# design 1

[src/rtl/adder_event_conditioner.sv]
// Event conditioner in front of the up-counter: synchronizes and debounces a raw
// event line, spaces the resulting inc pulses with a holdoff, and turns clr_req into clr.
module adder_event_conditioner #(
  parameter int  DEBOUNCE = 4,
  parameter int  HOLDOFF  = 2,
  localparam int DBW      = $clog2(DEBOUNCE + 1)
) (
  input  logic aclk,
  input  logic arstn,
  input  logic evt_in,
  input  logic en,
  input  logic clr_req,
  output logic inc,
  output logic clr,
  output logic busy,
  output logic drop
);

  localparam int HW = (HOLDOFF > 0) ? $clog2(HOLDOFF + 1) : 1;

  typedef enum logic [1:0] {IDLE, PULSE, HOLD} state_t;

  logic           s1_q, s2_q;
  logic           deb_q, deb_d;
  logic [DBW-1:0] dcnt_q, dcnt_d;
  state_t         state_q, state_d;
  logic [HW-1:0]  hold_q, hold_d;
  logic           pend_q, pend_d;
  logic           inc_q, inc_d;
  logic           drop_q, drop_d;
  logic           clr_q;
  logic           rise;
  logic           active;
  logic           pend_set;

  // NOTE: every sequential state uses <= so all flops sample pre-edge values together.
  always_ff @(posedge aclk or negedge arstn) begin
    if (!arstn) begin
      s1_q    <= 1'b0;
      s2_q    <= 1'b0;
      deb_q   <= 1'b0;
      dcnt_q  <= '0;
      state_q <= IDLE;
      hold_q  <= '0;
      pend_q  <= 1'b0;
      inc_q   <= 1'b0;
      drop_q  <= 1'b0;
      clr_q   <= 1'b0;
    end else begin
      s1_q    <= evt_in;
      s2_q    <= s1_q;
      deb_q   <= deb_d;
      dcnt_q  <= dcnt_d;
      state_q <= state_d;
      hold_q  <= hold_d;
      pend_q  <= pend_d;
      inc_q   <= inc_d;
      drop_q  <= drop_d;
      clr_q   <= clr_req;
    end
  end

  // NOTE: defaults first in every always_comb so no path leaves a variable unassigned (no latches).
  always_comb begin
    deb_d  = deb_q;
    dcnt_d = '0;
    if (s2_q != deb_q) begin
      // The DEBOUNCE-th consecutive differing sample is the one that flips deb.
      if (dcnt_q == DBW'(DEBOUNCE - 1)) deb_d = s2_q;
      else                              dcnt_d = dcnt_q + 1'b1;
    end
  end

  assign rise     = deb_d & ~deb_q & en;
  assign active   = (state_q != IDLE);
  assign pend_set = rise & active & ~pend_q;

  always_comb begin
    state_d = state_q;
    hold_d  = hold_q;
    pend_d  = pend_q | pend_set;
    inc_d   = 1'b0;
    drop_d  = rise & active & pend_q;

    unique case (state_q)
      IDLE: begin
        if (rise) state_d = PULSE;
      end
      PULSE: begin
        inc_d = 1'b1;
        if (HOLDOFF == 0) begin
          if (pend_q || pend_set) begin
            state_d = PULSE;
            pend_d  = 1'b0;
          end else begin
            state_d = IDLE;
          end
        end else begin
          state_d = HOLD;
          hold_d  = HW'(HOLDOFF);
        end
      end
      HOLD: begin
        hold_d = hold_q - 1'b1;
        // Last holdoff cycle: a buffered (or just-arrived) event issues immediately.
        if (hold_q <= HW'(1)) begin
          if (pend_q || pend_set) begin
            state_d = PULSE;
            pend_d  = 1'b0;
          end else begin
            state_d = IDLE;
          end
        end
      end
      default: state_d = IDLE;
    endcase

    // Clear wins over everything in the pulse path; deb and its counter keep running.
    if (clr_req) begin
      state_d = IDLE;
      pend_d  = 1'b0;
      inc_d   = 1'b0;
    end
  end

  assign inc  = inc_q;
  assign clr  = clr_q;
  assign drop = drop_q;
  assign busy = active | pend_q;

endmodule
[config.mk]
export PLATFORM = sky130hd
export DESIGN_NAME = adder_event_conditioner
export DESIGN_NICKNAME = d
export VERILOG_FILES = /design/src/rtl/adder_event_conditioner.sv
export SDC_FILE = /design/constraint.sdc
export NUM_CORES = 1
export LEC_CHECK = 0
export CORE_MARGIN = 2
export CORE_UTILIZATION = 50
export CTS_CLUSTER_SIZE = 14
export DETAILED_ROUTE_END_ITERATION = 12
export GPL_ROUTABILITY_DRIVEN = 0
export PLACE_DENSITY = 0.83
export SYNTH_ARGS = -nofsm -noshare
export SYNTH_HDL_FRONTEND = slang
export SYNTH_SLANG_ARGS = --single-unit
[constraint.sdc]
create_clock -name aclk -period 1.6 [get_ports aclk]
set_input_delay 0.48 -clock aclk [delete_from_list [all_inputs] [get_ports aclk]]
set_output_delay 0.48 -clock aclk [all_outputs]
set_load 0.01 [all_outputs]
Figure 1. Supply network (design 1).
Pins as bars on the die edge. Tap cells in gray.
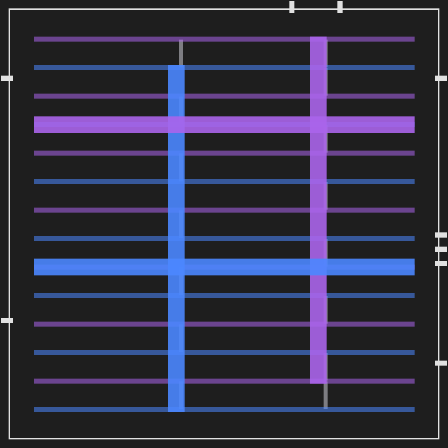
blue -> VSS
purple -> VDD
met4 straps = 2
rows = 13
signal pins = 9
tap cells = 15
met5 straps = 2
die outline height: 40.86 microns
Core Region: 0.001285 sq mm

==> notes.md <==
This note records the results obtained with Yosys and OpenROAD.

Run status
The flow ran to the end, and the final reports show no timing, DRC or antenna violations.

Final layout
In the final layout, excluding clock buffers the buffer count is 19. The final-layout non-clock buffer area share is 0.1730. The share of the final layout cell area in multi-input gates is 0.3569.

CTS
In this run the number of H-tree levels came out at 1. Clock-pin slew was measured on the worst setup and hold paths at 0.09 ns.

Routing
TritonRoute output was used to compute an average wire per cell of 14.32 microns.

Timing
The worst-case clock skew is 0.004467 ns. The final hold violation count is 0. The share of the cycle needed by the critical path after routing is 0.9956.

Die
The floorplan step records an initial core utilization of 0.5287.

Synthesis
Each instance of the synthesized netlist takes up on average 11.71 sq um. Of the total synthesized cell area, the portion taken by AND, OR, NAND and NOR gates is 0.1989. The cell-mix breakdown from Yosys lists the compound-gate area share as 0.1234.

Worst hold path
Note that the worst hold path type here is flip-flop to flip-flop.

Power
The largest part of the power goes to sequential cells. The switching power as a share of total power is 0.2867.

Worst setup path
Per the timing report, the most critical flop-to-flop path originates at state_q[1].
## sequential cells by signal (all words and copies together) (netlist names)
name,flops
pend_q,1
dcnt_q,3
deb_q,1
s2_q,1
inc,1
s1_q,1
state_q,2
drop,1
clr,1
hold_q,2
## through the flow
| step | util | worst slack, ns | TNS, ns |
|---|---|---|---|
| after floorplan | - | 0.1381 | 0 |
| after global routing | 0.7147 | -0.04259 | -0.07197 |
| after CTS | 0.6904 | -0.01535 | -0.01535 |
| final | 0.7147 | 0.007005 | 0 |
| after global placement | 0.6582 | -0.2456 | -0.5125 |
| after detailed placement | 0.6582 | -0.3045 | -0.6374 |

# design 2

Figure 2. Cell classes on the final placement (design 2).
Bar = 20 microns.
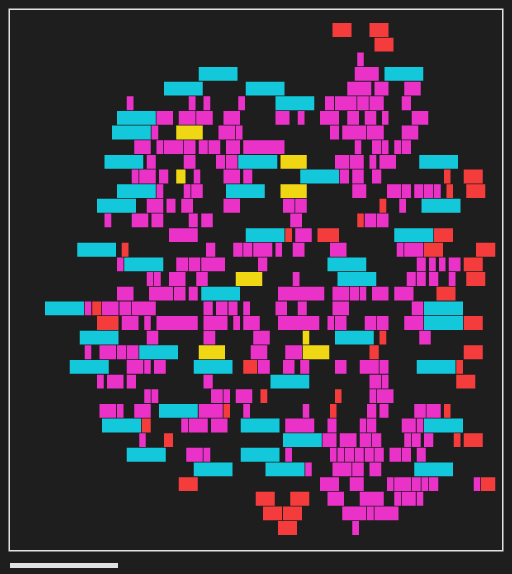
Figure 3. Clock wires, drivers and flops (design 2).
Bar = 20 microns.
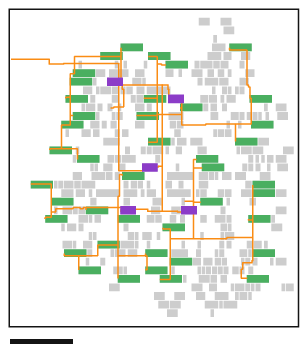
`config.mk`:
```
export PLATFORM = sky130hd
export DESIGN_NAME = player_motion_ctrl
export DESIGN_NICKNAME = d
export VERILOG_FILES = /design/src/rtl/game_pkg.sv /design/src/rtl/step_tick_gen.sv /design/src/rtl/player_motion_ctrl.sv
export SDC_FILE = /design/constraint.sdc
export NUM_CORES = 1
export LEC_CHECK = 0
export ABC_CLOCK_PERIOD_IN_PS = 2600
export CORE_ASPECT_RATIO = 1.1
export CORE_UTILIZATION = 29
export CTS_CLUSTER_SIZE = 10
export DETAILED_ROUTE_END_ITERATION = 10
export GPL_TIMING_DRIVEN = 0
export PLACE_DENSITY = 0.51
export SYNTH_ARGS = -nofsm -noshare
export SYNTH_HDL_FRONTEND = slang
export SYNTH_SLANG_ARGS = --single-unit
```
`constraint.sdc`:
```
create_clock -name clk -period 2.6 [get_ports clk]
set_clock_uncertainty 0.1 [all_clocks]
set_input_delay 0.26 -clock clk [delete_from_list [all_inputs] [get_ports clk]]
set_output_delay 0.26 -clock clk [all_outputs]
set_load 0.02 [all_outputs]
```
`src/rtl/game_pkg.sv`:
```
// Shared game definitions: direction codes, motion FSM states and default grid size.
// Used by the motion controller, the renderer and the button path.
package game_pkg;

  localparam logic [1:0] DIR_UP    = 2'b00;
  localparam logic [1:0] DIR_DOWN  = 2'b01;
  localparam logic [1:0] DIR_LEFT  = 2'b10;
  localparam logic [1:0] DIR_RIGHT = 2'b11;

  localparam int DEFAULT_GRID_W = 40;
  localparam int DEFAULT_GRID_H = 30;

  typedef enum logic [1:0] {
    ST_IDLE   = 2'b00,
    ST_MOVING = 2'b01,
    ST_PAUSED = 2'b10
  } motion_state_t;

  // Opposite directions differ only in the low bit of the encoding.
  function automatic logic [1:0] reverse_dir(input logic [1:0] d);
    return d ^ 2'b01;
  endfunction

endpackage

```
`src/rtl/step_tick_gen.sv`:
```
// Step-rate divider: produces a one-cycle tick every CLK_HZ/STEP_HZ cycles of run,
// holding its count while run is low.
module step_tick_gen #(
  parameter int CLK_HZ  = 100_000_000,
  parameter int STEP_HZ = 8
) (
  input  logic clk,
  input  logic reset,
  input  logic run,
  output logic tick
);

  localparam int TICKS = CLK_HZ / STEP_HZ;
  localparam int CW    = $clog2(TICKS);
  localparam logic [CW-1:0] LAST = CW'(TICKS - 1);

  logic [CW-1:0] count;

  always_ff @(posedge clk) begin
    if (reset) begin
      count <= '0;
    end else if (run) begin
      if (count == LAST) count <= '0;
      else               count <= count + CW'(1);
    end
  end

  assign tick = run && (count == LAST);

endmodule

```
`src/rtl/player_motion_ctrl.sv`:
```
// Moves a player position across a grid at a fixed step rate from latched direction
// requests, rejecting 180-degree reversals and wrapping or clamping at the edges.
module player_motion_ctrl
  import game_pkg::*;
#(
  parameter int CLK_HZ  = 100_000_000,
  parameter int STEP_HZ = 8,
  parameter int GRID_W  = DEFAULT_GRID_W,
  parameter int GRID_H  = DEFAULT_GRID_H,
  parameter int START_X = 20,
  parameter int START_Y = 15,
  parameter int WRAP    = 1
) (
  input  logic                      clk,
  input  logic                      reset,
  input  logic                      enable,
  input  logic                      up_pressed,
  input  logic                      down_pressed,
  input  logic                      left_pressed,
  input  logic                      right_pressed,
  output logic [$clog2(GRID_W)-1:0] pos_x,
  output logic [$clog2(GRID_H)-1:0] pos_y,
  output logic [1:0]                dir,
  output logic                      moving,
  output logic                      step_pulse,
  output logic                      hit_wall
);

  localparam int XW = $clog2(GRID_W);
  localparam int YW = $clog2(GRID_H);

  motion_state_t state, state_next;
  logic [1:0]    pend_dir;
  logic [1:0]    req_dir;
  logic          req_valid;
  logic          run;
  logic          tick;
  logic [XW-1:0] next_x;
  logic [YW-1:0] next_y;
  logic          blocked;

  step_tick_gen #(.CLK_HZ(CLK_HZ), .STEP_HZ(STEP_HZ)) u_tick (
    .clk   (clk),
    .reset (reset),
    .run   (run),
    .tick  (tick)
  );

  always_comb begin
    req_valid = 1'b1;
    req_dir   = DIR_RIGHT;
    if      (up_pressed)    req_dir = DIR_UP;
    else if (down_pressed)  req_dir = DIR_DOWN;
    else if (left_pressed)  req_dir = DIR_LEFT;
    else if (right_pressed) req_dir = DIR_RIGHT;
    else                    req_valid = 1'b0;
  end

  always_ff @(posedge clk) begin
    if (reset) state <= ST_IDLE;
    else       state <= state_next;
  end

  always_comb begin
    state_next = state;
    case (state)
      ST_IDLE:   if (req_valid && enable) state_next = ST_MOVING;
      ST_MOVING: if (!enable)             state_next = ST_PAUSED;
      ST_PAUSED: if (enable)              state_next = ST_MOVING;
      default:                            state_next = ST_IDLE;
    endcase
  end

  always_comb begin
    moving = (state == ST_MOVING);
    run    = (state == ST_MOVING);
  end

  // Reversal is judged against the applied direction, not the pending one.
  always_ff @(posedge clk) begin
    if (reset) begin
      pend_dir <= DIR_RIGHT;
    end else if (req_valid && ((state == ST_IDLE) || (req_dir != reverse_dir(dir)))) begin
      pend_dir <= req_dir;
    end
  end

  always_comb begin
    next_x  = pos_x;
    next_y  = pos_y;
    blocked = 1'b0;
    case (pend_dir)
      DIR_UP: begin
        if (pos_y == '0) begin
          if (WRAP != 0) next_y = YW'(GRID_H - 1);
          else           blocked = 1'b1;
        end else next_y = pos_y - YW'(1);
      end
      DIR_DOWN: begin
        if (pos_y == YW'(GRID_H - 1)) begin
          if (WRAP != 0) next_y = '0;
          else           blocked = 1'b1;
        end else next_y = pos_y + YW'(1);
      end
      DIR_LEFT: begin
        if (pos_x == '0) begin
          if (WRAP != 0) next_x = XW'(GRID_W - 1);
          else           blocked = 1'b1;
        end else next_x = pos_x - XW'(1);
      end
      default: begin
        if (pos_x == XW'(GRID_W - 1)) begin
          if (WRAP != 0) next_x = '0;
          else           blocked = 1'b1;
        end else next_x = pos_x + XW'(1);
      end
    endcase
  end

  always_ff @(posedge clk) begin
    if (reset) begin
      pos_x      <= XW'(START_X);
      pos_y      <= YW'(START_Y);
      dir        <= DIR_RIGHT;
      step_pulse <= 1'b0;
      hit_wall   <= 1'b0;
    end else begin
      step_pulse <= 1'b0;
      hit_wall   <= 1'b0;
      if (tick) begin
        dir        <= pend_dir;
        pos_x      <= next_x;
        pos_y      <= next_y;
        step_pulse <= !blocked;
        hit_wall   <= blocked;
      end
    end
  end

endmodule

```
==> notes.md <==
This note records the results obtained with Yosys and OpenROAD.

Global routing
The first global-routing pass estimated 10450 microns of wire.

Timing
Setup repair after global routing left no endpoint under its margin. The share of the cycle needed by the critical path after routing is 0.8406.

Worst setup path
The element type at the critical path end is a flip-flop. The reg-to-reg critical path startpoint is u_tick.count[0]. Across all register-to-register paths, the minimum setup slack is 0.41 ns. In this run the worst setup path begins at u_tick.count[0]. By instance count, the cell type seen most on the critical path is sky130_fd_sc_hd__or2_1. The largest incremental delay on the critical path is 0.44 ns.

Final layout
The number of multi-input logic gates is 231. The share of layout cells above drive strength 1 is 0.08383.

Routing
The script parses the final routing iteration and logs DRC violations as 0. Dividing the detail-routed wire length by the instance count gives 13.42 microns.

CTS
The CTS report gives the tree buffer count as 5.

Synthesis
The post-synthesis instance area is 0.002546 sq mm.

Run status
The run finished with clean final reports.

Power
The part of the total power dissipated in sequential elements is 0.554. The flow reported a cell area power density of 398.6 mW/mm^2.
Notes on Figure 2 above:
red -> other buffers and delay cells  # cells 43, share of their area 11%
cyan -> flip-flops  # cells 42, share of their area 30%
yellow -> clock drivers and dummy loads  # cells 8, share of their area 3.2%
magenta -> all other logic  # cells 241, share of their area 56%
count of standard-cell rows: 35
Post-Layout Inst Area: 0.002987 sq mm
Core Region: 0.008452 sq mm
share of the core filled with cells in the final layout: 0.3534

Notes on Figure 3 above:
green -> flip-flops  # count 42
purple -> cells driving clock nets  # count 5
orange -> clock wires  # length 619 microns
routed clock nets = 6
flops lie = widely spread
share of power burned in the clock network: 0.373
Clk Latency, worst-skew pair: 0.30 ns

per-layer routing:
layer	track usage	vias to the layer above	part of all wire
met3	0.02803	5	0.036
met1	0.1835	1077	0.47
met4	0.04029	0	0.012
met5	0	-	0
li1	-	1150	-
met2	0.2366	43	0.48
cell families (layout without fill, tap and decap cells):
family                     Yosys count  after routing  synth area share
muxes                                5              5           0.01966
other                                1              1          0.001473
and+or+nand+nor                    142            142            0.3273
AOI/OAI and AO/OA                   52             52            0.1464
adders and majority gates            7              7           0.03440
buffers and inverters               32             61           0.05798
DFF                                 42             42            0.3302
xor gates and xnor gates            24             24           0.08255

# design 3

Figure 4. Cell classes on the final placement (design 3).
Bar = 20 microns.
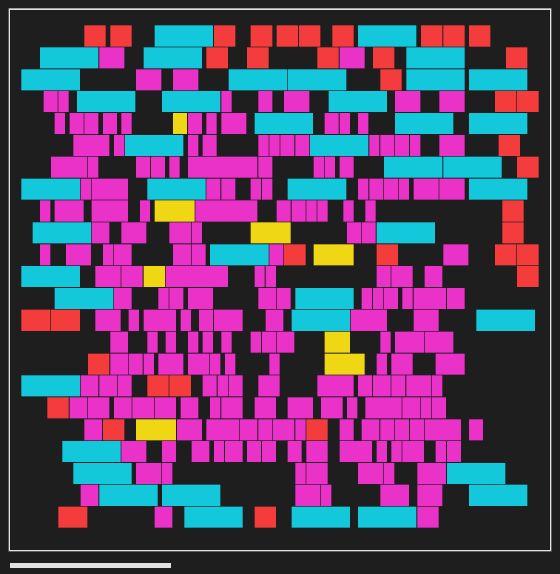
Figure 5. Clock wires, drivers and flops (design 3).
Bar = 20 microns.
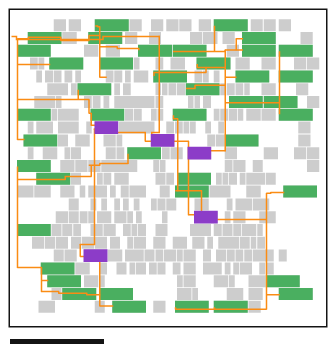
[src/rtl/sirc_rx_ctrl_pkg.sv]
// Sony SIRC-12 receiver shared types: FSM states, tick widths,
// classification windows and small counter helpers.
package sirc_pkg;

  localparam int NBITS       = 12;
  localparam int CNT_W       = 6;
  localparam int START_TICKS = 32;
  localparam int ONE_TICKS   = 16;
  localparam int ZERO_TICKS  = 8;
  localparam int TOL         = 3;
  localparam int SPACE_MIN   = 3;
  localparam int SPACE_MAX   = 16;

  typedef logic [CNT_W-1:0] cnt_t;
  typedef logic [3:0]       idx_t;

  localparam cnt_t START_LO = cnt_t'(START_TICKS - TOL);
  localparam cnt_t START_HI = cnt_t'(START_TICKS + TOL);
  localparam cnt_t ONE_LO   = cnt_t'(ONE_TICKS - TOL);
  localparam cnt_t ONE_HI   = cnt_t'(ONE_TICKS + TOL);
  localparam cnt_t ZERO_LO  = cnt_t'(ZERO_TICKS - TOL);
  localparam cnt_t ZERO_HI  = cnt_t'(ZERO_TICKS + TOL);
  localparam cnt_t SPC_LO   = cnt_t'(SPACE_MIN);
  localparam cnt_t SPC_HI   = cnt_t'(SPACE_MAX);
  // a data mark longer than the longest start mark can never classify
  localparam cnt_t MARK_HI  = START_HI;
  localparam idx_t LAST_IDX = idx_t'(NBITS - 1);

  typedef enum logic [2:0] {
    S_IDLE,
    S_START_MK,
    S_SPACE,
    S_BIT_MK,
    S_DONE
  } state_t;

  function automatic logic in_range(cnt_t v, cnt_t lo, cnt_t hi);
    return (v >= lo) && (v <= hi);
  endfunction

  function automatic cnt_t sat_inc(cnt_t v);
    return (v == '1) ? v : v + cnt_t'(1);
  endfunction

endpackage

[src/rtl/sirc_rx_ctrl_ir_sync.sv]
// Two-flop synchroniser for the raw IR pin plus polarity fix.
// Ports: clk, reset, ir_i (async pin) -> mark_o (1 = carrier present).
module sirc_rx_ctrl_ir_sync #(
  parameter bit ACTIVE_LOW = 1'b1
) (
  input  logic clk,
  input  logic reset,
  input  logic ir_i,
  output logic mark_o
);

  logic [1:0] sync_q;

  // reset to the idle (no carrier) pin level
  always_ff @(posedge clk) begin
    if (reset) sync_q <= {2{ACTIVE_LOW}};
    else       sync_q <= {sync_q[0], ir_i};
  end

  assign mark_o = sync_q[1] ^ ACTIVE_LOW;

endmodule

[src/rtl/sirc_rx_ctrl.sv]
// SIRC-12 frame decoder: times marks/spaces in sample ticks, shifts bits LSB first.
// Ports: clk, reset, sample_en, ir_in -> data/command/address, valid, error, busy.
module sirc_rx_ctrl
  import sirc_pkg::*;
#(
  parameter bit ACTIVE_LOW = 1'b1
) (
  input  logic             clk,
  input  logic             reset,
  input  logic             sample_en,
  input  logic             ir_in,
  output logic [NBITS-1:0] data,
  output logic [6:0]       command,
  output logic [4:0]       address,
  output logic             valid,
  output logic             error,
  output logic             busy
);

  logic mark;

  sirc_rx_ctrl_ir_sync #(
    .ACTIVE_LOW(ACTIVE_LOW)
  ) u_sync (
    .clk   (clk),
    .reset (reset),
    .ir_i  (ir_in),
    .mark_o(mark)
  );

  state_t           state_q, state_d;
  cnt_t             cnt_q, cnt_d;
  idx_t             idx_q, idx_d;
  logic [NBITS-1:0] sreg_q, sreg_d;
  logic [NBITS-1:0] data_q, data_d;
  logic             valid_q, valid_d;
  logic             error_q, error_d;
  logic             busy_q, busy_d;

  cnt_t inc;
  logic zero_ok;
  logic one_ok;

  assign inc     = sat_inc(cnt_q);
  assign zero_ok = in_range(cnt_q, ZERO_LO, ZERO_HI);
  assign one_ok  = in_range(cnt_q, ONE_LO, ONE_HI);

  always_comb begin
    state_d = state_q;
    cnt_d   = cnt_q;
    idx_d   = idx_q;
    sreg_d  = sreg_q;
    data_d  = data_q;
    valid_d = 1'b0;
    error_d = 1'b0;
    // DONE publishes on the very next clock, tick or not
    if (state_q == S_DONE) begin
      data_d  = sreg_q;
      valid_d = 1'b1;
      state_d = S_IDLE;
      cnt_d   = '0;
    end else if (sample_en) begin
      unique case (state_q)
        S_IDLE: begin
          if (mark) begin
            state_d = S_START_MK;
            cnt_d   = cnt_t'(1);
          end
        end
        S_START_MK: begin
          if (mark) begin
            cnt_d = inc;
          end else if (in_range(cnt_q, START_LO, START_HI)) begin
            state_d = S_SPACE;
            cnt_d   = cnt_t'(1);
            idx_d   = '0;
          end else begin
            error_d = 1'b1;
            state_d = S_IDLE;
            cnt_d   = '0;
          end
        end
        S_SPACE: begin
          if (!mark) begin
            if (inc > SPC_HI) begin
              error_d = 1'b1;
              state_d = S_IDLE;
              cnt_d   = '0;
            end else begin
              cnt_d = inc;
            end
          end else if (cnt_q < SPC_LO) begin
            error_d = 1'b1;
            state_d = S_IDLE;
            cnt_d   = '0;
          end else begin
            state_d = S_BIT_MK;
            cnt_d   = cnt_t'(1);
          end
        end
        S_BIT_MK: begin
          if (mark) begin
            if (inc > MARK_HI) begin
              error_d = 1'b1;
              state_d = S_IDLE;
              cnt_d   = '0;
            end else begin
              cnt_d = inc;
            end
          end else if (!(zero_ok || one_ok)) begin
            error_d = 1'b1;
            state_d = S_IDLE;
            cnt_d   = '0;
          end else begin
            sreg_d[idx_q] = one_ok;
            if (idx_q == LAST_IDX) begin
              state_d = S_DONE;
              cnt_d   = '0;
            end else begin
              idx_d   = idx_q + idx_t'(1);
              state_d = S_SPACE;
              cnt_d   = cnt_t'(1);
            end
          end
        end
        S_DONE: begin
        end
        default: begin
        end
      endcase
    end
    busy_d = (state_d != S_IDLE);
  end

  always_ff @(posedge clk) begin
    if (reset) begin
      state_q <= S_IDLE;
      cnt_q   <= '0;
      idx_q   <= '0;
      sreg_q  <= '0;
      data_q  <= '0;
      valid_q <= 1'b0;
      error_q <= 1'b0;
      busy_q  <= 1'b0;
    end else begin
      state_q <= state_d;
      cnt_q   <= cnt_d;
      idx_q   <= idx_d;
      sreg_q  <= sreg_d;
      data_q  <= data_d;
      valid_q <= valid_d;
      error_q <= error_d;
      busy_q  <= busy_d;
    end
  end

  assign data    = data_q;
  assign command = data_q[6:0];
  assign address = data_q[11:7];
  assign valid   = valid_q;
  assign error   = error_q;
  assign busy    = busy_q;

endmodule

[config.mk]
export PLATFORM = sky130hd
export DESIGN_NAME = sirc_rx_ctrl
export DESIGN_NICKNAME = d
export VERILOG_FILES = /design/src/rtl/sirc_rx_ctrl_pkg.sv /design/src/rtl/sirc_rx_ctrl_ir_sync.sv /design/src/rtl/sirc_rx_ctrl.sv
export SDC_FILE = /design/constraint.sdc
export NUM_CORES = 1
export LEC_CHECK = 0
export ABC_CLOCK_PERIOD_IN_PS = 2600
export CAP_MARGIN = 20
export CORE_UTILIZATION = 55
export CTS_CLUSTER_DIAMETER = 120
export DETAILED_ROUTE_END_ITERATION = 8
export GPL_TIMING_DRIVEN = 1
export HOLD_SLACK_MARGIN = 0.05
export PLACE_DENSITY_LB_ADDON = 0.12
export SYNTH_ARGS = -nofsm -noshare
export SYNTH_HDL_FRONTEND = slang
export SYNTH_SLANG_ARGS = --single-unit
[constraint.sdc]
create_clock -name clk -period 2.6 [get_ports clk]
set_input_delay 0.52 -clock clk [delete_from_list [all_inputs] [get_ports clk]]
set_output_delay 0.52 -clock clk [all_outputs]
set_load 0.1 [all_outputs]
==> notes.md <==
This note records the results obtained with Yosys and OpenROAD.

Run status
The flow ran to the end, and the final reports show no timing, DRC or antenna violations.

Synthesis
The post-synthesis instance area is 0.002335 sq mm. Synthesis produced 274 cells. Averaged over all synthesized cells, the footprint is 8.521 sq um.

Final layout
Per the layout area report, the combinational fraction of cell area is 0.4903. The number of diodes is 0. Between the synthesized netlist and the finished layout, the area growth was recorded as 10.29%.

Die
For this configuration, the core starts out at a cell density of 0.5795.

Power
The net switching power figure is 0.3087 mW.

Timing
The highest clock frequency the design can meet is 0.4230 GHz. Setup repair after global routing left no endpoint under its margin. The slew of the pin with the lowest slew margin is 0.8743 ns.

Global routing
After global routing the overflow that remains totals 0.

Placed design
The count of port buffers added during placement is 30.

Worst setup path
The endpoint of the worst-slack reg-to-reg timing path is error.
## Picture notes: Figure 4
magenta -> all other logic  # cells 206, share of their area 52%
yellow -> clock drivers and dummy loads  # cells 8, share of their area 3.6%
cyan -> flip-flops  # cells 42, share of their area 33%
red -> other buffers and delay cells  # cells 37, share of their area 11%
Core Region: 0.004029 sq mm
count of standard-cell rows: 23

## Picture notes: Figure 5
green -> flip-flops  # count 42
purple -> cells driving clock nets  # count 5
orange -> clock wires  # length 514 microns
routed clock nets = 6
flops lie = widely spread
clock network power: 0.422 mW
Clk Latency, worst-skew pair: 0.29 ns
Fin Clk Skew: 0.006613 ns

-- synthesized netlist by cell type (all sizes together) (3+ instances only) --
library cell  number
or2                3
buf               17
nand4              4
ha                 7
and3               3
a22o              13
o21ai             11
inv                9
clkbuf             9
xnor2              5
a211oi             3
nor2b              3
nand3             17
nor2              22
a31oi              3
dfxtp             42
a21oi             24
nand2b             4
or4                4
nor4               3
nand2             37

# design 4

Figure 6. Clock wires, drivers and flops (design 4).
Bar = 100 microns.
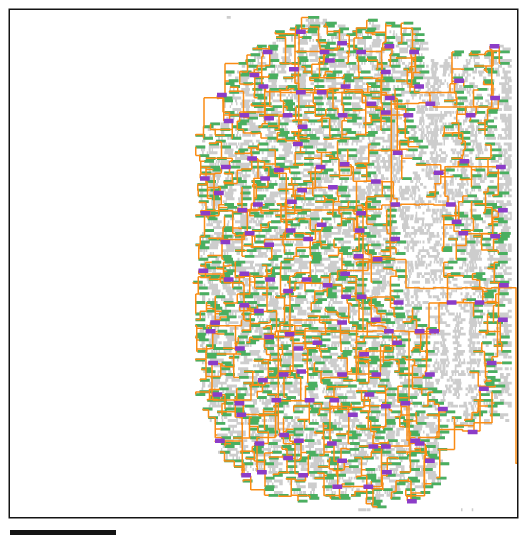
Figure 7. Clock routing (design 4).
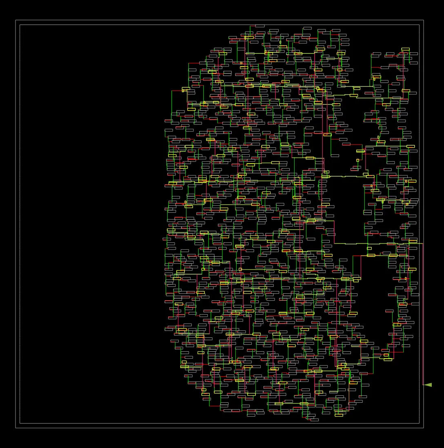
Figure 8. Cell classes on the final placement (design 4).
Bar = 100 microns.
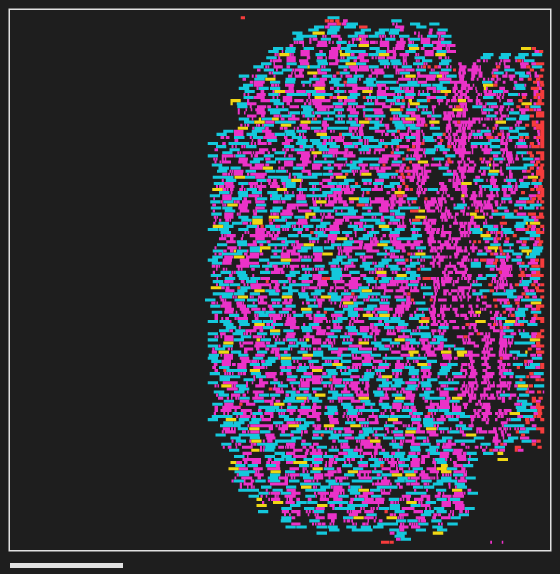
==> src/rtl/mc_cpu_if.sv <==
// mc_cpu_if: instruction and data memory req/ready buses of the multi-cycle core
interface mc_cpu_if #(
  parameter int AW = 32
);
  logic          imem_req;
  logic [AW-1:0] imem_addr;
  logic [31:0]   imem_rdata;
  logic          imem_ready;
  logic          dmem_req;
  logic          dmem_we;
  logic [AW-1:0] dmem_addr;
  logic [31:0]   dmem_wdata;
  logic [31:0]   dmem_rdata;
  logic          dmem_ready;
  modport master (
    output imem_req, imem_addr, dmem_req, dmem_we, dmem_addr, dmem_wdata,
    input  imem_rdata, imem_ready, dmem_rdata, dmem_ready
  );
  modport slave (
    input  imem_req, imem_addr, dmem_req, dmem_we, dmem_addr, dmem_wdata,
    output imem_rdata, imem_ready, dmem_rdata, dmem_ready
  );
endinterface

==> src/rtl/mc_cpu.sv <==
// mc_cpu: multi-cycle MIPS-subset core (addu/subu/ori/lui/lw/sw/beq/j) with req/ready memories
module mc_cpu #(
  parameter logic [31:0] RESET_PC       = 32'h0000_3000,
  parameter int          ADDR_WIDTH     = 32,
  parameter int          TIMEOUT_CYCLES = 0
) (
  input  logic            clk,
  input  logic            reset,
  mc_cpu_if.master        bus,
  output logic            retire,
  output logic [31:0]     retire_pc,
  output logic            halted,
  output logic            error
);
  typedef enum logic [2:0] {S_FETCH, S_DECODE, S_EXEC, S_MEM, S_WB, S_HALT} state_t;
  state_t state_q, state_d;
  logic run_q, err_q, err_d;
  logic [31:0] pc_q, pc_d, ir_q, ir_d, a_q, a_d, b_q, b_d, imm_q, imm_d;
  logic [31:0] alu_q, alu_d, mdr_q, mdr_d, wait_q, wait_d;
  logic [31:0] rf_q [32];
  logic [31:0] rf_d [32];
  logic [5:0]  op, funct;
  logic [4:0]  rs, rt, rd, dest;
  logic [15:0] imm16;
  logic [25:0] idx;
  logic is_r, is_addu, is_subu, is_ori, is_lui, is_lw, is_sw, is_beq, is_j, legal;
  logic [31:0] pc_plus4, br_target, alu_y;
  logic req_wait, to_hit;

  assign op    = ir_q[31:26];
  assign rs    = ir_q[25:21];
  assign rt    = ir_q[20:16];
  assign rd    = ir_q[15:11];
  assign funct = ir_q[5:0];
  assign imm16 = ir_q[15:0];
  assign idx   = ir_q[25:0];

  assign is_r    = op == 6'h00;
  assign is_addu = is_r && funct == 6'h21;
  assign is_subu = is_r && funct == 6'h23;
  assign is_ori  = op == 6'h0D;
  assign is_lui  = op == 6'h0F;
  assign is_lw   = op == 6'h23;
  assign is_sw   = op == 6'h2B;
  assign is_beq  = op == 6'h04;
  assign is_j    = op == 6'h02;
  assign legal   = is_addu || is_subu || is_ori || is_lui || is_lw || is_sw || is_beq || is_j;
  assign dest    = is_r ? rd : rt;

  assign pc_plus4  = pc_q + 32'd4;
  assign br_target = pc_plus4 + {imm_q[29:0], 2'b00};
  assign alu_y     = is_subu ? a_q - b_q :
                     is_ori  ? a_q | imm_q :
                     is_lui  ? {imm_q[15:0], 16'h0000} :
                               a_q + (is_r ? b_q : imm_q);

  // run_q holds fetch off until the first clock edge after reset is released
  assign bus.imem_req   = run_q && state_q == S_FETCH;
  assign bus.imem_addr  = pc_q[ADDR_WIDTH-1:0];
  assign bus.dmem_req   = state_q == S_MEM;
  assign bus.dmem_we    = bus.dmem_req && is_sw;
  assign bus.dmem_addr  = alu_q[ADDR_WIDTH-1:0];
  assign bus.dmem_wdata = b_q;

  assign retire    = (state_q == S_EXEC && (is_beq || is_j)) || state_q == S_WB ||
                     (state_q == S_MEM && is_sw && bus.dmem_ready);
  assign retire_pc = retire ? pc_q : 32'd0;
  assign halted    = state_q == S_HALT;
  assign error     = err_q;

  assign req_wait = (bus.imem_req && !bus.imem_ready) || (bus.dmem_req && !bus.dmem_ready);
  assign to_hit   = TIMEOUT_CYCLES > 0 && req_wait && wait_q == 32'(TIMEOUT_CYCLES - 1);

  // next-state, datapath latches and register-file write for the current phase
  always_comb begin
    state_d = state_q;
    err_d   = err_q;
    pc_d    = pc_q;
    ir_d    = ir_q;
    a_d     = a_q;
    b_d     = b_q;
    imm_d   = imm_q;
    alu_d   = alu_q;
    mdr_d   = mdr_q;
    rf_d    = rf_q;
    wait_d  = req_wait ? wait_q + 32'd1 : 32'd0;
    case (state_q)
      S_FETCH: if (bus.imem_req && bus.imem_ready) begin
        ir_d    = bus.imem_rdata;
        state_d = S_DECODE;
      end
      S_DECODE: if (!legal) begin
        state_d = S_HALT;
        err_d   = 1'b1;
      end else begin
        a_d     = rf_q[rs];
        b_d     = rf_q[rt];
        imm_d   = is_ori ? {16'h0000, imm16} : {{16{imm16[15]}}, imm16};
        state_d = S_EXEC;
      end
      S_EXEC: if (is_beq || is_j) begin
        pc_d    = is_j ? {pc_plus4[31:28], idx, 2'b00} : (a_q == b_q ? br_target : pc_plus4);
        state_d = S_FETCH;
      end else begin
        alu_d   = alu_y;
        state_d = (is_lw || is_sw) ? S_MEM : S_WB;
      end
      S_MEM: if (bus.dmem_ready) begin
        pc_d    = is_sw ? pc_plus4 : pc_q;
        mdr_d   = is_sw ? mdr_q : bus.dmem_rdata;
        state_d = is_sw ? S_FETCH : S_WB;
      end
      S_WB: begin
        rf_d[dest] = is_lw ? mdr_q : alu_q;
        rf_d[0]    = 32'd0;
        pc_d       = pc_plus4;
        state_d    = S_FETCH;
      end
      default: ;
    endcase
    if (to_hit) begin
      state_d = S_HALT;
      err_d   = 1'b1;
    end
  end

  // architectural and sequencing state; reset abandons any in-flight access
  always_ff @(posedge clk or posedge reset) begin
    if (reset) begin
      state_q <= S_FETCH;
      run_q   <= 1'b0;
      err_q   <= 1'b0;
      pc_q    <= RESET_PC;
      ir_q    <= '0;
      a_q     <= '0;
      b_q     <= '0;
      imm_q   <= '0;
      alu_q   <= '0;
      mdr_q   <= '0;
      wait_q  <= '0;
      for (int i = 0; i < 32; i++) rf_q[i] <= '0;
    end else begin
      state_q <= state_d;
      run_q   <= 1'b1;
      err_q   <= err_d;
      pc_q    <= pc_d;
      ir_q    <= ir_d;
      a_q     <= a_d;
      b_q     <= b_d;
      imm_q   <= imm_d;
      alu_q   <= alu_d;
      mdr_q   <= mdr_d;
      wait_q  <= wait_d;
      rf_q    <= rf_d;
    end
  end
endmodule

==> src/flat_wrapper.sv <==
// flat-port wrapper written by rule: the top's interface ports become plain ports
module mc_cpu_flat 
#(
  parameter logic [31:0] RESET_PC       = 32'h0000_3000,
  parameter int          ADDR_WIDTH     = 32,
  parameter int          TIMEOUT_CYCLES = 0
)
  (clk, reset, retire, retire_pc, halted, error, bus_imem_req, bus_imem_addr, bus_dmem_req, bus_dmem_we, bus_dmem_addr, bus_dmem_wdata, bus_imem_rdata, bus_imem_ready, bus_dmem_rdata, bus_dmem_ready);
  mc_cpu_if #(.AW(32)) bus_i ();
  input  logic clk;
  input  logic reset;
  output logic retire;
  output logic [31:0] retire_pc;
  output logic halted;
  output logic error;
  output wire logic [$bits(bus_i.imem_req)-1:0] bus_imem_req;
  output wire logic [$bits(bus_i.imem_addr)-1:0] bus_imem_addr;
  output wire logic [$bits(bus_i.dmem_req)-1:0] bus_dmem_req;
  output wire logic [$bits(bus_i.dmem_we)-1:0] bus_dmem_we;
  output wire logic [$bits(bus_i.dmem_addr)-1:0] bus_dmem_addr;
  output wire logic [$bits(bus_i.dmem_wdata)-1:0] bus_dmem_wdata;
  input wire logic [$bits(bus_i.imem_rdata)-1:0] bus_imem_rdata;
  input wire logic [$bits(bus_i.imem_ready)-1:0] bus_imem_ready;
  input wire logic [$bits(bus_i.dmem_rdata)-1:0] bus_dmem_rdata;
  input wire logic [$bits(bus_i.dmem_ready)-1:0] bus_dmem_ready;
  assign bus_imem_req = bus_i.imem_req;
  assign bus_imem_addr = bus_i.imem_addr;
  assign bus_dmem_req = bus_i.dmem_req;
  assign bus_dmem_we = bus_i.dmem_we;
  assign bus_dmem_addr = bus_i.dmem_addr;
  assign bus_dmem_wdata = bus_i.dmem_wdata;
  assign bus_i.imem_rdata = bus_imem_rdata;
  assign bus_i.imem_ready = bus_imem_ready;
  assign bus_i.dmem_rdata = bus_dmem_rdata;
  assign bus_i.dmem_ready = bus_dmem_ready;
  mc_cpu #(.RESET_PC(RESET_PC), .ADDR_WIDTH(ADDR_WIDTH), .TIMEOUT_CYCLES(TIMEOUT_CYCLES)) u_core (.clk(clk), .reset(reset), .bus(bus_i), .retire(retire), .retire_pc(retire_pc), .halted(halted), .error(error));
endmodule
==> config.mk <==
export PLATFORM = sky130hd
export DESIGN_NAME = mc_cpu_flat
export DESIGN_NICKNAME = d
export VERILOG_FILES = /design/src/rtl/mc_cpu_if.sv /design/src/rtl/mc_cpu.sv /design/src/flat_wrapper.sv
export SDC_FILE = /design/constraint.sdc
export NUM_CORES = 2
export LEC_CHECK = 0
export CORE_MARGIN = 5
export CORE_UTILIZATION = 30
export CTS_CLUSTER_SIZE = 10
export DETAILED_ROUTE_END_ITERATION = 16
export MAX_ROUTING_LAYER = met4
export SYNTH_ARGS = -nofsm -noshare
export SYNTH_HDL_FRONTEND = slang
export SYNTH_SLANG_ARGS = --single-unit
export TNS_END_PERCENT = 50
==> constraint.sdc <==
create_clock -name clk -period 99.8 [get_ports clk]
set_input_delay 14.97 -clock clk [delete_from_list [all_inputs] [get_ports clk]]
set_output_delay 14.97 -clock clk [all_outputs]
set_load 0.05 [all_outputs]
==> notes.md <==
This note records the results obtained with Yosys and OpenROAD.

Run status
The flow ran to the end, and the final reports show no timing, DRC or antenna violations.

Worst setup path
The critical path class is primary input to output pin.

CTS
The number of clock sinks seen by CTS is 1204.

Final layout
The number of diodes is 1. The layout-stage area growth over the synthesis result is 12.96%. Once layout is complete, the utilization of the core stands at 0.3397. The layout report lists the clock-cell share of area as 0.05183.

Synthesis
The area share of the largest cell type after synthesis is 0.4561. The area of the synthesized netlist per yosys stat is 0.06595 sq mm. The area fraction in compound gates is 0.1358.

Routing
The number of vias after detailed routing is 49655.

Power
The overall power consumption is 2.504 mW.

Timing
The final critical-path setup slack is 67.01 ns. Setup repair after global routing left no endpoint under its margin. The total negative slack for setup checks is 0 ns.

Hold-check failures listed in the final report amount to 0.

Global routing
The maximum number of pins on one net before global-route repair is 197. The number of global-route vias before repair is 48734.

Run
The max-capacitance violation count is 0.
## Picture notes: Figure 6
green -> flip-flops  # count 1204
purple -> cells driving clock nets  # count 140
orange -> clock wires  # length 16500 microns
routed clock nets = 141
share of power burned in the clock network: 0.185
Clk Latency, worst-skew pair: 0.79 ns
Fin Clk Skew: 0.02428 ns
clock network power: 0.463 mW

## Picture notes: Figure 7
number of clock buffers in the layout: 161
final sequential cell count: 1204

## Picture notes: Figure 8
red -> other buffers and delay cells  # cells 316, share of their area 4.2%
yellow -> clock drivers and dummy loads  # cells 176, share of their area 5.4%
cyan -> flip-flops  # cells 1204, share of their area 43%
magenta -> all other logic  # cells 4273, share of their area 48%
share of the final layout cell area in sequential cells: 0.4050
Core Region: 0.2193 sq mm
count of standard-cell rows: 172
Post-Layout Inst Area: 0.07449 sq mm

## worst max path at each step
stage	endpoint	slack [ns]
floorplan	u_core.a_q[0]	50.91
global placement	retire_pc[5]	67.05
detailed placement	retire_pc[5]	67.05
CTS	retire_pc[5]	67.04
global route	retire_pc[5]	66.91
finish	retire_pc[5]	67.01
## metal layers
layer	up-vias	global-route usage	part of all wire	wire (microns)
li1	21644	-	-	-
met1	25318	0.2534	0.41	90790
met2	2241	0.3128	0.47	105300
met3	452	0.03365	0.080	17710
met4	0	0.06706	0.037	8190
met5	-	-	0	0

# design 5

Figure 9. Clock routing (design 5).
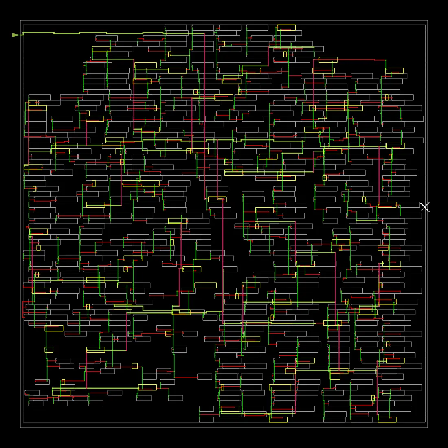
Figure 10. Clock wires, drivers and flops (design 5).
Bar = 50 microns.
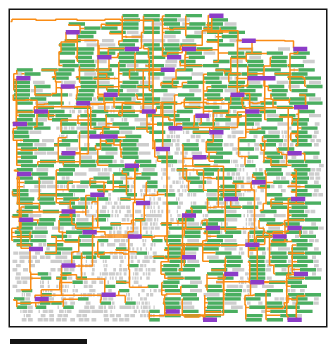
$ cat config.mk
export PLATFORM = sky130hd
export DESIGN_NAME = trace_char_arbiter
export DESIGN_NICKNAME = d
export VERILOG_FILES = /design/src/rtl/trace_char_arbiter.sv
export SDC_FILE = /design/constraint.sdc
export NUM_CORES = 1
export LEC_CHECK = 0
export CORE_UTILIZATION = 55
export CTS_CLUSTER_SIZE = 30
export DETAILED_ROUTE_END_ITERATION = 12
export MAX_ROUTING_LAYER = met4
export PLACE_DENSITY_LB_ADDON = 0.1
export SETUP_SLACK_MARGIN = 0.3
export SLEW_MARGIN = 20
export SYNTH_ARGS = -nofsm -noshare
export SYNTH_HDL_FRONTEND = slang
export SYNTH_SLANG_ARGS = --single-unit
$ cat constraint.sdc
create_clock -name clk -period 4.5 [get_ports clk]
set_clock_uncertainty 0.15 [all_clocks]
set_input_delay 1.125 -clock clk [delete_from_list [all_inputs] [get_ports clk]]
set_output_delay 1.125 -clock clk [all_outputs]
set_load 0.03 [all_outputs]
$ cat src/rtl/trace_char_arbiter.sv
`default_nettype none
// ============================================================================
// Module   : trace_char_arbiter
// Purpose  : Shares one character-stream trace checker between N_SRC trace
//            sources. The checker cannot stall, so each source's record
//            ('^' .. '#') is first captured whole into a line buffer. The
//            buffer is then replayed to the checker one char per cycle with no
//            gaps. After replay the checker result is sampled and reported,
//            tagged with the source id. Sources are served round-robin.
// Ports    : clk, reset        - clock, synchronous active-high reset
//            src_valid/ready   - per-source char handshake
//            src_char          - per-source char, source i on [8i+7:8i]
//            chk_char          - registered char stream to the checker
//            chk_format_type   - checker result: [0] reg rec, [1] mem rec
//            chk_error_code    - checker error flags
//            res_valid         - one-cycle pulse, res_* valid
//            res_src/format/error - reported result
//            busy              - high whenever not IDLE
//            drop_cnt          - saturating count of discarded records
// Revision : 1.0 - initial release
// ============================================================================
module trace_char_arbiter #(
    parameter int         N_SRC     = 4,
    parameter int         SRC_W     = 2,
    parameter int         MAX_LEN   = 64,
    parameter int         LEN_W     = 7,
    parameter logic [7:0] IDLE_CHAR = 8'h00,
    parameter int         TIMEOUT   = 255
) (
    input  logic                 clk,
    input  logic                 reset,
    input  logic [N_SRC-1:0]     src_valid,
    input  logic [8*N_SRC-1:0]   src_char,
    output logic [N_SRC-1:0]     src_ready,
    output logic [7:0]           chk_char,
    input  logic [1:0]           chk_format_type,
    input  logic [3:0]           chk_error_code,
    output logic                 res_valid,
    output logic [SRC_W-1:0]     res_src,
    output logic [1:0]           res_format,
    output logic [3:0]           res_error,
    output logic                 busy,
    output logic [7:0]           drop_cnt
);

    localparam int             c_AW       = (MAX_LEN > 1) ? $clog2(MAX_LEN) : 1;
    localparam logic [2:0]     c_IDLE     = 3'd0;
    localparam logic [2:0]     c_CAPTURE  = 3'd1;
    localparam logic [2:0]     c_REPLAY   = 3'd2;
    localparam logic [2:0]     c_WAIT_RES = 3'd3;
    localparam logic [2:0]     c_REPORT   = 3'd4;
    localparam logic [7:0]     c_SOR      = 8'h5E;   // '^'
    localparam logic [7:0]     c_EOR      = 8'h23;   // '#'
    localparam logic [LEN_W-1:0] c_FULL   = LEN_W'(MAX_LEN);
    localparam logic [7:0]     c_TMO_LAST = 8'(TIMEOUT - 1);

    logic [2:0]       r_state;
    logic [SRC_W-1:0] r_last;
    logic [SRC_W-1:0] r_grant;
    logic [LEN_W-1:0] r_len;
    logic [LEN_W-1:0] r_idx;
    logic [7:0]       r_tmo;
    logic [7:0]       r_chk_char;
    logic [SRC_W-1:0] r_res_src;
    logic [1:0]       r_res_format;
    logic [3:0]       r_res_error;
    logic [7:0]       r_drop_cnt;
    logic [7:0]       r_buf [MAX_LEN];

    logic             w_found;
    logic [SRC_W-1:0] w_pick;
    logic [N_SRC-1:0] w_ready;
    logic             w_xfer;
    logic [7:0]       w_char;
    logic             w_buf_we;
    logic [c_AW-1:0]  w_buf_waddr;

    // Round-robin scan starting at last+1. Iterating downwards lets the
    // closest candidate after r_last overwrite the farther ones.
    always_comb begin
        w_found = 1'b0;
        w_pick  = '0;
        for (int i = N_SRC; i >= 1; i--) begin
            if (src_valid[SRC_W'((int'(r_last) + i) % N_SRC)]) begin
                w_found = 1'b1;
                w_pick  = SRC_W'((int'(r_last) + i) % N_SRC);
            end
        end
    end

    always_comb begin
        w_ready = '0;
        if (r_state == c_CAPTURE) begin
            w_ready[r_grant] = 1'b1;
        end
    end

    assign w_char = src_char[{r_grant, 3'b000} +: 8];
    assign w_xfer = (r_state == c_CAPTURE) && src_valid[r_grant];

    // Buffer write port: '^' always lands in entry 0; other chars append
    // while the record is open and there is room.
    always_comb begin
        w_buf_we    = 1'b0;
        w_buf_waddr = '0;
        if (w_xfer) begin
            if (w_char == c_SOR) begin
                w_buf_we = 1'b1;
            end else if ((r_len != '0) && (r_len != c_FULL)) begin
                w_buf_we    = 1'b1;
                w_buf_waddr = r_len[c_AW-1:0];
            end
        end
    end

    always_ff @(posedge clk) begin
        if (w_buf_we) begin
            r_buf[w_buf_waddr] <= w_char;
        end
    end

    always_ff @(posedge clk) begin
        if (reset) begin
            r_state      <= c_IDLE;
            r_last       <= SRC_W'(N_SRC - 1);
            r_grant      <= '0;
            r_len        <= '0;
            r_idx        <= '0;
            r_tmo        <= '0;
            r_chk_char   <= IDLE_CHAR;
            r_res_src    <= '0;
            r_res_format <= '0;
            r_res_error  <= '0;
            r_drop_cnt   <= '0;
        end else begin
            case (r_state)
                c_IDLE: begin
                    r_chk_char <= IDLE_CHAR;
                    if (w_found) begin
                        r_grant <= w_pick;
                        r_last  <= w_pick;
                        r_len   <= '0;
                        r_tmo   <= '0;
                        r_state <= c_CAPTURE;
                    end
                end
                c_CAPTURE: begin
                    if (w_xfer) begin
                        r_tmo <= '0;
                        if (w_char == c_SOR) begin
                            r_len <= LEN_W'(1);
                        end else if (r_len == '0) begin
                            r_len <= '0;            // line noise before '^'
                        end else if (r_len == c_FULL) begin
                            // No room left, not even for the terminating '#'
                            r_len   <= '0;
                            r_state <= c_IDLE;
                            if (r_drop_cnt != 8'hFF) begin
                                r_drop_cnt <= r_drop_cnt + 8'd1;
                            end
                        end else begin
                            r_len <= r_len + LEN_W'(1);
                            if (w_char == c_EOR) begin
                                // Preload entry 0 so '^' is on the wire in
                                // the very first replay cycle.
                                r_chk_char <= r_buf[0];
                                r_idx      <= LEN_W'(1);
                                r_state    <= c_REPLAY;
                            end
                        end
                    end else if (r_tmo == c_TMO_LAST) begin
                        r_len   <= '0;
                        r_state <= c_IDLE;
                        if (r_drop_cnt != 8'hFF) begin
                            r_drop_cnt <= r_drop_cnt + 8'd1;
                        end
                    end else begin
                        r_tmo <= r_tmo + 8'd1;
                    end
                end
                c_REPLAY: begin
                    if (r_idx == r_len) begin
                        r_chk_char <= IDLE_CHAR;
                        r_state    <= c_WAIT_RES;
                    end else begin
                        r_chk_char <= r_buf[r_idx[c_AW-1:0]];
                        r_idx      <= r_idx + LEN_W'(1);
                    end
                end
                c_WAIT_RES: begin
                    r_res_format <= chk_format_type;
                    r_res_error  <= chk_error_code;
                    r_res_src    <= r_grant;
                    r_state      <= c_REPORT;
                end
                c_REPORT: begin
                    r_len   <= '0;
                    r_state <= c_IDLE;
                end
                default: begin
                    r_len      <= '0;
                    r_chk_char <= IDLE_CHAR;
                    r_state    <= c_IDLE;
                end
            endcase
        end
    end

    assign src_ready  = w_ready;
    assign chk_char   = r_chk_char;
    assign res_valid  = (r_state == c_REPORT);
    assign res_src    = r_res_src;
    assign res_format = r_res_format;
    assign res_error  = r_res_error;
    assign busy       = (r_state != c_IDLE);
    assign drop_cnt   = r_drop_cnt;

endmodule
`default_nettype wire

==> notes.md <==
This note records the results obtained with Yosys and OpenROAD.

Die
The placeable core area is 0.04102 sq mm. Row generation in the floorplan step produced 74 rows.

Run status
The final reports fail on design-rule violations. The run finished, with violations left.

Synthesis
The post-synthesis instance area is 0.02297 sq mm. The share of the Yosys chip area taken by registers is 0.7209. By area the synthesized netlist is led by sky130_fd_sc_hd__edfxtp_1 67%, sky130_fd_sc_hd__mux4_2 12%, sky130_fd_sc_hd__dfxtp_1 5.1%. For this run, the chip area from Yosys synthesis comes to 0.02297 sq mm.

Worst setup path
Looking at the reg2reg group, the worst path ends at r_buf[58][0]. The critical path's top delay family is simple AND/OR/NAND/NOR gates. The maximum fanout encountered on the critical timing path is 12.

For this run, the slowest stage of the critical path takes 0.70 ns.

Routing
The total DRC errors in the routed layout is 2. The count of nets left with antenna violations once routing finished came out at 0. The total routed wire length on the met1 layer is 21970 microns.

The detailed-route wire length per cell is 25.32 microns. The top routing layer in use is met4.

Final layout
The layout-stage area growth over the synthesis result is 16.24%. The final design area excluding fillers is 0.02670 sq mm.

Timing
The critical path in the final layout is reported with a setup slack of 0.6479 ns. The slew of the pin with the lowest slew margin is 1.096 ns. Summed over all failing endpoints, the final setup total negative slack is 0 ns. For the finished layout, the period the worst path requires is 3.852 ns.

Global routing
The met2 demand-to-capacity share in global routing is 0.3918. Entering global routing, the biggest net connects 50 pins. For met3 alone, demand over resource in global routing was 0.04257.

Placed design
The area after detailed placement is 0.02487 sq mm.
## Picture notes: Figure 9
Clock Sink Count: 571
final sequential cell count: 571

## Picture notes: Figure 10
orange -> clock wires  # length 6190 microns
green -> flip-flops  # count 571
purple -> cells driving clock nets  # count 57
flops lie = widely spread
routed clock nets = 58
share of power burned in the clock network: 0.368
Clk Latency, worst-skew pair: 0.62 ns
clock network power: 4.59 mW

==> stage by stage <==
step,hold slack [ns],cells,util
after floorplan,0.3052,1268,-
after global placement,0.3172,1908,0.6062
after detailed placement,0.3369,1908,0.6062
after CTS,0.3523,2016,0.6505
after global routing,0.3822,2016,0.6508
final,0.3498,2016,0.6508
==> registers in the layout, summed over array words and instances (netlist names), named ones only <==
name and flops:
chk_char 8, drop_cnt 8, r_buf 512, r_grant 2, r_idx 7, r_last 2
r_len 7, r_state 3, r_tmo 8, res_error 4, res_format 2, res_src 2

# design 6

File: src/rtl/pixel_pkg.sv
// Shared types and helpers for the pixel-select path.
// Board geometry, coordinate/board types, direction codes and raster-wrap stepping.
package pixel_pkg;

  localparam int BOARD_DIM = 8;

  typedef logic [2:0] coord_t;
  typedef logic [BOARD_DIM-1:0][BOARD_DIM-1:0] board_t;

  typedef enum logic [1:0] {
    DIR_L,
    DIR_R,
    DIR_U,
    DIR_D
  } dir_t;

  typedef struct packed {
    coord_t x;
    coord_t y;
  } pos_t;

  // Horizontal steps wrap in raster order (carry/borrow into y);
  // vertical steps wrap within the column. 3-bit math gives mod 8.
  function automatic pos_t wrap_step(coord_t x, coord_t y, dir_t dir);
    pos_t p;
    p.x = x;
    p.y = y;
    case (dir)
      DIR_L: begin
        p.x = x - 3'd1;
        if (x == 3'd0) p.y = y - 3'd1;
      end
      DIR_R: begin
        p.x = x + 3'd1;
        if (x == 3'd7) p.y = y + 3'd1;
      end
      DIR_U: p.y = y - 3'd1;
      DIR_D: p.y = y + 3'd1;
      default: ;
    endcase
    return p;
  endfunction

endpackage

File: src/rtl/pixel_cursor_writer_scan.sv
// Row-multiplexed LED matrix scan: walks one active row every SCAN_DIV cycles.
// Ports: i_clk, i_reset (sync, high), i_board, o_row_sel (one-hot), o_col_out.
// CURSOR_BLINK_EN: adds a BLINK_DIV phase that blanks col_out while off.
module led_row_scan
  import pixel_pkg::*;
#(
  parameter int SCAN_DIV = 1000
`ifdef CURSOR_BLINK_EN
  , parameter int BLINK_DIV = 25000000
`endif
) (
  input  logic       i_clk,
  input  logic       i_reset,
  input  board_t     i_board,
  output logic [7:0] o_row_sel,
  output logic [7:0] o_col_out
);

  localparam int SW = (SCAN_DIV > 1) ? $clog2(SCAN_DIV) : 1;

  logic [SW-1:0] r_cnt;
  logic [2:0]    r_row;
  logic          w_wrap;

  assign w_wrap = (r_cnt == SW'(SCAN_DIV - 1));

  always_ff @(posedge i_clk) begin
    if (i_reset) begin
      r_cnt <= '0;
      r_row <= 3'd0;
    end else if (w_wrap) begin
      r_cnt <= '0;
      r_row <= r_row + 3'd1;
    end else begin
      r_cnt <= r_cnt + SW'(1);
    end
  end

  assign o_row_sel = 8'd1 << r_row;

`ifdef CURSOR_BLINK_EN
  localparam int BW = (BLINK_DIV > 1) ? $clog2(BLINK_DIV) : 1;

  logic [BW-1:0] r_bcnt;
  logic          r_phase;

  always_ff @(posedge i_clk) begin
    if (i_reset) begin
      r_bcnt  <= '0;
      r_phase <= 1'b1;
    end else if (r_bcnt == BW'(BLINK_DIV - 1)) begin
      r_bcnt  <= '0;
      r_phase <= ~r_phase;
    end else begin
      r_bcnt <= r_bcnt + BW'(1);
    end
  end

  // The board is one-hot, so blanking the whole row blanks only the cursor.
  assign o_col_out = r_phase ? i_board[r_row] : 8'd0;
`else
  assign o_col_out = i_board[r_row];
`endif

endmodule

File: src/rtl/pixel_cursor_writer.sv
// Single-lit-pixel cursor on an 8x8 board: edge-driven moves, load, one-hot board.
// Ports: clk, reset (sync, high), l/r/u/d levels, load/load_x/load_y,
// cur_x/cur_y, pixel_board[y][x], moved pulse, row_sel/col_out LED scan.
// CURSOR_BLINK_EN: blinks the cursor on col_out only (pixel_board unaffected).
module pixel_cursor_writer
  import pixel_pkg::*;
#(
  parameter int SCAN_DIV  = 1000,
  parameter int HOME_X    = 3,
  parameter int HOME_Y    = 3,
  parameter int BLINK_DIV = 25000000
) (
  input  logic            clk,
  input  logic            reset,
  input  logic            l,
  input  logic            r,
  input  logic            u,
  input  logic            d,
  input  logic            load,
  input  logic [2:0]      load_x,
  input  logic [2:0]      load_y,
  output logic [2:0]      cur_x,
  output logic [2:0]      cur_y,
  output logic [7:0][7:0] pixel_board,
  output logic            moved,
  output logic [7:0]      row_sel,
  output logic [7:0]      col_out
);

  if (SCAN_DIV < 1 || BLINK_DIV < 1) begin : g_bad_div
    $error("SCAN_DIV and BLINK_DIV must be >= 1");
  end
  if (HOME_X < 0 || HOME_X > 7 || HOME_Y < 0 || HOME_Y > 7) begin : g_bad_home
    $error("HOME_X/HOME_Y must be 0..7");
  end

  localparam coord_t HX = coord_t'(HOME_X);
  localparam coord_t HY = coord_t'(HOME_Y);

  coord_t r_x;
  coord_t r_y;
  logic   r_prev_l;
  logic   r_prev_r;
  logic   r_prev_u;
  logic   r_prev_d;
  logic   r_moved;

  logic   w_ev_l;
  logic   w_ev_r;
  logic   w_ev_u;
  logic   w_ev_d;
  pos_t   w_h;
  pos_t   w_nxt;

  assign w_ev_l = l & ~r_prev_l;
  assign w_ev_r = r & ~r_prev_r;
  assign w_ev_u = u & ~r_prev_u;
  assign w_ev_d = d & ~r_prev_d;

  // Horizontal first, then vertical on the horizontal result;
  // opposing events on the same axis cancel. Load overrides both.
  always_comb begin
    w_h = '{x: r_x, y: r_y};
    if (w_ev_l & ~w_ev_r) begin
      w_h = wrap_step(r_x, r_y, DIR_L);
    end else if (w_ev_r & ~w_ev_l) begin
      w_h = wrap_step(r_x, r_y, DIR_R);
    end
    w_nxt = w_h;
    if (w_ev_u & ~w_ev_d) begin
      w_nxt = wrap_step(w_h.x, w_h.y, DIR_U);
    end else if (w_ev_d & ~w_ev_u) begin
      w_nxt = wrap_step(w_h.x, w_h.y, DIR_D);
    end
    if (load) begin
      w_nxt = '{x: load_x, y: load_y};
    end
  end

  always_ff @(posedge clk) begin
    if (reset) begin
      r_x      <= HX;
      r_y      <= HY;
      r_prev_l <= 1'b0;
      r_prev_r <= 1'b0;
      r_prev_u <= 1'b0;
      r_prev_d <= 1'b0;
      r_moved  <= 1'b0;
    end else begin
      r_x      <= w_nxt.x;
      r_y      <= w_nxt.y;
      r_prev_l <= l;
      r_prev_r <= r;
      r_prev_u <= u;
      r_prev_d <= d;
      r_moved  <= (w_nxt.x != r_x) || (w_nxt.y != r_y);
    end
  end

  assign cur_x = r_x;
  assign cur_y = r_y;
  assign moved = r_moved;

  always_comb begin
    pixel_board = '0;
    pixel_board[r_y][r_x] = 1'b1;
  end

  led_row_scan #(
    .SCAN_DIV  (SCAN_DIV)
`ifdef CURSOR_BLINK_EN
    , .BLINK_DIV (BLINK_DIV)
`endif
  ) u_scan (
    .i_clk     (clk),
    .i_reset   (reset),
    .i_board   (pixel_board),
    .o_row_sel (row_sel),
    .o_col_out (col_out)
  );

endmodule

File: config.mk
export PLATFORM = sky130hd
export DESIGN_NAME = pixel_cursor_writer
export DESIGN_NICKNAME = d
export VERILOG_FILES = /design/src/rtl/pixel_pkg.sv /design/src/rtl/pixel_cursor_writer_scan.sv /design/src/rtl/pixel_cursor_writer.sv
export SDC_FILE = /design/constraint.sdc
export NUM_CORES = 1
export LEC_CHECK = 0
export ABC_AREA = 1
export CAP_MARGIN = 20
export CORE_ASPECT_RATIO = 1.75
export CORE_MARGIN = 2
export CORE_UTILIZATION = 39
export CTS_CLUSTER_SIZE = 40
export DETAILED_ROUTE_END_ITERATION = 10
export PLACE_DENSITY = 0.77
export SLEW_MARGIN = 10
export SYNTH_ARGS = -nofsm -noshare
export SYNTH_HDL_FRONTEND = slang
export SYNTH_SLANG_ARGS = --single-unit
export TNS_END_PERCENT = 10
File: constraint.sdc
create_clock -name clk -period 2.4 [get_ports clk]
set_input_delay 0.72 -clock clk [delete_from_list [all_inputs] [get_ports clk]]
set_output_delay 0.72 -clock clk [all_outputs]
set_load 0.02 [all_outputs]
Figure 11. Supply network (design 6).
Pins as bars on the die edge. Tap cells in gray.
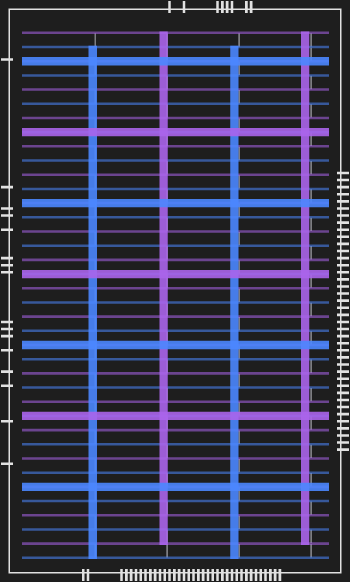
blue -> VSS
purple -> VDD
rows = 37
met4 straps = 4
die outline height: 107.7 microns
width of the chip: 63.28 microns
worst-case vdd ir drop: 0.5670 mV

Figure 12. Clock wires, drivers and flops (design 6).
Bar = 20 microns.
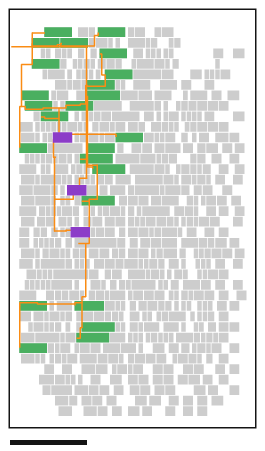
orange -> clock wires  # length 334 microns
green -> flip-flops  # count 24
purple -> cells driving clock nets  # count 3
routed clock nets = 4
clock network power: 0.365 mW
Clk Latency, worst-skew pair: 0.27 ns
share of power burned in the clock network: 0.258
Fin Clk Skew: 0.003591 ns

Figure 13. Gate-type map (design 6).
Bar = 20 microns.
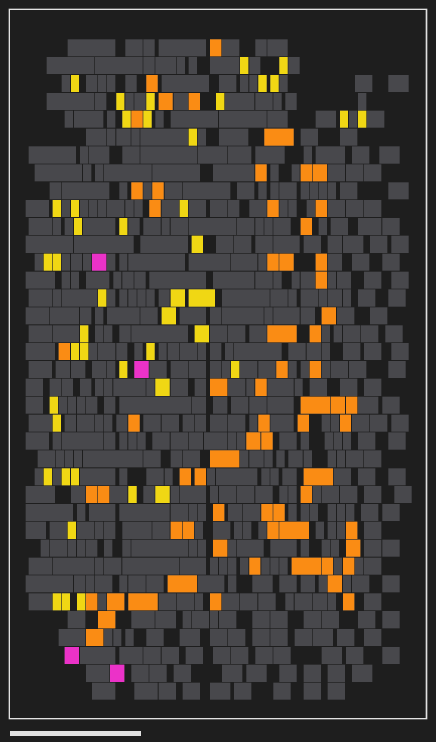
yellow -> inverters  # cells 44, most used inv_1
orange -> inverting AOI/OAI gates  # cells 66, most used o21ai_0
magenta -> AND and OR gates  # cells 4, most used or2_2
logic gate fraction of the total cell area: 0.4285
Finished Layout Cells: 721
most common cell after layout, fill and taps aside: sky130_fd_sc_hd__buf_4

==> notes.md <==
This note records the results obtained with Yosys and OpenROAD.

Run status
The run finished, with violations left. The final reports fail on negative setup slack.

Worst setup path
The count of buffer and inverter cells on the critical path is 3. Data on the critical path arrives at its endpoint at 1.85 ns. STA lists the endpoint of the worst register-to-register path as moved.

Die
The placeable core area is 0.005926 sq mm.

Synthesis
The mux share of post-synthesis cell area is 0. Looking at the cell usage after synthesis, the top flip-flop cell is sky130_fd_sc_hd__dfxtp_1.

Timing
The final critical-path setup slack is -0.1724 ns. The highest clock frequency the design can meet is 0.3887 GHz. The final-report setup violation count is 10.

CTS
Looking at the clock tree report, the H-tree level count equals 1.

Final layout
The layout-stage area growth over the synthesis result is 93.32%.

Routing
The detailed router finished its first iteration with 367 violations.

Worst hold path
For the worst min-delay path, the startpoint reported by OpenROAD is u_scan.r_cnt[0].
==> per-stage QoR <==
stage	utilization	power [mW]	hold slack (ns)	std cells	setup slack [ns]
after floorplan	-	0.7037	0.4175	432	-0.1798
after global placement	0.7443	0.9322	0.4277	705	-0.4919
after detailed placement	0.7443	0.9450	0.4538	705	-0.6600
after CTS	0.7650	1.337	0.4666	716	-0.2013
after global routing	0.7825	1.471	0.4845	721	-0.3140
final	0.7825	1.417	0.4615	721	-0.1724
==> routing by layer <==
layer,track usage,part of all wire
met1,0.2979,0.32
met5,0,0
met3,0.03452,0.074
met4,0.2127,0.070
met2,0.6269,0.54

# design 7

Figure 14. Clock wires, drivers and flops (design 7).
Bar = 50 microns.
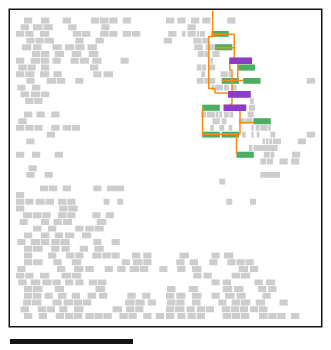
File: src/rtl/cb_bus_arbiter_pkg.sv
`default_nettype none
// ============================================================================
// Module   : cb_bus_arbiter_pkg
// Brief    : Shared types and master index constants for the core-bus arbiter
// Revision : 1.0
// ============================================================================
package cb_bus_arbiter_pkg;

    localparam int CB_ADDR_WIDTH = 32;
    localparam int CB_DATA_WIDTH = 32;
    localparam int CB_STRB_WIDTH = CB_DATA_WIDTH / 8;

    localparam logic ARB_M_FETCH = 1'b0;
    localparam logic ARB_M_LSU   = 1'b1;

    typedef struct packed {
        logic                     we;
        logic [CB_ADDR_WIDTH-1:0] addr;
        logic [CB_DATA_WIDTH-1:0] wdata;
        logic [CB_STRB_WIDTH-1:0] wstrb;
    } s_arb_req_t;

    typedef struct packed {
        logic [CB_DATA_WIDTH-1:0] rdata;
        logic                     err;
    } s_arb_rsp_t;

    // Two-way round robin: on a tie the master that did not win last time goes.
    function automatic logic rr_pick(input logic [1:0] valid, input logic last_grant);
        if (valid == 2'b11) begin
            return ~last_grant;
        end
        return valid[1];
    endfunction

endpackage
`default_nettype wire

File: src/rtl/cb_bus_arbiter_id_fifo.sv
`default_nettype none
// ============================================================================
// Module   : arb_id_fifo
// Brief    : Synchronous FIFO of 1-bit master IDs for in-order response routing
// Revision : 1.0
// ============================================================================
module arb_id_fifo #(
    parameter int DEPTH = 2,
    parameter int CNT_W = $clog2(DEPTH) + 1
) (
    input  logic             clk,
    input  logic             rst,
    input  logic             i_push,
    input  logic             i_pop,
    input  logic             i_din,
    output logic             o_dout,
    output logic             o_full,
    output logic             o_empty,
    output logic [CNT_W-1:0] o_count
);

    localparam int               PTR_W      = (DEPTH > 1) ? $clog2(DEPTH) : 1;
    localparam logic [PTR_W-1:0] c_last_ptr = PTR_W'(DEPTH - 1);
    localparam logic [CNT_W-1:0] c_depth    = CNT_W'(DEPTH);

    logic [DEPTH-1:0] r_mem;
    logic [PTR_W-1:0] r_wr_ptr;
    logic [PTR_W-1:0] r_rd_ptr;
    logic [CNT_W-1:0] r_count;
    logic             w_do_push;
    logic             w_do_pop;

    assign o_full    = (r_count == c_depth);
    assign o_empty   = (r_count == '0);
    assign o_count   = r_count;
    assign o_dout    = r_mem[r_rd_ptr];
    assign w_do_push = i_push & ~o_full;
    assign w_do_pop  = i_pop & ~o_empty;

    // Explicit wrap keeps non-power-of-two depths correct as well.
    function automatic logic [PTR_W-1:0] next_ptr(input logic [PTR_W-1:0] ptr);
        return (ptr == c_last_ptr) ? '0 : ptr + 1'b1;
    endfunction

    always_ff @(posedge clk) begin
        if (rst) begin
            r_wr_ptr <= '0;
            r_rd_ptr <= '0;
            r_count  <= '0;
            r_mem    <= '0;
        end else begin
            if (w_do_push) begin
                r_mem[r_wr_ptr] <= i_din;
                r_wr_ptr        <= next_ptr(r_wr_ptr);
            end
            if (w_do_pop) begin
                r_rd_ptr <= next_ptr(r_rd_ptr);
            end
            case ({w_do_push, w_do_pop})
                2'b10:   r_count <= r_count + 1'b1;
                2'b01:   r_count <= r_count - 1'b1;
                default: r_count <= r_count;
            endcase
        end
    end

endmodule
`default_nettype wire

File: src/rtl/cb_bus_arbiter.sv
`default_nettype none
// ============================================================================
// Module   : cb_bus_arbiter
// Brief    : Round-robin sharing of one core-bus slave between fetch and LSU
// Revision : 1.0
// ============================================================================
module cb_bus_arbiter
    import cb_bus_arbiter_pkg::*;
#(
    parameter int MAX_OUTSTANDING = 2,
    parameter int ADDR_WIDTH      = 32,
    parameter int DATA_WIDTH      = 32
) (
    input  logic                             clk,
    input  logic                             rst,
    input  logic       [1:0]                 m_req_valid_i,
    output logic       [1:0]                 m_req_ready_o,
    input  s_arb_req_t [1:0]                 m_req_i,
    output logic       [1:0]                 m_rsp_valid_o,
    input  logic       [1:0]                 m_rsp_ready_i,
    output s_arb_rsp_t [1:0]                 m_rsp_o,
    output logic                             s_req_valid_o,
    input  logic                             s_req_ready_i,
    output s_arb_req_t                       s_req_o,
    input  logic                             s_rsp_valid_i,
    output logic                             s_rsp_ready_o,
    input  s_arb_rsp_t                       s_rsp_i,
    output logic                             err_unexp_rsp_o,
    output logic [$clog2(MAX_OUTSTANDING):0] outstanding_o
);

    localparam int CNT_W = $clog2(MAX_OUTSTANDING) + 1;

    generate
        if (ADDR_WIDTH != CB_ADDR_WIDTH || DATA_WIDTH != CB_DATA_WIDTH) begin : g_width_mismatch
            $error("cb_bus_arbiter: ADDR_WIDTH/DATA_WIDTH must match the package payload widths");
        end
    endgenerate

    logic r_last_grant;
    logic r_locked;
    logic r_lock_idx;
    logic r_err_unexp;
    logic w_gnt;
    logic w_full;
    logic w_empty;
    logic w_head;
    logic w_handshake;
    logic w_pop;

    // Request path uses only master inputs, slave ready and registered state.
    assign w_gnt         = r_locked ? r_lock_idx : rr_pick(m_req_valid_i, r_last_grant);
    assign s_req_valid_o = ~w_full & m_req_valid_i[w_gnt];
    assign s_req_o       = m_req_i[w_gnt];
    assign w_handshake   = s_req_valid_o & s_req_ready_i;

    always_comb begin
        m_req_ready_o = 2'b00;
        if (!w_full) begin
            m_req_ready_o[w_gnt] = s_req_ready_i;
        end
    end

    always_comb begin
        m_rsp_valid_o = 2'b00;
        s_rsp_ready_o = 1'b1;
        if (!w_empty) begin
            m_rsp_valid_o[w_head] = s_rsp_valid_i;
            s_rsp_ready_o         = m_rsp_ready_i[w_head];
        end
    end

    assign w_pop           = s_rsp_valid_i & s_rsp_ready_o & ~w_empty;
    assign m_rsp_o         = {s_rsp_i, s_rsp_i};
    assign err_unexp_rsp_o = r_err_unexp;

    always_ff @(posedge clk) begin
        if (rst) begin
            r_last_grant <= ARB_M_LSU;
            r_locked     <= 1'b0;
            r_lock_idx   <= ARB_M_FETCH;
            r_err_unexp  <= 1'b0;
        end else begin
            r_err_unexp <= s_rsp_valid_i & w_empty;
            if (w_handshake) begin
                r_last_grant <= w_gnt;
                r_locked     <= 1'b0;
            end else if (s_req_valid_o) begin
                r_locked   <= 1'b1;
                r_lock_idx <= w_gnt;
            end
        end
    end

    arb_id_fifo #(
        .DEPTH (MAX_OUTSTANDING),
        .CNT_W (CNT_W)
    ) u_id_fifo (
        .clk     (clk),
        .rst     (rst),
        .i_push  (w_handshake),
        .i_pop   (w_pop),
        .i_din   (w_gnt),
        .o_dout  (w_head),
        .o_full  (w_full),
        .o_empty (w_empty),
        .o_count (outstanding_o)
    );

endmodule
`default_nettype wire

File: config.mk
export PLATFORM = sky130hd
export DESIGN_NAME = cb_bus_arbiter
export DESIGN_NICKNAME = d
export VERILOG_FILES = /design/src/rtl/cb_bus_arbiter_pkg.sv /design/src/rtl/cb_bus_arbiter_id_fifo.sv /design/src/rtl/cb_bus_arbiter.sv
export SDC_FILE = /design/constraint.sdc
export NUM_CORES = 1
export LEC_CHECK = 0
export CAP_MARGIN = 20
export CORE_AREA = 2 2 124 126
export DETAILED_ROUTE_END_ITERATION = 6
export DIE_AREA = 0 0 126 128
export PLACE_DENSITY = 0.53
export SYNTH_ARGS = -nofsm -noshare
export SYNTH_HDL_FRONTEND = slang
export SYNTH_SLANG_ARGS = --single-unit
File: constraint.sdc
create_clock -name clk -period 2.95 [get_ports clk]
set_input_delay 0.295 -clock clk [delete_from_list [all_inputs] [get_ports clk]]
set_output_delay 0.295 -clock clk [all_outputs]
set_load 0.02 [all_outputs]
==> notes.md <==
This note records the results obtained with Yosys and OpenROAD.

Run status
The flow ran to the end, and the final reports show no timing, DRC or antenna violations.

Final layout
The sequential cells in the finished layout cover a total of 200.2 sq um. The number of inserted filler cells in the final layout is 1622. The layout summary lists the proportion of cells stronger than drive strength 1 as 0.2310.

The number of diodes is 0. The dominant kind of cell by area is buffers.

Timing
After layout, the minimum clock period comes to 2.705 ns. Post-route period utilization is reported as 0.9169. The normalized max-slew margin is 0.6893. The total negative slack for setup checks is 0 ns. Setup repair after global routing left no endpoint under its margin.

Routing
The pre-antenna-repair detailed-routing pass consisted of 4 iterations.

Synthesis
The yosys stat cell total is 209. In this run the mean area of a mapped cell was 9.201 sq um. The stat command in Yosys gives a chip area of 0.001923 sq mm. The area share of the largest cell type after synthesis is 0.4040.

Global routing
In the global route stage, overall resource usage came out at 0.1133. The global-route met3 utilization is 0.03715. The most used routing layer in global routing is met2.

The overall overflow remaining after global route is 0.

Die
According to the I/O placement log, the pin count is 323.

Worst setup path
The last element of the critical path is s_req_o[4]. In this design, the stage delay of the slowest critical-path cell is 0.57 ns. At the worst endpoint, the arrival time is 2.41 ns.

CTS
Clock-pin slew was measured on the worst setup and hold paths at 0.04 ns.

Placed design
The count of port buffers added during placement is 223.

Worst hold path
STA shows the worst min-delay path finishing at u_id_fifo.r_mem[0].
About Figure 14:
purple -> cells driving clock nets  # count 3
orange -> clock wires  # length 169 microns
green -> flip-flops  # count 10
routed clock nets = 4
Fin Clk Skew: 0.0005335 ns
Clk Latency, worst-skew pair: 0.23 ns
clock network power: 0.230 mW
share of power burned in the clock network: 0.162

-- cells by family (layout without fill, tap and decap cells) --
| group | Yosys count | in the layout | share of synthesized area |
|---|---|---|---|
| buffers and inverters | 80 | 239 | 0.3103 |
| multiplexers | 75 | 75 | 0.4353 |
| AND/OR/NAND/NOR | 25 | 25 | 0.06963 |
| AND-OR/OR-AND | 15 | 15 | 0.06051 |
| adder cells (fa/ha/maj) | 1 | 1 | 0.006505 |
| flip-flops | 10 | 10 | 0.1041 |
| XOR/XNOR | 3 | 3 | 0.01367 |

# design 8

Figure 15. Gate-type map (design 8).
Bar = 20 microns.
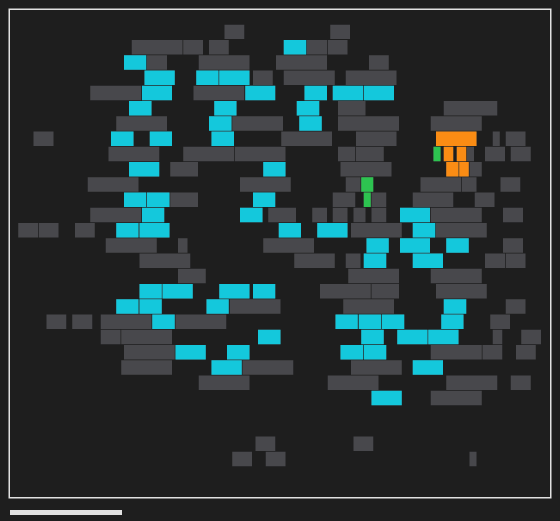
Figure 16. Supply network (design 8).
Pins as bars on the die edge. Tap cells in gray.
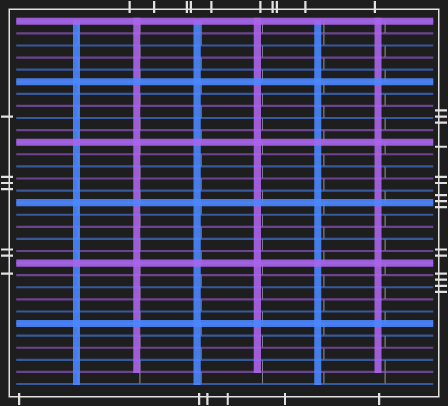
<file path="src/rtl/ssg_frame_assembler_if.sv">
// Handshake and frame bus between an SSG word producer/consumer and ssg_frame_assembler.
// The master side drives words and out_ready; the slave side (the assembler) drives frames.
interface ssg_frame_assembler_if #(
    parameter int WEIGHT = 5,
    parameter int WIDTH  = 2
);
    logic              in_valid;
    logic              in_ready;
    logic [WEIGHT-1:0] in_data_1;
    logic [WEIGHT-1:0] in_data_2;
    logic              in_last;
    logic              out_valid;
    logic              out_ready;
    logic [WEIGHT-1:0] some_2d_port_1 [WIDTH-1:0];
    logic [WEIGHT-1:0] some_2d_port_2 [WIDTH-1:0];
    logic              err_len;

    modport master (
        output in_valid, in_data_1, in_data_2, in_last, out_ready,
        input  in_ready, out_valid, some_2d_port_1, some_2d_port_2, err_len
    );

    modport slave (
        input  in_valid, in_data_1, in_data_2, in_last, out_ready,
        output in_ready, out_valid, some_2d_port_1, some_2d_port_2, err_len
    );
endinterface

</file>
<file path="src/rtl/ssg_frame_assembler.sv">
// Two-lane word-to-frame assembler with a fill bank and an output bank (double buffered).
// Optional frame-length checking of in_last is enabled by defining SSG_ASM_LAST_CHECK_EN.
module ssg_frame_assembler #(
    parameter int WEIGHT = 5,
    parameter int WIDTH  = 2
) (
    input  logic                  clk,
    input  logic                  reset,
    ssg_frame_assembler_if.slave  bus
);
    localparam int X = (WIDTH > 2) ? $clog2(WIDTH) : 1;
    localparam logic [X-1:0] LAST_IDX = X'(WIDTH - 1);

    localparam logic [0:0] FILL = 1'b0;
    localparam logic [0:0] FULL = 1'b1;

    logic [0:0]        stateQ, stateD;
    logic [X-1:0]      idxQ, idxD;
    logic              outValidQ, outValidD;
    logic [WEIGHT-1:0] fill1Q [WIDTH-1:0];
    logic [WEIGHT-1:0] fill1D [WIDTH-1:0];
    logic [WEIGHT-1:0] fill2Q [WIDTH-1:0];
    logic [WEIGHT-1:0] fill2D [WIDTH-1:0];
    logic [WEIGHT-1:0] out1Q  [WIDTH-1:0];
    logic [WEIGHT-1:0] out1D  [WIDTH-1:0];
    logic [WEIGHT-1:0] out2Q  [WIDTH-1:0];
    logic [WEIGHT-1:0] out2D  [WIDTH-1:0];

    logic accept;
    logic pop;
    logic atLast;
    logic discard;
    logic errD;

    always_comb begin
        accept = bus.in_valid && (stateQ == FILL);
        pop    = outValidQ && bus.out_ready;
        atLast = (idxQ == LAST_IDX);
`ifdef SSG_ASM_LAST_CHECK_EN
        discard = accept && bus.in_last && !atLast;
        errD    = discard || (accept && !bus.in_last && atLast);
`else
        discard = 1'b0;
        errD    = 1'b0;
`endif

        stateD    = stateQ;
        idxD      = idxQ;
        outValidD = outValidQ;
        fill1D    = fill1Q;
        fill2D    = fill2Q;
        out1D     = out1Q;
        out2D     = out2Q;

        if (pop) begin
            outValidD = 1'b0;
        end

        // A completed frame goes straight to the output bank when it is free or
        // being popped this cycle; otherwise it parks in the fill bank (FULL).
        case (stateQ)
            FILL: begin
                if (discard) begin
                    idxD = '0;
                end else if (accept) begin
                    fill1D[idxQ] = bus.in_data_1;
                    fill2D[idxQ] = bus.in_data_2;
                    idxD = atLast ? '0 : idxQ + X'(1);
                    if (atLast) begin
                        if (!outValidQ || bus.out_ready) begin
                            out1D     = fill1D;
                            out2D     = fill2D;
                            outValidD = 1'b1;
                        end else begin
                            stateD = FULL;
                        end
                    end
                end
            end
            FULL: begin
                if (pop) begin
                    out1D     = fill1Q;
                    out2D     = fill2Q;
                    outValidD = 1'b1;
                    stateD    = FILL;
                end
            end
            default: stateD = FILL;
        endcase
    end

    always_ff @(posedge clk or negedge reset) begin
        if (!reset) begin
            stateQ    <= FILL;
            idxQ      <= '0;
            outValidQ <= 1'b0;
            for (int k = 0; k < WIDTH; k++) begin
                fill1Q[k] <= '0;
                fill2Q[k] <= '0;
                out1Q[k]  <= '0;
                out2Q[k]  <= '0;
            end
        end else begin
            stateQ    <= stateD;
            idxQ      <= idxD;
            outValidQ <= outValidD;
            fill1Q    <= fill1D;
            fill2Q    <= fill2D;
            out1Q     <= out1D;
            out2Q     <= out2D;
        end
    end

`ifdef SSG_ASM_LAST_CHECK_EN
    logic errQ;

    always_ff @(posedge clk or negedge reset) begin
        if (!reset) begin
            errQ <= 1'b0;
        end else begin
            errQ <= errD;
        end
    end

    assign bus.err_len = errQ;
`else
    assign bus.err_len = errD;
`endif

    assign bus.in_ready       = (stateQ == FILL);
    assign bus.out_valid      = outValidQ;
    assign bus.some_2d_port_1 = out1Q;
    assign bus.some_2d_port_2 = out2Q;
endmodule

</file>
<file path="src/flat_wrapper.sv">
// flat-port wrapper written by rule: the top's interface ports become plain ports
module ssg_frame_assembler_flat 
#(
    parameter int WEIGHT = 5,
    parameter int WIDTH  = 2
)
  (clk, reset, bus_in_valid, bus_in_data_1, bus_in_data_2, bus_in_last, bus_out_ready, bus_in_ready, bus_out_valid, bus_some_2d_port_1, bus_some_2d_port_2, bus_err_len);
  ssg_frame_assembler_if #(.WEIGHT(WEIGHT), .WIDTH(WIDTH)) bus_i ();
  input  logic clk;
  input  logic reset;
  input wire logic [$bits(bus_i.in_valid)-1:0] bus_in_valid;
  input wire logic [$bits(bus_i.in_data_1)-1:0] bus_in_data_1;
  input wire logic [$bits(bus_i.in_data_2)-1:0] bus_in_data_2;
  input wire logic [$bits(bus_i.in_last)-1:0] bus_in_last;
  input wire logic [$bits(bus_i.out_ready)-1:0] bus_out_ready;
  output wire logic [$bits(bus_i.in_ready)-1:0] bus_in_ready;
  output wire logic [$bits(bus_i.out_valid)-1:0] bus_out_valid;
  output wire logic [$bits(bus_i.some_2d_port_1)-1:0] bus_some_2d_port_1;
  output wire logic [$bits(bus_i.some_2d_port_2)-1:0] bus_some_2d_port_2;
  output wire logic [$bits(bus_i.err_len)-1:0] bus_err_len;
  assign bus_i.in_valid = bus_in_valid;
  assign bus_i.in_data_1 = bus_in_data_1;
  assign bus_i.in_data_2 = bus_in_data_2;
  assign bus_i.in_last = bus_in_last;
  assign bus_i.out_ready = bus_out_ready;
  assign bus_in_ready = bus_i.in_ready;
  assign bus_out_valid = bus_i.out_valid;
  assign bus_some_2d_port_1 = {>>{bus_i.some_2d_port_1}};
  assign bus_some_2d_port_2 = {>>{bus_i.some_2d_port_2}};
  assign bus_err_len = bus_i.err_len;
  ssg_frame_assembler #(.WEIGHT(WEIGHT), .WIDTH(WIDTH)) u_core (.clk(clk), .reset(reset), .bus(bus_i));
endmodule
</file>
<file path="config.mk">
export PLATFORM = sky130hd
export DESIGN_NAME = ssg_frame_assembler_flat
export DESIGN_NICKNAME = d
export VERILOG_FILES = /design/src/rtl/ssg_frame_assembler_if.sv /design/src/rtl/ssg_frame_assembler.sv /design/src/flat_wrapper.sv
export SDC_FILE = /design/constraint.sdc
export NUM_CORES = 1
export LEC_CHECK = 0
export ABC_CLOCK_PERIOD_IN_PS = 2000
export CORE_ASPECT_RATIO = 0.9
export CORE_UTILIZATION = 25
export CTS_CLUSTER_SIZE = 30
export DETAILED_ROUTE_END_ITERATION = 10
export PLACE_DENSITY_LB_ADDON = 0.25
export SLEW_MARGIN = 10
export SYNTH_ARGS = -nofsm -noshare
export SYNTH_HDL_FRONTEND = slang
export SYNTH_SLANG_ARGS = --single-unit
</file>
<file path="constraint.sdc">
create_clock -name clk -period 2 [get_ports clk]
set_clock_uncertainty 0.2 [all_clocks]
set_input_delay 0.4 -clock clk [delete_from_list [all_inputs] [get_ports clk]]
set_output_delay 0.4 -clock clk [all_outputs]
set_load 0.005 [all_outputs]
</file>
==> notes.md <==
This note records the results obtained with Yosys and OpenROAD.

Run status
The run finished with clean final reports.

Worst setup path
The critical path data arrival time is 1.32 ns. In this run the register-to-register setup slack is 0.17 ns. The critical path depth in cells is 2.

Broken down by cell family, the worst path's largest delay share belongs to buffers and inverters. The worst setup path is captured at an output pin.

Global routing
Entering global routing, the biggest net connects 26 pins. Summed over all routing layers, the global router reports a total usage of 0.1017. The wire length of the first global-routing pass is 6210 microns.

Synthesis
Synthesis produced 126 cells. The post-synth count of flops with an enable pin is 0. In this run, distinct cell masters in the synthesized netlist total 20.

Warnings reported by Yosys during synthesis add up to 0.

Routing
Summed over all layers, the routed wires come to 3792 microns. Per the post-route antenna check, the number of violating nets is 0. The total routed wire length on the met1 layer is 1874 microns. Before antenna repair, the detailed router went through 3 iterations.

Timing
Max-slew check failures listed in the final report amount to 0. The routed design could run at a clock period as short as 1.915 ns.

Final layout
The number of nets in the finished design is 188. The area taken by multi-input combinational cells is reported as 855.8 sq um. The final-layout non-clock buffer area share is 0.1830.

Power
The power report puts the leakage power at 1.138 nW.

Worst hold path
The report gives the cell count of the worst hold path as 1.
Notes on Figure 15 above:
cyan -> multiplexers  # cells 60, most used mux2_2
orange -> inverting AOI/OAI gates  # cells 5, most used a21oi_1
green -> NAND gates  # cells 3, most used nand2_1
most common cell after layout, fill and taps aside: sky130_fd_sc_hd__dfrtp_1
Finished Layout Cells: 270
logic gate fraction of the total cell area: 0.3210

Notes on Figure 16 above:
blue -> VSS
purple -> VDD
met5 straps = 6
rows = 30
signal pins = 38
Core Region: 0.007657 sq mm
die outline height: 86.87 microns
worst-case vdd ir drop: 0.4773 mV
width of the chip: 96.30 microns

power by group:
group,leakage [nW],internal (mW),switching (mW),total [mW]
clock,0.0612,0.404,0.287,0.691
sequential,0.507,1.33,0.273,1.60
combinational,0.570,1.54,0.707,2.25
per-stage QoR:
| stage | cell area (sq um) | std cells | TNS [ns] |
|---|---|---|---|
| floorplan | 2001 | 126 | 0 |
| global placement | 2537 | 261 | -2.755 |
| detailed placement | 2537 | 261 | -3.169 |
| CTS | 2665 | 270 | 0 |
| global route | 2666 | 270 | 0 |
| finish | 2666 | 270 | 0 |

# design 9

Figure 17. Gate-type map (design 9).
Bar = 100 microns.
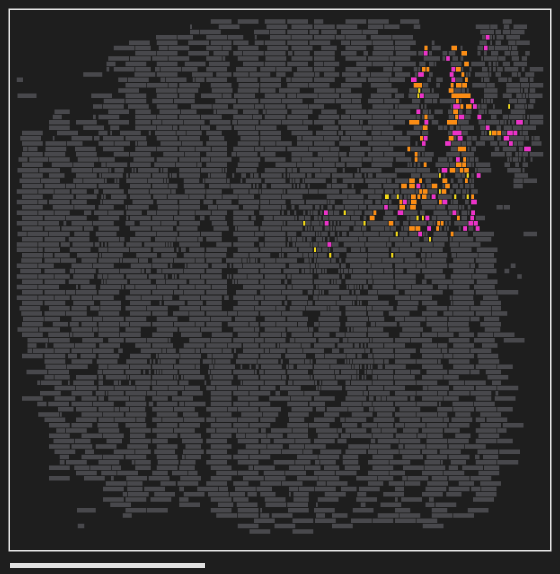
Figure 18. Clock wires, drivers and flops (design 9).
Bar = 100 microns.
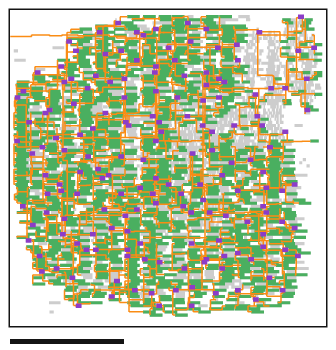
**src/rtl/music_pkg.sv**
```systemverilog
// music_pkg: shared state type, command bytes and duration table for the music sequencer
package music_pkg;
  localparam int TONE_W = 5;
  localparam int DUR_W = 3;
  localparam int MS_W = 16;
  localparam logic [7:0] CMD_PLAY = 8'hF0;
  localparam logic [7:0] CMD_STOP = 8'hF1;
  localparam logic [7:0] CMD_PAUSE = 8'hF2;
  localparam logic [7:0] CMD_LOAD = 8'hF3;
  localparam logic [7:0] CMD_END = 8'hFF;
  localparam logic [MS_W-1:0] DUR_MS [8] = '{16'd0, 16'd200, 16'd500, 16'd1000, 16'd2000, 16'd4000, 16'd100, 16'd50};
  typedef enum logic [2:0] {IDLE, LOAD, FETCH, NOTE, GAP, PAUSE} state_t;
endpackage

```
**src/rtl/ms_tick_gen.sv**
```systemverilog
// ms_tick_gen: clearable, freezable prescaler emitting a one-cycle tick every millisecond
module ms_tick_gen #(
  parameter int CLK_FREQ_HZ = 50_000_000
) (
  input  logic sys_clk,
  input  logic sys_rst,
  input  logic clr,
  input  logic en,
  output logic tick
);
  localparam int DIV = CLK_FREQ_HZ / 1000;
  localparam int CW = DIV > 1 ? $clog2(DIV) : 1;
  logic [CW-1:0] cnt;
  assign tick = en && cnt == CW'(DIV - 1);
  always_ff @(posedge sys_clk) begin
    if (sys_rst || clr) cnt <= '0;
    else if (en) cnt <= tick ? '0 : cnt + CW'(1);
  end
endmodule

```
**src/rtl/music_seq_player.sv**
```systemverilog
// music_seq_player: UART-loaded note sequencer with pause, stop and loop playback
module music_seq_player
  import music_pkg::*;
#(
  parameter int CLK_FREQ_HZ = 50_000_000,
  parameter int DEPTH = 128,
  parameter int GAP_MS = 20
) (
  input  logic sys_clk,
  input  logic sys_rst,
  input  logic rx_valid,
  input  logic [7:0] rx_data,
  input  logic loop_en,
  output logic [TONE_W-1:0] tone_code,
  output logic tone_valid,
  output logic busy,
  output logic [$clog2(DEPTH)-1:0] play_idx,
  output logic [$clog2(DEPTH):0] song_len,
  output logic load_err
);
  localparam int AW = $clog2(DEPTH);
  localparam logic [AW:0] FULL = (AW+1)'(DEPTH);
  state_t state, state_n;
  logic f_ph, ret_gap, tick, clr, en, expire, last, we;
  logic is_note, c_play, c_stop, c_pause, c_load, c_end;
  logic [AW-1:0] idx_n;
  logic [TONE_W-1:0] cur_tone;
  logic [DUR_W-1:0] cur_dur;
  logic [MS_W-1:0] ms_cnt, target;
  logic [7:0] mem [DEPTH];
  logic [7:0] rd_data;
  assign is_note = rx_valid && rx_data[7:3] <= 5'd29;
  assign c_play = rx_valid && rx_data == CMD_PLAY;
  assign c_stop = rx_valid && rx_data == CMD_STOP;
  assign c_pause = rx_valid && rx_data == CMD_PAUSE;
  assign c_load = rx_valid && rx_data == CMD_LOAD;
  assign c_end = rx_valid && rx_data == CMD_END;
  // a command cycle does not count as elapsed time, so a coincident expiry is discarded
  assign en = (state == NOTE || state == GAP) && !(c_stop || c_pause || c_load);
  assign target = state == GAP ? MS_W'(GAP_MS) : DUR_MS[cur_dur];
  assign expire = tick && ms_cnt == target - MS_W'(1);
  assign last = (AW+1)'(play_idx) + (AW+1)'(1) >= song_len;
  assign we = !sys_rst && state == LOAD && is_note && song_len != FULL;
  assign tone_code = state == NOTE ? cur_tone : '0;
  assign tone_valid = state == NOTE && cur_tone != '0;
  assign busy = state != IDLE;
  ms_tick_gen #(.CLK_FREQ_HZ(CLK_FREQ_HZ)) u_tick (
    .sys_clk(sys_clk),
    .sys_rst(sys_rst),
    .clr(clr),
    .en(en),
    .tick(tick)
  );
  always_comb begin
    state_n = state;
    idx_n = play_idx;
    clr = 1'b0;
    case (state)
      IDLE: begin
        state_n = c_load ? LOAD : (c_play && song_len != '0) ? FETCH : IDLE;
        idx_n = c_play ? '0 : play_idx;
      end
      LOAD: state_n = c_end ? IDLE : LOAD;
      default:
        if (c_load || c_stop) state_n = c_load ? LOAD : IDLE;
        else if (state == PAUSE) state_n = c_pause ? (ret_gap ? GAP : NOTE) : PAUSE;
        else if (c_pause && state != FETCH) state_n = PAUSE;
        else if (state == FETCH && f_ph) begin
          clr = 1'b1;
          state_n = rd_data[2:0] != '0 ? NOTE : loop_en ? FETCH : IDLE;
          idx_n = rd_data[2:0] != '0 ? play_idx : '0;
        end else if (expire) begin
          clr = 1'b1;
          state_n = (state == NOTE && GAP_MS != 0) ? GAP : (!last || loop_en) ? FETCH : IDLE;
          idx_n = (state == NOTE && GAP_MS != 0) ? play_idx : last ? '0 : play_idx + AW'(1);
        end
    endcase
  end
  always_ff @(posedge sys_clk) begin
    if (sys_rst) begin
      state <= IDLE;
      f_ph <= 1'b0;
      ret_gap <= 1'b0;
      play_idx <= '0;
      song_len <= '0;
      load_err <= 1'b0;
      ms_cnt <= '0;
      cur_tone <= '0;
      cur_dur <= '0;
    end else begin
      state <= state_n;
      f_ph <= state == FETCH && !f_ph && state_n == FETCH;
      play_idx <= idx_n;
      load_err <= state == LOAD && is_note && song_len == FULL;
      ms_cnt <= clr ? '0 : tick ? ms_cnt + MS_W'(1) : ms_cnt;
      if (state_n == LOAD && state != LOAD) song_len <= '0;
      else if (we) song_len <= song_len + (AW+1)'(1);
      if (state == FETCH && f_ph) {cur_tone, cur_dur} <= rd_data;
      if (state_n == PAUSE && state != PAUSE) ret_gap <= state == GAP;
    end
  end
  always_ff @(posedge sys_clk) begin
    if (we) mem[song_len[AW-1:0]] <= rx_data;
    rd_data <= mem[play_idx];
  end
endmodule

```
**config.mk**
```make
export PLATFORM = sky130hd
export DESIGN_NAME = music_seq_player
export DESIGN_NICKNAME = d
export VERILOG_FILES = /design/src/rtl/music_pkg.sv /design/src/rtl/ms_tick_gen.sv /design/src/rtl/music_seq_player.sv
export SDC_FILE = /design/constraint.sdc
export NUM_CORES = 1
export LEC_CHECK = 0
export CAP_MARGIN = 20
export CORE_MARGIN = 3
export CORE_UTILIZATION = 60
export CTS_BUF_LIST = sky130_fd_sc_hd__clkbuf_4 sky130_fd_sc_hd__clkbuf_8
export DETAILED_ROUTE_END_ITERATION = 10
export DONT_BUFFER_PORTS = 1
export GPL_ROUTABILITY_DRIVEN = 1
export PLACE_DENSITY = 0.83
export SLEW_MARGIN = 20
export SYNTH_ARGS = -nofsm -noshare
export SYNTH_HDL_FRONTEND = slang
export SYNTH_HIERARCHICAL = 1
export SYNTH_SLANG_ARGS = --single-unit
```
**constraint.sdc**
```tcl
create_clock -name sys_clk -period 3.6 [get_ports sys_clk]
set_input_delay 0.36 -clock sys_clk [delete_from_list [all_inputs] [get_ports sys_clk]]
set_output_delay 0.36 -clock sys_clk [all_outputs]
set_load 0.05 [all_outputs]
```
==> notes.md <==
This note records the results obtained with Yosys and OpenROAD.

Worst setup path
The critical path depth in cells is 11. On the worst path, the slowest cell contributes a delay of 0.50 ns. The reg-to-reg critical path startpoint is cur_dur[1]. In this design, the largest share of critical-path delay is due to simple AND/OR/NAND/NOR gates. The critical path is of the flip-flop to flip-flop type.

Looking at the reg2reg group, the worst path ends at f_ph. The maximum fanout encountered on the critical timing path is 10.

Placed design
In this run, placement finished with an instance count of 3101. The count of port buffers added during placement is 0. Note, the detailed placer reported a final HPWL of 59790 microns.

Final layout
The most common logic cells in the final layout are 1024 x sky130_fd_sc_hd__edfxtp_1, 336 x sky130_fd_sc_hd__mux4_2, 179 x sky130_fd_sc_hd__nor2_1, 175 x sky130_fd_sc_hd__clkbuf_8, 113 x sky130_fd_sc_hd__buf_4. The final cell utilization of the core is 0.6849. The number of inserted filler cells in the final layout is 4153.

Run status
The run finished with clean final reports.

Synthesis
The adder-cell share of the synthesized area is 0.005416. The synthesized instance count is 2130. Looking at area per cell type in the netlist, the leader is sky130_fd_sc_hd__edfxtp_1. Counting distinct cell types in the post-synthesis netlist gives 84. The number of synthesized register bits is 1093.

Global routing
The initial antenna violation count was 8. The met1 track utilization from global routing is 0.3619. The number of global-route vias before repair came to 23087.

Power
Power attributed to combinational cells is 0.238 mW. The power report attributes to the sequential group a share of 0.576.

Die
Per the OpenROAD floorplan log, the area of the die is 0.07644 sq mm.

Routing
The routed layout reports a DRC error count of 0.
Notes on Figure 17 above:
yellow -> inverters  # cells 21, most used inv_1
magenta -> AND and OR gates  # cells 52, most used and3_1, where north-east
orange -> inverting AOI/OAI gates  # cells 69, most used a21oi_1
Finished Layout Cells: 3415
logic gate fraction of the total cell area: 0.2273

Notes on Figure 18 above:
green -> flip-flops  # count 1093
orange -> clock wires  # length 12400 microns
purple -> cells driving clock nets  # count 166
routed clock nets = 167
Clk Latency, worst-skew pair: 0.82 ns
share of power burned in the clock network: 0.414
Fin Clk Skew: 0.03258 ns
clock network power: 9.97 mW

==> per-layer routing <==
layer	up-vias	routed length, microns
met3	228	11390
met1	11525	36570
met5	-	23
met2	1326	48100
li1	9242	-
met4	4	3461
==> final cells by class <==
type | instances | area, sq um | share of cell area
antenna | 1 | 2.502 | 0.00005076
multi-input combinational | 909 | 11200 | 0.2273
sequential | 1093 | 32140 | 0.6520
tap | 950 | 1189 | 0.02411
clock buffer | 231 | 2829 | 0.05739
timing repair buffer | 142 | 1429 | 0.02898
inverter | 21 | 81.33 | 0.001650
clock inverter | 68 | 419.2 | 0.008503

# design 10

Figure 19. Gate-type map (design 10).
Bar = 50 microns.
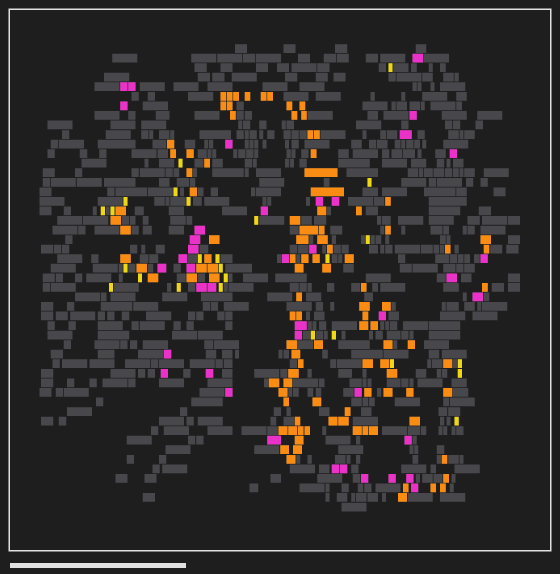
Figure 20. Clock wires, drivers and flops (design 10).
Bar = 50 microns.
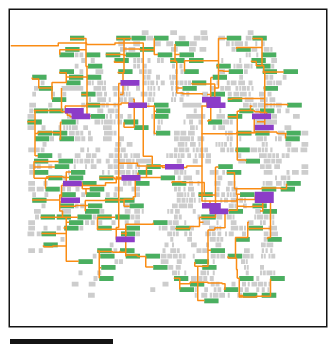
Figure 21. Cell classes on the final placement (design 10).
Bar = 50 microns.
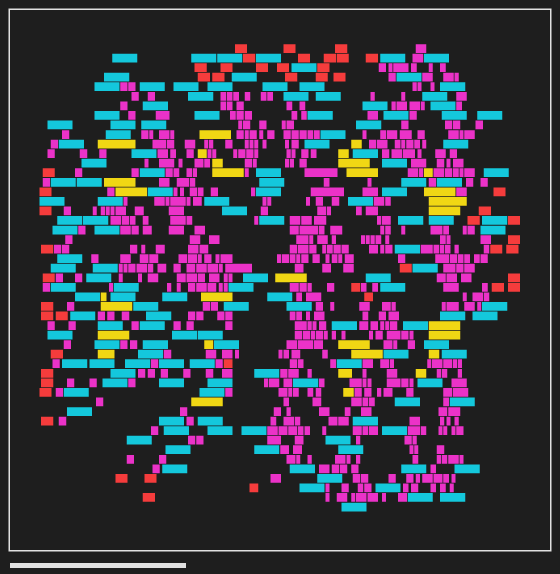
--- src/rtl/mole_scheduler.sv ---
// Whack-a-mole game scheduler: lights a pseudo-random mole, times it on a
// prescaled tick and scores synchronised switch whacks against it.
module mole_scheduler #(
  parameter int TICK_DIV  = 100000,
  parameter int UP_TICKS  = 1000,
  parameter int UP_STEP   = 100,
  parameter int UP_MIN    = 300,
  parameter int GAP_TICKS = 250,
  parameter int LIVES     = 3,
  parameter int WIN_SCORE = 60
) (
  input  logic        clk,
  input  logic        rst,
  input  logic        start,
  input  logic [15:0] sw,
  output logic [15:0] led,
  output logic [5:0]  score,
  output logic [1:0]  lives,
  output logic        game_over,
  output logic        win,
  output logic        hit_pulse,
  output logic        miss_pulse
);

  typedef enum logic [2:0] {IDLE, ARM, SHOW, GAP, OVER} state_t;

  localparam int PRE_W = (TICK_DIV > 1) ? $clog2(TICK_DIV) : 1;
  localparam logic [PRE_W-1:0] PRE_LAST = PRE_W'(TICK_DIV - 1);
  localparam logic [15:0] UP_INIT   = 16'(UP_TICKS);
  localparam logic [15:0] UP_DEC    = 16'(UP_STEP);
  localparam logic [15:0] UP_FLOOR  = 16'(UP_MIN);
  localparam logic [15:0] GAP_INIT  = 16'(GAP_TICKS);
  localparam logic [5:0]  WIN_PTS   = 6'(WIN_SCORE);
  localparam logic [1:0]  LIFE_INIT = 2'(LIVES);

  state_t           state_reg, state_next;
  logic [PRE_W-1:0] pre_reg, pre_next;
  logic [15:0]      sync1_reg, sync2_reg, sync3_reg;
  logic [15:0]      lfsr_reg;
  logic [3:0]       mole_reg, mole_next, mole_pick;
  logic [15:0]      timer_reg, timer_next;
  logic [15:0]      up_time_reg, up_time_next, up_time_dec;
  logic [5:0]       score_reg, score_next, score_inc;
  logic [1:0]       lives_reg, lives_next;
  logic             win_reg, win_next, game_over_reg;
  logic             hit_pulse_reg, hit_next, miss_pulse_reg, miss_next;
  logic [15:0]      led_reg, led_next;
  logic [15:0]      mole_onehot, mole_next_onehot, sw_edge;
  logic             tick, lfsr_fb, mole_hit, wrong_edge;

  genvar gi;
  generate
    for (gi = 0; gi < 16; gi++) begin : g_decode
      assign mole_onehot[gi]      = (mole_reg == 4'(gi));
      assign mole_next_onehot[gi] = (mole_next == 4'(gi));
    end
  endgenerate

  assign tick       = (pre_reg == PRE_LAST);
  assign sw_edge    = sync2_reg & ~sync3_reg;
  assign lfsr_fb    = lfsr_reg[15] ^ lfsr_reg[13] ^ lfsr_reg[12] ^ lfsr_reg[10];
  assign mole_pick  = (lfsr_reg[3:0] == mole_reg) ? mole_reg + 4'd1 : lfsr_reg[3:0];
  assign mole_hit   = |(sw_edge & mole_onehot);
  assign wrong_edge = |(sw_edge & ~mole_onehot);
  assign score_inc  = (score_reg == 6'd63) ? score_reg : score_reg + 6'd1;
  // Compare before subtracting so the floor is applied without wrapping.
  assign up_time_dec = ({1'b0, up_time_reg} >= ({1'b0, UP_FLOOR} + {1'b0, UP_DEC}))
                       ? up_time_reg - UP_DEC : UP_FLOOR;

  always_comb begin
    state_next   = state_reg;
    pre_next     = tick ? '0 : pre_reg + PRE_W'(1);
    mole_next    = mole_reg;
    timer_next   = timer_reg;
    up_time_next = up_time_reg;
    score_next   = score_reg;
    lives_next   = lives_reg;
    win_next     = win_reg;
    hit_next     = 1'b0;
    miss_next    = 1'b0;
    if (start) begin
      score_next   = '0;
      lives_next   = LIFE_INIT;
      up_time_next = UP_INIT;
      win_next     = 1'b0;
      state_next   = ARM;
    end else begin
      case (state_reg)
        ARM: begin
          mole_next  = mole_pick;
          timer_next = up_time_reg;
          state_next = SHOW;
        end
        SHOW: begin
          if (mole_hit) begin
            score_next = score_inc;
            hit_next   = 1'b1;
            if (score_inc[2:0] == 3'd0) up_time_next = up_time_dec;
            if (score_inc == WIN_PTS) begin
              state_next = OVER;
              win_next   = 1'b1;
            end else begin
              state_next = GAP;
              timer_next = GAP_INIT;
            end
          end else if (wrong_edge || (tick && timer_reg == 16'd1)) begin
            lives_next = lives_reg - 2'd1;
            miss_next  = 1'b1;
            if (lives_reg == 2'd1) begin
              state_next = OVER;
              win_next   = 1'b0;
            end else begin
              state_next = GAP;
              timer_next = GAP_INIT;
            end
          end else if (tick) begin
            timer_next = timer_reg - 16'd1;
          end
        end
        GAP: begin
          if (tick) begin
            if (timer_reg == 16'd1) state_next = ARM;
            else timer_next = timer_reg - 16'd1;
          end
        end
        default: ;
      endcase
    end
    // Every mole starts on a fresh tick phase.
    if (state_next == ARM) pre_next = '0;
  end

  always_comb begin
    led_next = 16'h0000;
    case (state_next)
      SHOW:    led_next = mole_next_onehot;
      OVER:    led_next = win_next ? 16'hFFFF : 16'h0000;
      default: led_next = 16'h0000;
    endcase
  end

  always_ff @(posedge clk) begin
    if (rst) begin
      state_reg      <= IDLE;
      pre_reg        <= '0;
      sync1_reg      <= '0;
      sync2_reg      <= '0;
      sync3_reg      <= '0;
      lfsr_reg       <= 16'hACE1;
      mole_reg       <= '0;
      timer_reg      <= '0;
      up_time_reg    <= UP_INIT;
      score_reg      <= '0;
      lives_reg      <= '0;
      win_reg        <= 1'b0;
      game_over_reg  <= 1'b0;
      hit_pulse_reg  <= 1'b0;
      miss_pulse_reg <= 1'b0;
      led_reg        <= '0;
    end else begin
      state_reg      <= state_next;
      pre_reg        <= pre_next;
      sync1_reg      <= sw;
      sync2_reg      <= sync1_reg;
      sync3_reg      <= sync2_reg;
      lfsr_reg       <= {lfsr_reg[14:0], lfsr_fb};
      mole_reg       <= mole_next;
      timer_reg      <= timer_next;
      up_time_reg    <= up_time_next;
      score_reg      <= score_next;
      lives_reg      <= lives_next;
      win_reg        <= win_next;
      game_over_reg  <= (state_next == OVER);
      hit_pulse_reg  <= hit_next;
      miss_pulse_reg <= miss_next;
      led_reg        <= led_next;
    end
  end

  assign led        = led_reg;
  assign score      = score_reg;
  assign lives      = lives_reg;
  assign game_over  = game_over_reg;
  assign win        = win_reg;
  assign hit_pulse  = hit_pulse_reg;
  assign miss_pulse = miss_pulse_reg;

endmodule

--- config.mk ---
export PLATFORM = sky130hd
export DESIGN_NAME = mole_scheduler
export DESIGN_NICKNAME = d
export VERILOG_FILES = /design/src/rtl/mole_scheduler.sv
export SDC_FILE = /design/constraint.sdc
export NUM_CORES = 1
export LEC_CHECK = 0
export ABC_AREA = 0
export CAP_MARGIN = 30
export CORE_MARGIN = 8
export CORE_UTILIZATION = 35
export CTS_CLUSTER_DIAMETER = 120
export DETAILED_ROUTE_END_ITERATION = 7
export PLACE_DENSITY = 0.51
export SETUP_SLACK_MARGIN = 0.3
export SYNTH_ARGS = -nofsm -noshare
export SYNTH_HDL_FRONTEND = slang
export SYNTH_SLANG_ARGS = --single-unit
export TNS_END_PERCENT = 1
--- constraint.sdc ---
create_clock -name clk -period 6.2 [get_ports clk]
set_clock_uncertainty 0.05 [all_clocks]
set_input_delay 1.55 -clock clk [delete_from_list [all_inputs] [get_ports clk]]
set_output_delay 1.55 -clock clk [all_outputs]
set_load 0.02 [all_outputs]
==> notes.md <==
This note records the results obtained with Yosys and OpenROAD.

Final layout
The share of layout cells above drive strength 1 is 0.08805. Once layout is complete, the utilization of the core stands at 0.4208.

Synthesis
The area of the synthesized netlist per yosys stat is 0.006644 sq mm. The post-synthesis instance area is 0.006644 sq mm.

Worst setup path
The critical path's top delay family is AND-OR/OR-AND gates. The critical path data arrival time is 4.14 ns. OpenSTA lists the critical path endpoint as pre_reg[7]. The worst register-to-register path begins at mole_reg[0]. The slowest stage of the critical path is the sky130_fd_sc_hd__o311ai_4 cell.

Routing
The post-route antenna net violation count is 0. The DRC violation total after the first TritonRoute iteration is 286. The top routing layer in use is met4. After detailed routing, the average wire length per cell comes to 15.10 microns. In the detailed route, the total length drawn on met3 is 712 microns. Detailed routing inserted a total of 5412 vias.

CTS
The clock-pin transition on the worst setup and hold timing paths is 0.06 ns.

Global routing
The met2 demand-to-capacity share in global routing is 0.2234. The initial antenna violation count came to 0. Global routing put the most usage on met2.

Run status
The flow ran to the end, and the final reports show no timing, DRC or antenna violations.

Timing
The tightest hold path in the finished design has a slack of 0.3636 ns.

Die
The vertical extent of the die is 153.8 microns.
About Figure 19:
yellow -> inverters  # cells 26, most used inv_1
orange -> inverting AOI/OAI gates  # cells 107, most used a21oi_1
magenta -> AND and OR gates  # cells 40, most used or2_2
logic gate fraction of the total cell area: 0.4411
most common cell after layout, fill and taps aside: sky130_fd_sc_hd__dfxtp_1
Finished Layout Cells: 1029

About Figure 20:
purple -> cells driving clock nets  # count 17
green -> flip-flops  # count 146
orange -> clock wires  # length 1920 microns
routed clock nets = 18
clock network power: 1.02 mW
share of power burned in the clock network: 0.458

About Figure 21:
red -> other buffers and delay cells  # cells 49, share of their area 6.4%
magenta -> all other logic  # cells 569, share of their area 47%
yellow -> clock drivers and dummy loads  # cells 31, share of their area 7.8%
cyan -> flip-flops  # cells 146, share of their area 39%
Core Region: 0.01864 sq mm
Post-Layout Inst Area: 0.007845 sq mm

final cells by class:
| cell class | instances | area [sq um] | area share |
|---|---|---|---|
| tap | 234 | 292.8 | 0.03732 |
| multi-input combinational | 543 | 3461 | 0.4411 |
| inverter | 26 | 97.59 | 0.01244 |
| timing repair buffer | 49 | 480.5 | 0.06124 |
| clock buffer | 18 | 439.2 | 0.05598 |
| clock inverter | 13 | 151.4 | 0.01930 |
| sequential | 146 | 2923 | 0.3726 |

# design 11

[config.mk]
export PLATFORM = sky130hd
export DESIGN_NAME = uart_rx_core
export DESIGN_NICKNAME = d
export VERILOG_FILES = /design/src/rtl/uart_rx_pkg.sv /design/src/rtl/uart_rx_sync.sv /design/src/rtl/uart_rx_core.sv
export SDC_FILE = /design/constraint.sdc
export NUM_CORES = 1
export LEC_CHECK = 0
export ABC_CLOCK_PERIOD_IN_PS = 6200
export CORE_ASPECT_RATIO = 0.9
export CORE_UTILIZATION = 35
export DETAILED_ROUTE_END_ITERATION = 8
export GPL_TIMING_DRIVEN = 0
export SLEW_MARGIN = 30
export SYNTH_ARGS = -nofsm -noshare
export SYNTH_HDL_FRONTEND = slang
export SYNTH_SLANG_ARGS = --single-unit
export TNS_END_PERCENT = 20
[constraint.sdc]
create_clock -name clk -period 6.2 [get_ports clk]
set_clock_uncertainty 0.2 [all_clocks]
set_input_delay 0.62 -clock clk [delete_from_list [all_inputs] [get_ports clk]]
set_output_delay 0.62 -clock clk [all_outputs]
set_load 0.01 [all_outputs]
[src/rtl/uart_rx_pkg.sv]
// ============================================================================
// Module      : uart_rx_pkg
// Description : Shared types, constants and helpers for the UART receive path.
// Revision    : 1.0 - initial release
// ============================================================================
`default_nettype none

package uart_rx_pkg;

   localparam int RX_DATA_W          = 8;
   localparam int OVERSAMPLE_DEFAULT = 16;

   typedef enum logic [2:0] {
      IDLE      = 3'd0,
      START     = 3'd1,
      DATA      = 3'd2,
      PARITY    = 3'd3,
      STOP      = 3'd4,
      WAIT_HIGH = 3'd5
   } rx_state_t;

   // High when the data bits plus the received parity bit disagree with the
   // selected sense (odd = 0 expects an even count of ones overall).
   function automatic logic parity_fail(input logic [RX_DATA_W-1:0] data,
                                        input logic par_bit,
                                        input logic odd);
      return ((^data) ^ par_bit) != odd;
   endfunction

endpackage

`default_nettype wire

[src/rtl/uart_rx_sync.sv]
// ============================================================================
// Module      : uart_rx_sync
// Description : Two-flop synchroniser with a configurable reset value.
// Revision    : 1.0 - initial release
// ============================================================================
`default_nettype none

module uart_rx_sync #(
   parameter logic RST_VAL = 1'b1
) (
   input  logic clk,
   input  logic reset_n,
   input  logic async_in,
   output logic sync_out
);

   logic [1:0] r_sync;

   always_ff @(posedge clk or negedge reset_n) begin
      if (!reset_n) begin
         r_sync <= {2{RST_VAL}};
      end else begin
         r_sync <= {r_sync[0], async_in};
      end
   end

   assign sync_out = r_sync[1];

endmodule

`default_nettype wire

[src/rtl/uart_rx_core.sv]
// ============================================================================
// Module      : uart_rx_core
// Description : Oversampled UART receiver, 8 data bits LSB-first, one stop bit.
//               Define UART_RX_PARITY_EN to add a parity bit and parity_err.
// Revision    : 1.0 - initial release
// ============================================================================
`default_nettype none

module uart_rx_core
   import uart_rx_pkg::*;
#(
   parameter int OVERSAMPLE = OVERSAMPLE_DEFAULT,
   parameter bit PARITY_ODD = 1'b0
) (
   input  logic                 clk,
   input  logic                 reset_n,
   input  logic                 baud_tick,
   input  logic                 rx_in,
   output logic [RX_DATA_W-1:0] rx_data,
   output logic                 rx_valid,
   output logic                 frame_err,
   output logic                 parity_err,
   output logic                 rx_busy
);

   localparam int                 c_tick_w   = $clog2(OVERSAMPLE);
   localparam logic [c_tick_w-1:0] c_tick_mid = c_tick_w'(OVERSAMPLE / 2 - 1);
   localparam logic [c_tick_w-1:0] c_tick_end = c_tick_w'(OVERSAMPLE - 1);
   localparam logic [c_tick_w-1:0] c_tick_one = c_tick_w'(1);

   logic                 w_rx_s;
   rx_state_t            r_state;
   logic [c_tick_w-1:0]  r_tick_cnt;
   logic [2:0]           r_bit_cnt;
   logic [RX_DATA_W-1:0] r_shreg;
   logic [RX_DATA_W-1:0] r_rx_data;
   logic                 r_rx_valid;
   logic                 r_frame_err;
   logic                 r_parity_err;
`ifdef UART_RX_PARITY_EN
   logic                 r_par_bit;
`else
   logic                 w_unused_parity_odd;
   assign w_unused_parity_odd = PARITY_ODD;
`endif

   uart_rx_sync #(
      .RST_VAL (1'b1)
   ) u_rx_sync (
      .clk      (clk),
      .reset_n  (reset_n),
      .async_in (rx_in),
      .sync_out (w_rx_s)
   );

   always_ff @(posedge clk or negedge reset_n) begin
      if (!reset_n) begin
         r_state      <= IDLE;
         r_tick_cnt   <= '0;
         r_bit_cnt    <= '0;
         r_shreg      <= '0;
         r_rx_data    <= '0;
         r_rx_valid   <= 1'b0;
         r_frame_err  <= 1'b0;
         r_parity_err <= 1'b0;
`ifdef UART_RX_PARITY_EN
         r_par_bit    <= 1'b0;
`endif
      end else begin
         // Pulse outputs last exactly one clk regardless of tick spacing.
         r_rx_valid   <= 1'b0;
         r_frame_err  <= 1'b0;
         r_parity_err <= 1'b0;
         if (baud_tick) begin
            case (r_state)
               IDLE: begin
                  if (!w_rx_s) begin
                     r_state    <= START;
                     r_tick_cnt <= '0;
                  end
               end
               START: begin
                  if (r_tick_cnt == c_tick_mid) begin
                     r_tick_cnt <= '0;
                     r_bit_cnt  <= '0;
                     r_state    <= w_rx_s ? IDLE : DATA;
                  end else begin
                     r_tick_cnt <= r_tick_cnt + c_tick_one;
                  end
               end
               DATA: begin
                  if (r_tick_cnt == c_tick_end) begin
                     r_tick_cnt <= '0;
                     r_shreg    <= {w_rx_s, r_shreg[RX_DATA_W-1:1]};
                     r_bit_cnt  <= r_bit_cnt + 3'd1;
                     if (r_bit_cnt == 3'd7) begin
`ifdef UART_RX_PARITY_EN
                        r_state <= PARITY;
`else
                        r_state <= STOP;
`endif
                     end
                  end else begin
                     r_tick_cnt <= r_tick_cnt + c_tick_one;
                  end
               end
`ifdef UART_RX_PARITY_EN
               PARITY: begin
                  if (r_tick_cnt == c_tick_end) begin
                     r_tick_cnt <= '0;
                     r_par_bit  <= w_rx_s;
                     r_state    <= STOP;
                  end else begin
                     r_tick_cnt <= r_tick_cnt + c_tick_one;
                  end
               end
`endif
               STOP: begin
                  if (r_tick_cnt == c_tick_end) begin
                     r_tick_cnt <= '0;
                     if (w_rx_s) begin
                        r_rx_data  <= r_shreg;
                        r_rx_valid <= 1'b1;
`ifdef UART_RX_PARITY_EN
                        r_parity_err <= parity_fail(r_shreg, r_par_bit, PARITY_ODD);
`endif
                        r_state    <= IDLE;
                     end else begin
                        r_frame_err <= 1'b1;
                        r_state     <= WAIT_HIGH;
                     end
                  end else begin
                     r_tick_cnt <= r_tick_cnt + c_tick_one;
                  end
               end
               // A held-low line (break) must not look like a fresh start bit.
               WAIT_HIGH: begin
                  if (w_rx_s) begin
                     r_state <= IDLE;
                  end
               end
               default: r_state <= IDLE;
            endcase
         end
      end
   end

   assign rx_data    = r_rx_data;
   assign rx_valid   = r_rx_valid;
   assign frame_err  = r_frame_err;
   assign parity_err = r_parity_err;
   assign rx_busy    = (r_state != IDLE);

endmodule

`default_nettype wire

==> notes.md <==
This note records the results obtained with Yosys and OpenROAD.

Run status
The flow ran to the end, and the final reports show no timing, DRC or antenna violations.

CTS
The number of clock sinks seen by CTS is 30. The longest clock path from root to sink contains 2 buffers.

Routing
The total routed wire length on the met1 layer is 1243 microns. The pre-antenna-repair detailed-routing pass consisted of 4 iterations.

Final layout
In the finished layout, the clock tree contains a buffer count of 7. Once layout is complete, the cells apart from fillers number 177. The share of the final layout cell area in multi-input gates is 0.3388. The register cell area after layout is 753.2 sq um. In the final layout, the multi-input gates occupy 566.8 sq um.

Run
The tally of OpenROAD warnings is 26.

Synthesis
Synthesis instantiated 39 different standard cells from the library. The mux share of post-synthesis cell area is 0.1523. In this run, the synthesized area fraction spent on and/or/nand/nor cells is recorded as 0.09099. The share of synthesized area in the top cell type comes to 0.5045.

Power
In this run the VDD rail shows a maximum IR drop of 0.1432 mV. After layout, the design draws a total of 0.5141 mW.

Worst setup path
In this run the register-to-register setup slack is 3.97 ns. In this run the critical register-to-register path is launched from r_tick_cnt[0]. Per the OpenROAD timing report, the critical path contains 5 cells.

In this run the critical path is formed by buf_6 > clkbuf_1 > nor3_1 > inv_1 > clkdlybuf4s50_1.

Timing
The total negative slack for setup checks is 0 ns. Setup repair after global routing left no endpoint under its margin.

Placed design
At the placement stage, the worst setup path has a slack of 3.442 ns.

Global routing
The most used routing layer in global routing is met1. The global route stage reports its total congestion overflow as 0. Routing resource usage on met3 recorded by global route was 0.03832.

Die
Measured along the y axis, the die boundary spans 61.76 microns.
[flip-flops by register name (all words and copies together) (netlist names)]
register	cells
frame_err	1
r_bit_cnt	3
r_shreg	8
r_state	3
r_tick_cnt	4
rx_data	8
rx_valid	1
u_rx_sync.r_sync	2
[report_power, final]
part	total, mW	internal, mW	switching [mW]
sequential	0.226	0.211	0.0149
clock	0.159	0.0893	0.0701
combinational	0.129	0.0570	0.0718
Figure 22. Cell classes on the final placement (design 11).
Bar = 20 microns.
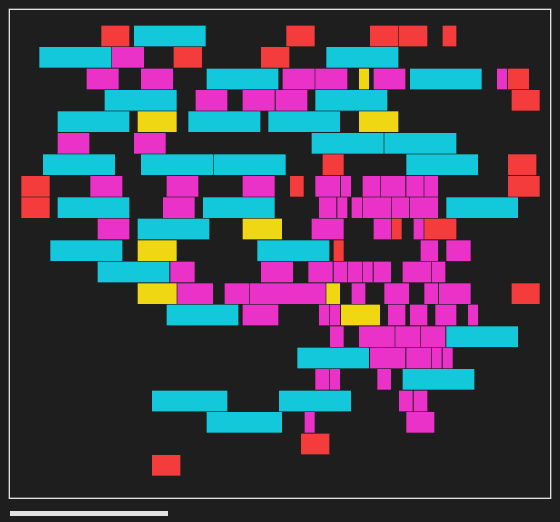
red -> other buffers and delay cells  # cells 21, share of their area 11%
magenta -> all other logic  # cells 72, share of their area 36%
yellow -> clock drivers and dummy loads  # cells 8, share of their area 5.7%
cyan -> flip-flops  # cells 30, share of their area 47%
Core Region: 0.003757 sq mm
share of the final layout cell area in sequential cells: 0.4503
share of the core filled with cells in the final layout: 0.4452
Post-Layout Inst Area: 0.001673 sq mm
count of standard-cell rows: 21

Figure 23. Clock wires, drivers and flops (design 11).
Bar = 20 microns.
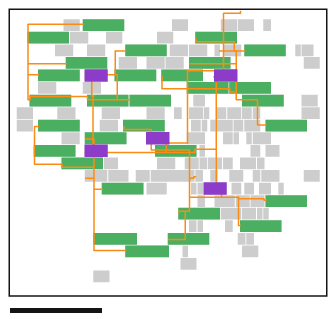
orange -> clock wires  # length 407 microns
green -> flip-flops  # count 30
purple -> cells driving clock nets  # count 5
flops lie = widely spread
routed clock nets = 6
Clk Latency, worst-skew pair: 0.28 ns
clock network power: 0.159 mW
share of power burned in the clock network: 0.310

Figure 24. Clock routing (design 11).
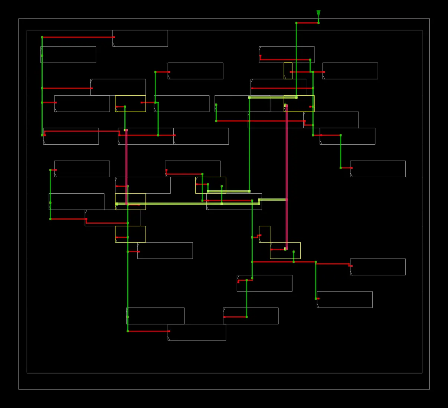
final sequential cell count: 30
number of buffers created by CTS: 5



==> gallery <==
Supply network.
Pins as bars on the die edge. Tap cells in gray.
panel A
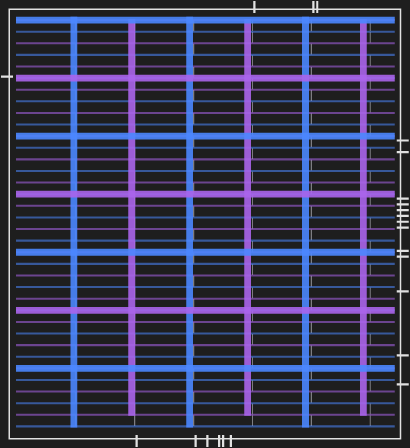
panel B
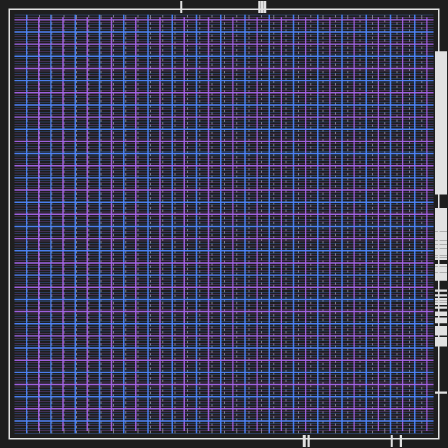
panel C
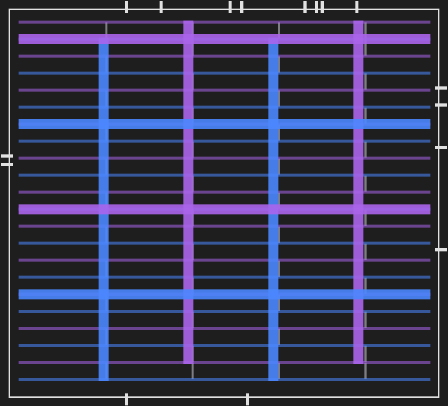
panel D
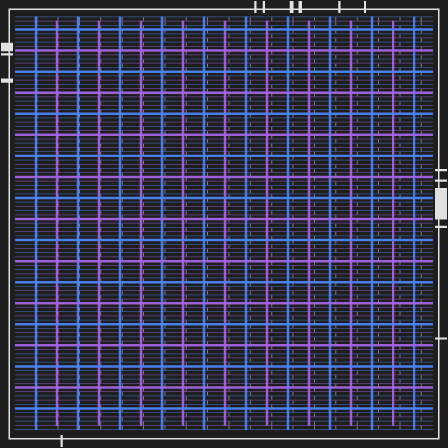
panel E
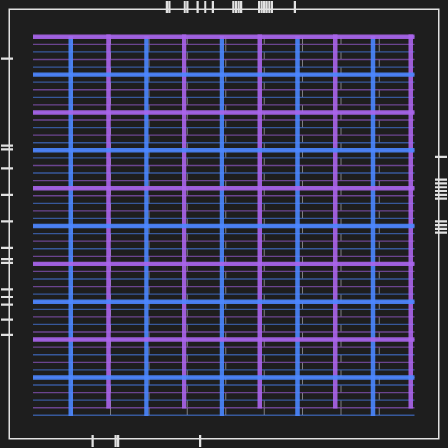
panel F
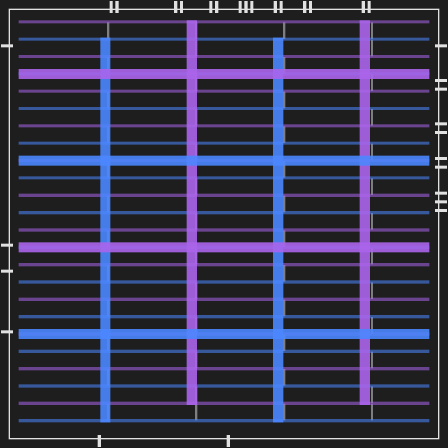
panel F -> design 3
panel B -> design 4
panel D -> design 9
panel E -> design 10
panel A -> design 2
panel C -> design 11
- most pins: panel B
- fewest pins: panel C

Key to panel A:
blue -> VSS
purple -> VDD
met4 straps = 6
tap cells = 111
signal pins = 23


## Gallery

Cell classes on the final placement.
shot_01.png
Bar = 20 microns.
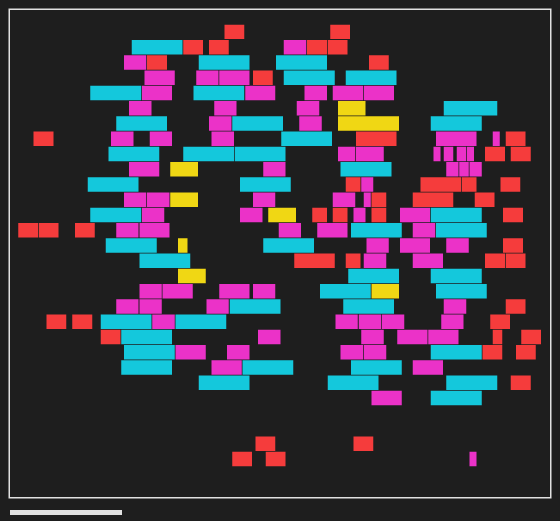
shot_02.png
Bar = 50 microns.
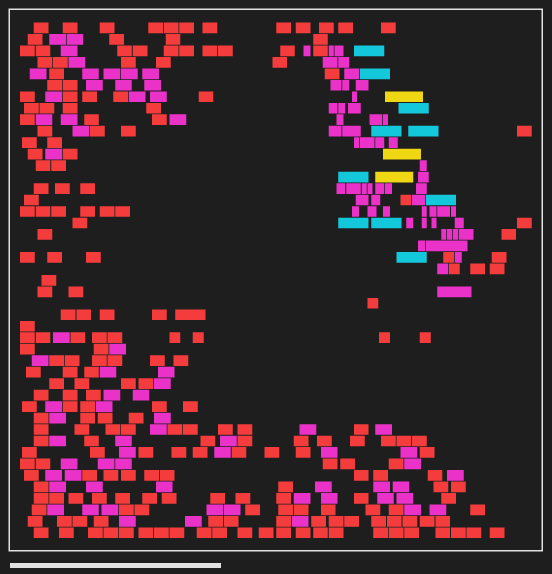
shot_03.png
Bar = 20 microns.
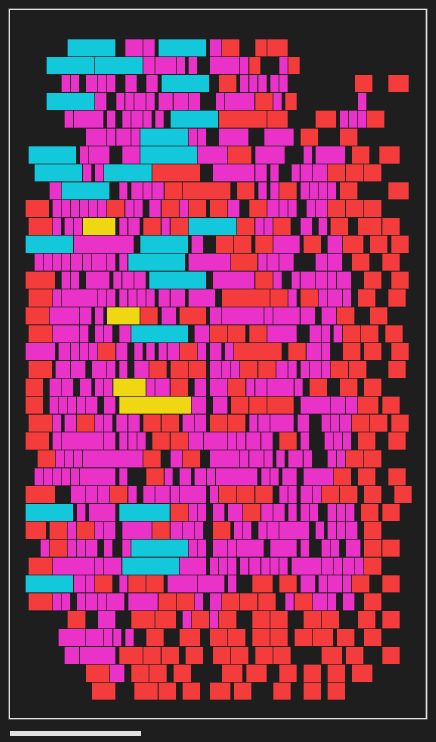
shot_04.png
Bar = 10 microns.
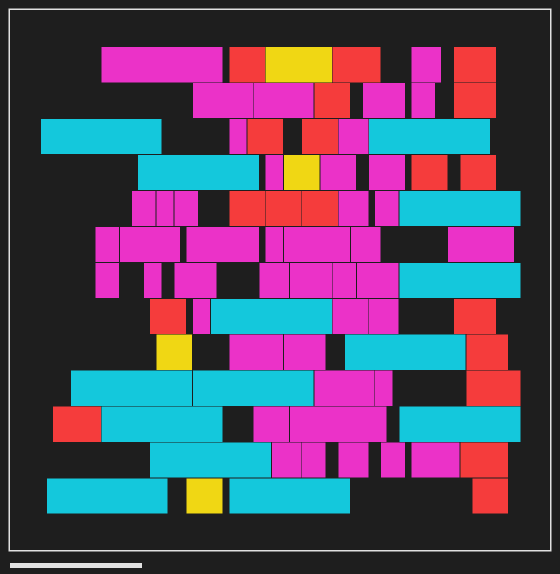
shot_05.png
Bar = 50 microns.
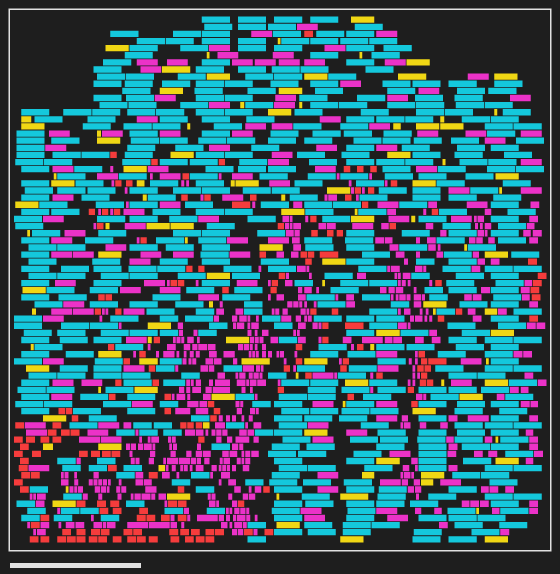
shot_06.png
Bar = 100 microns.
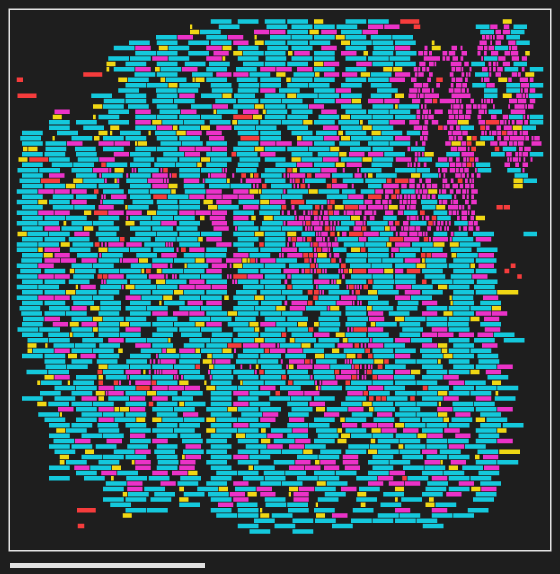
The one with the lowest utilization is shot_02.png.
The one with the smallest die is shot_04.png.
design 7: shot_02.png
design 5: shot_05.png
design 8: shot_01.png
design 9: shot_06.png
design 6: shot_03.png
design 1: shot_04.png

Key to shot_05.png:
red -> other buffers and delay cells  # cells 171, share of their area 5.8%
yellow -> clock drivers and dummy loads  # cells 108, share of their area 7.0%
cyan -> flip-flops  # cells 571, share of their area 64%
magenta -> all other logic  # cells 634, share of their area 24%

Power and IR drop assume default switching activity.
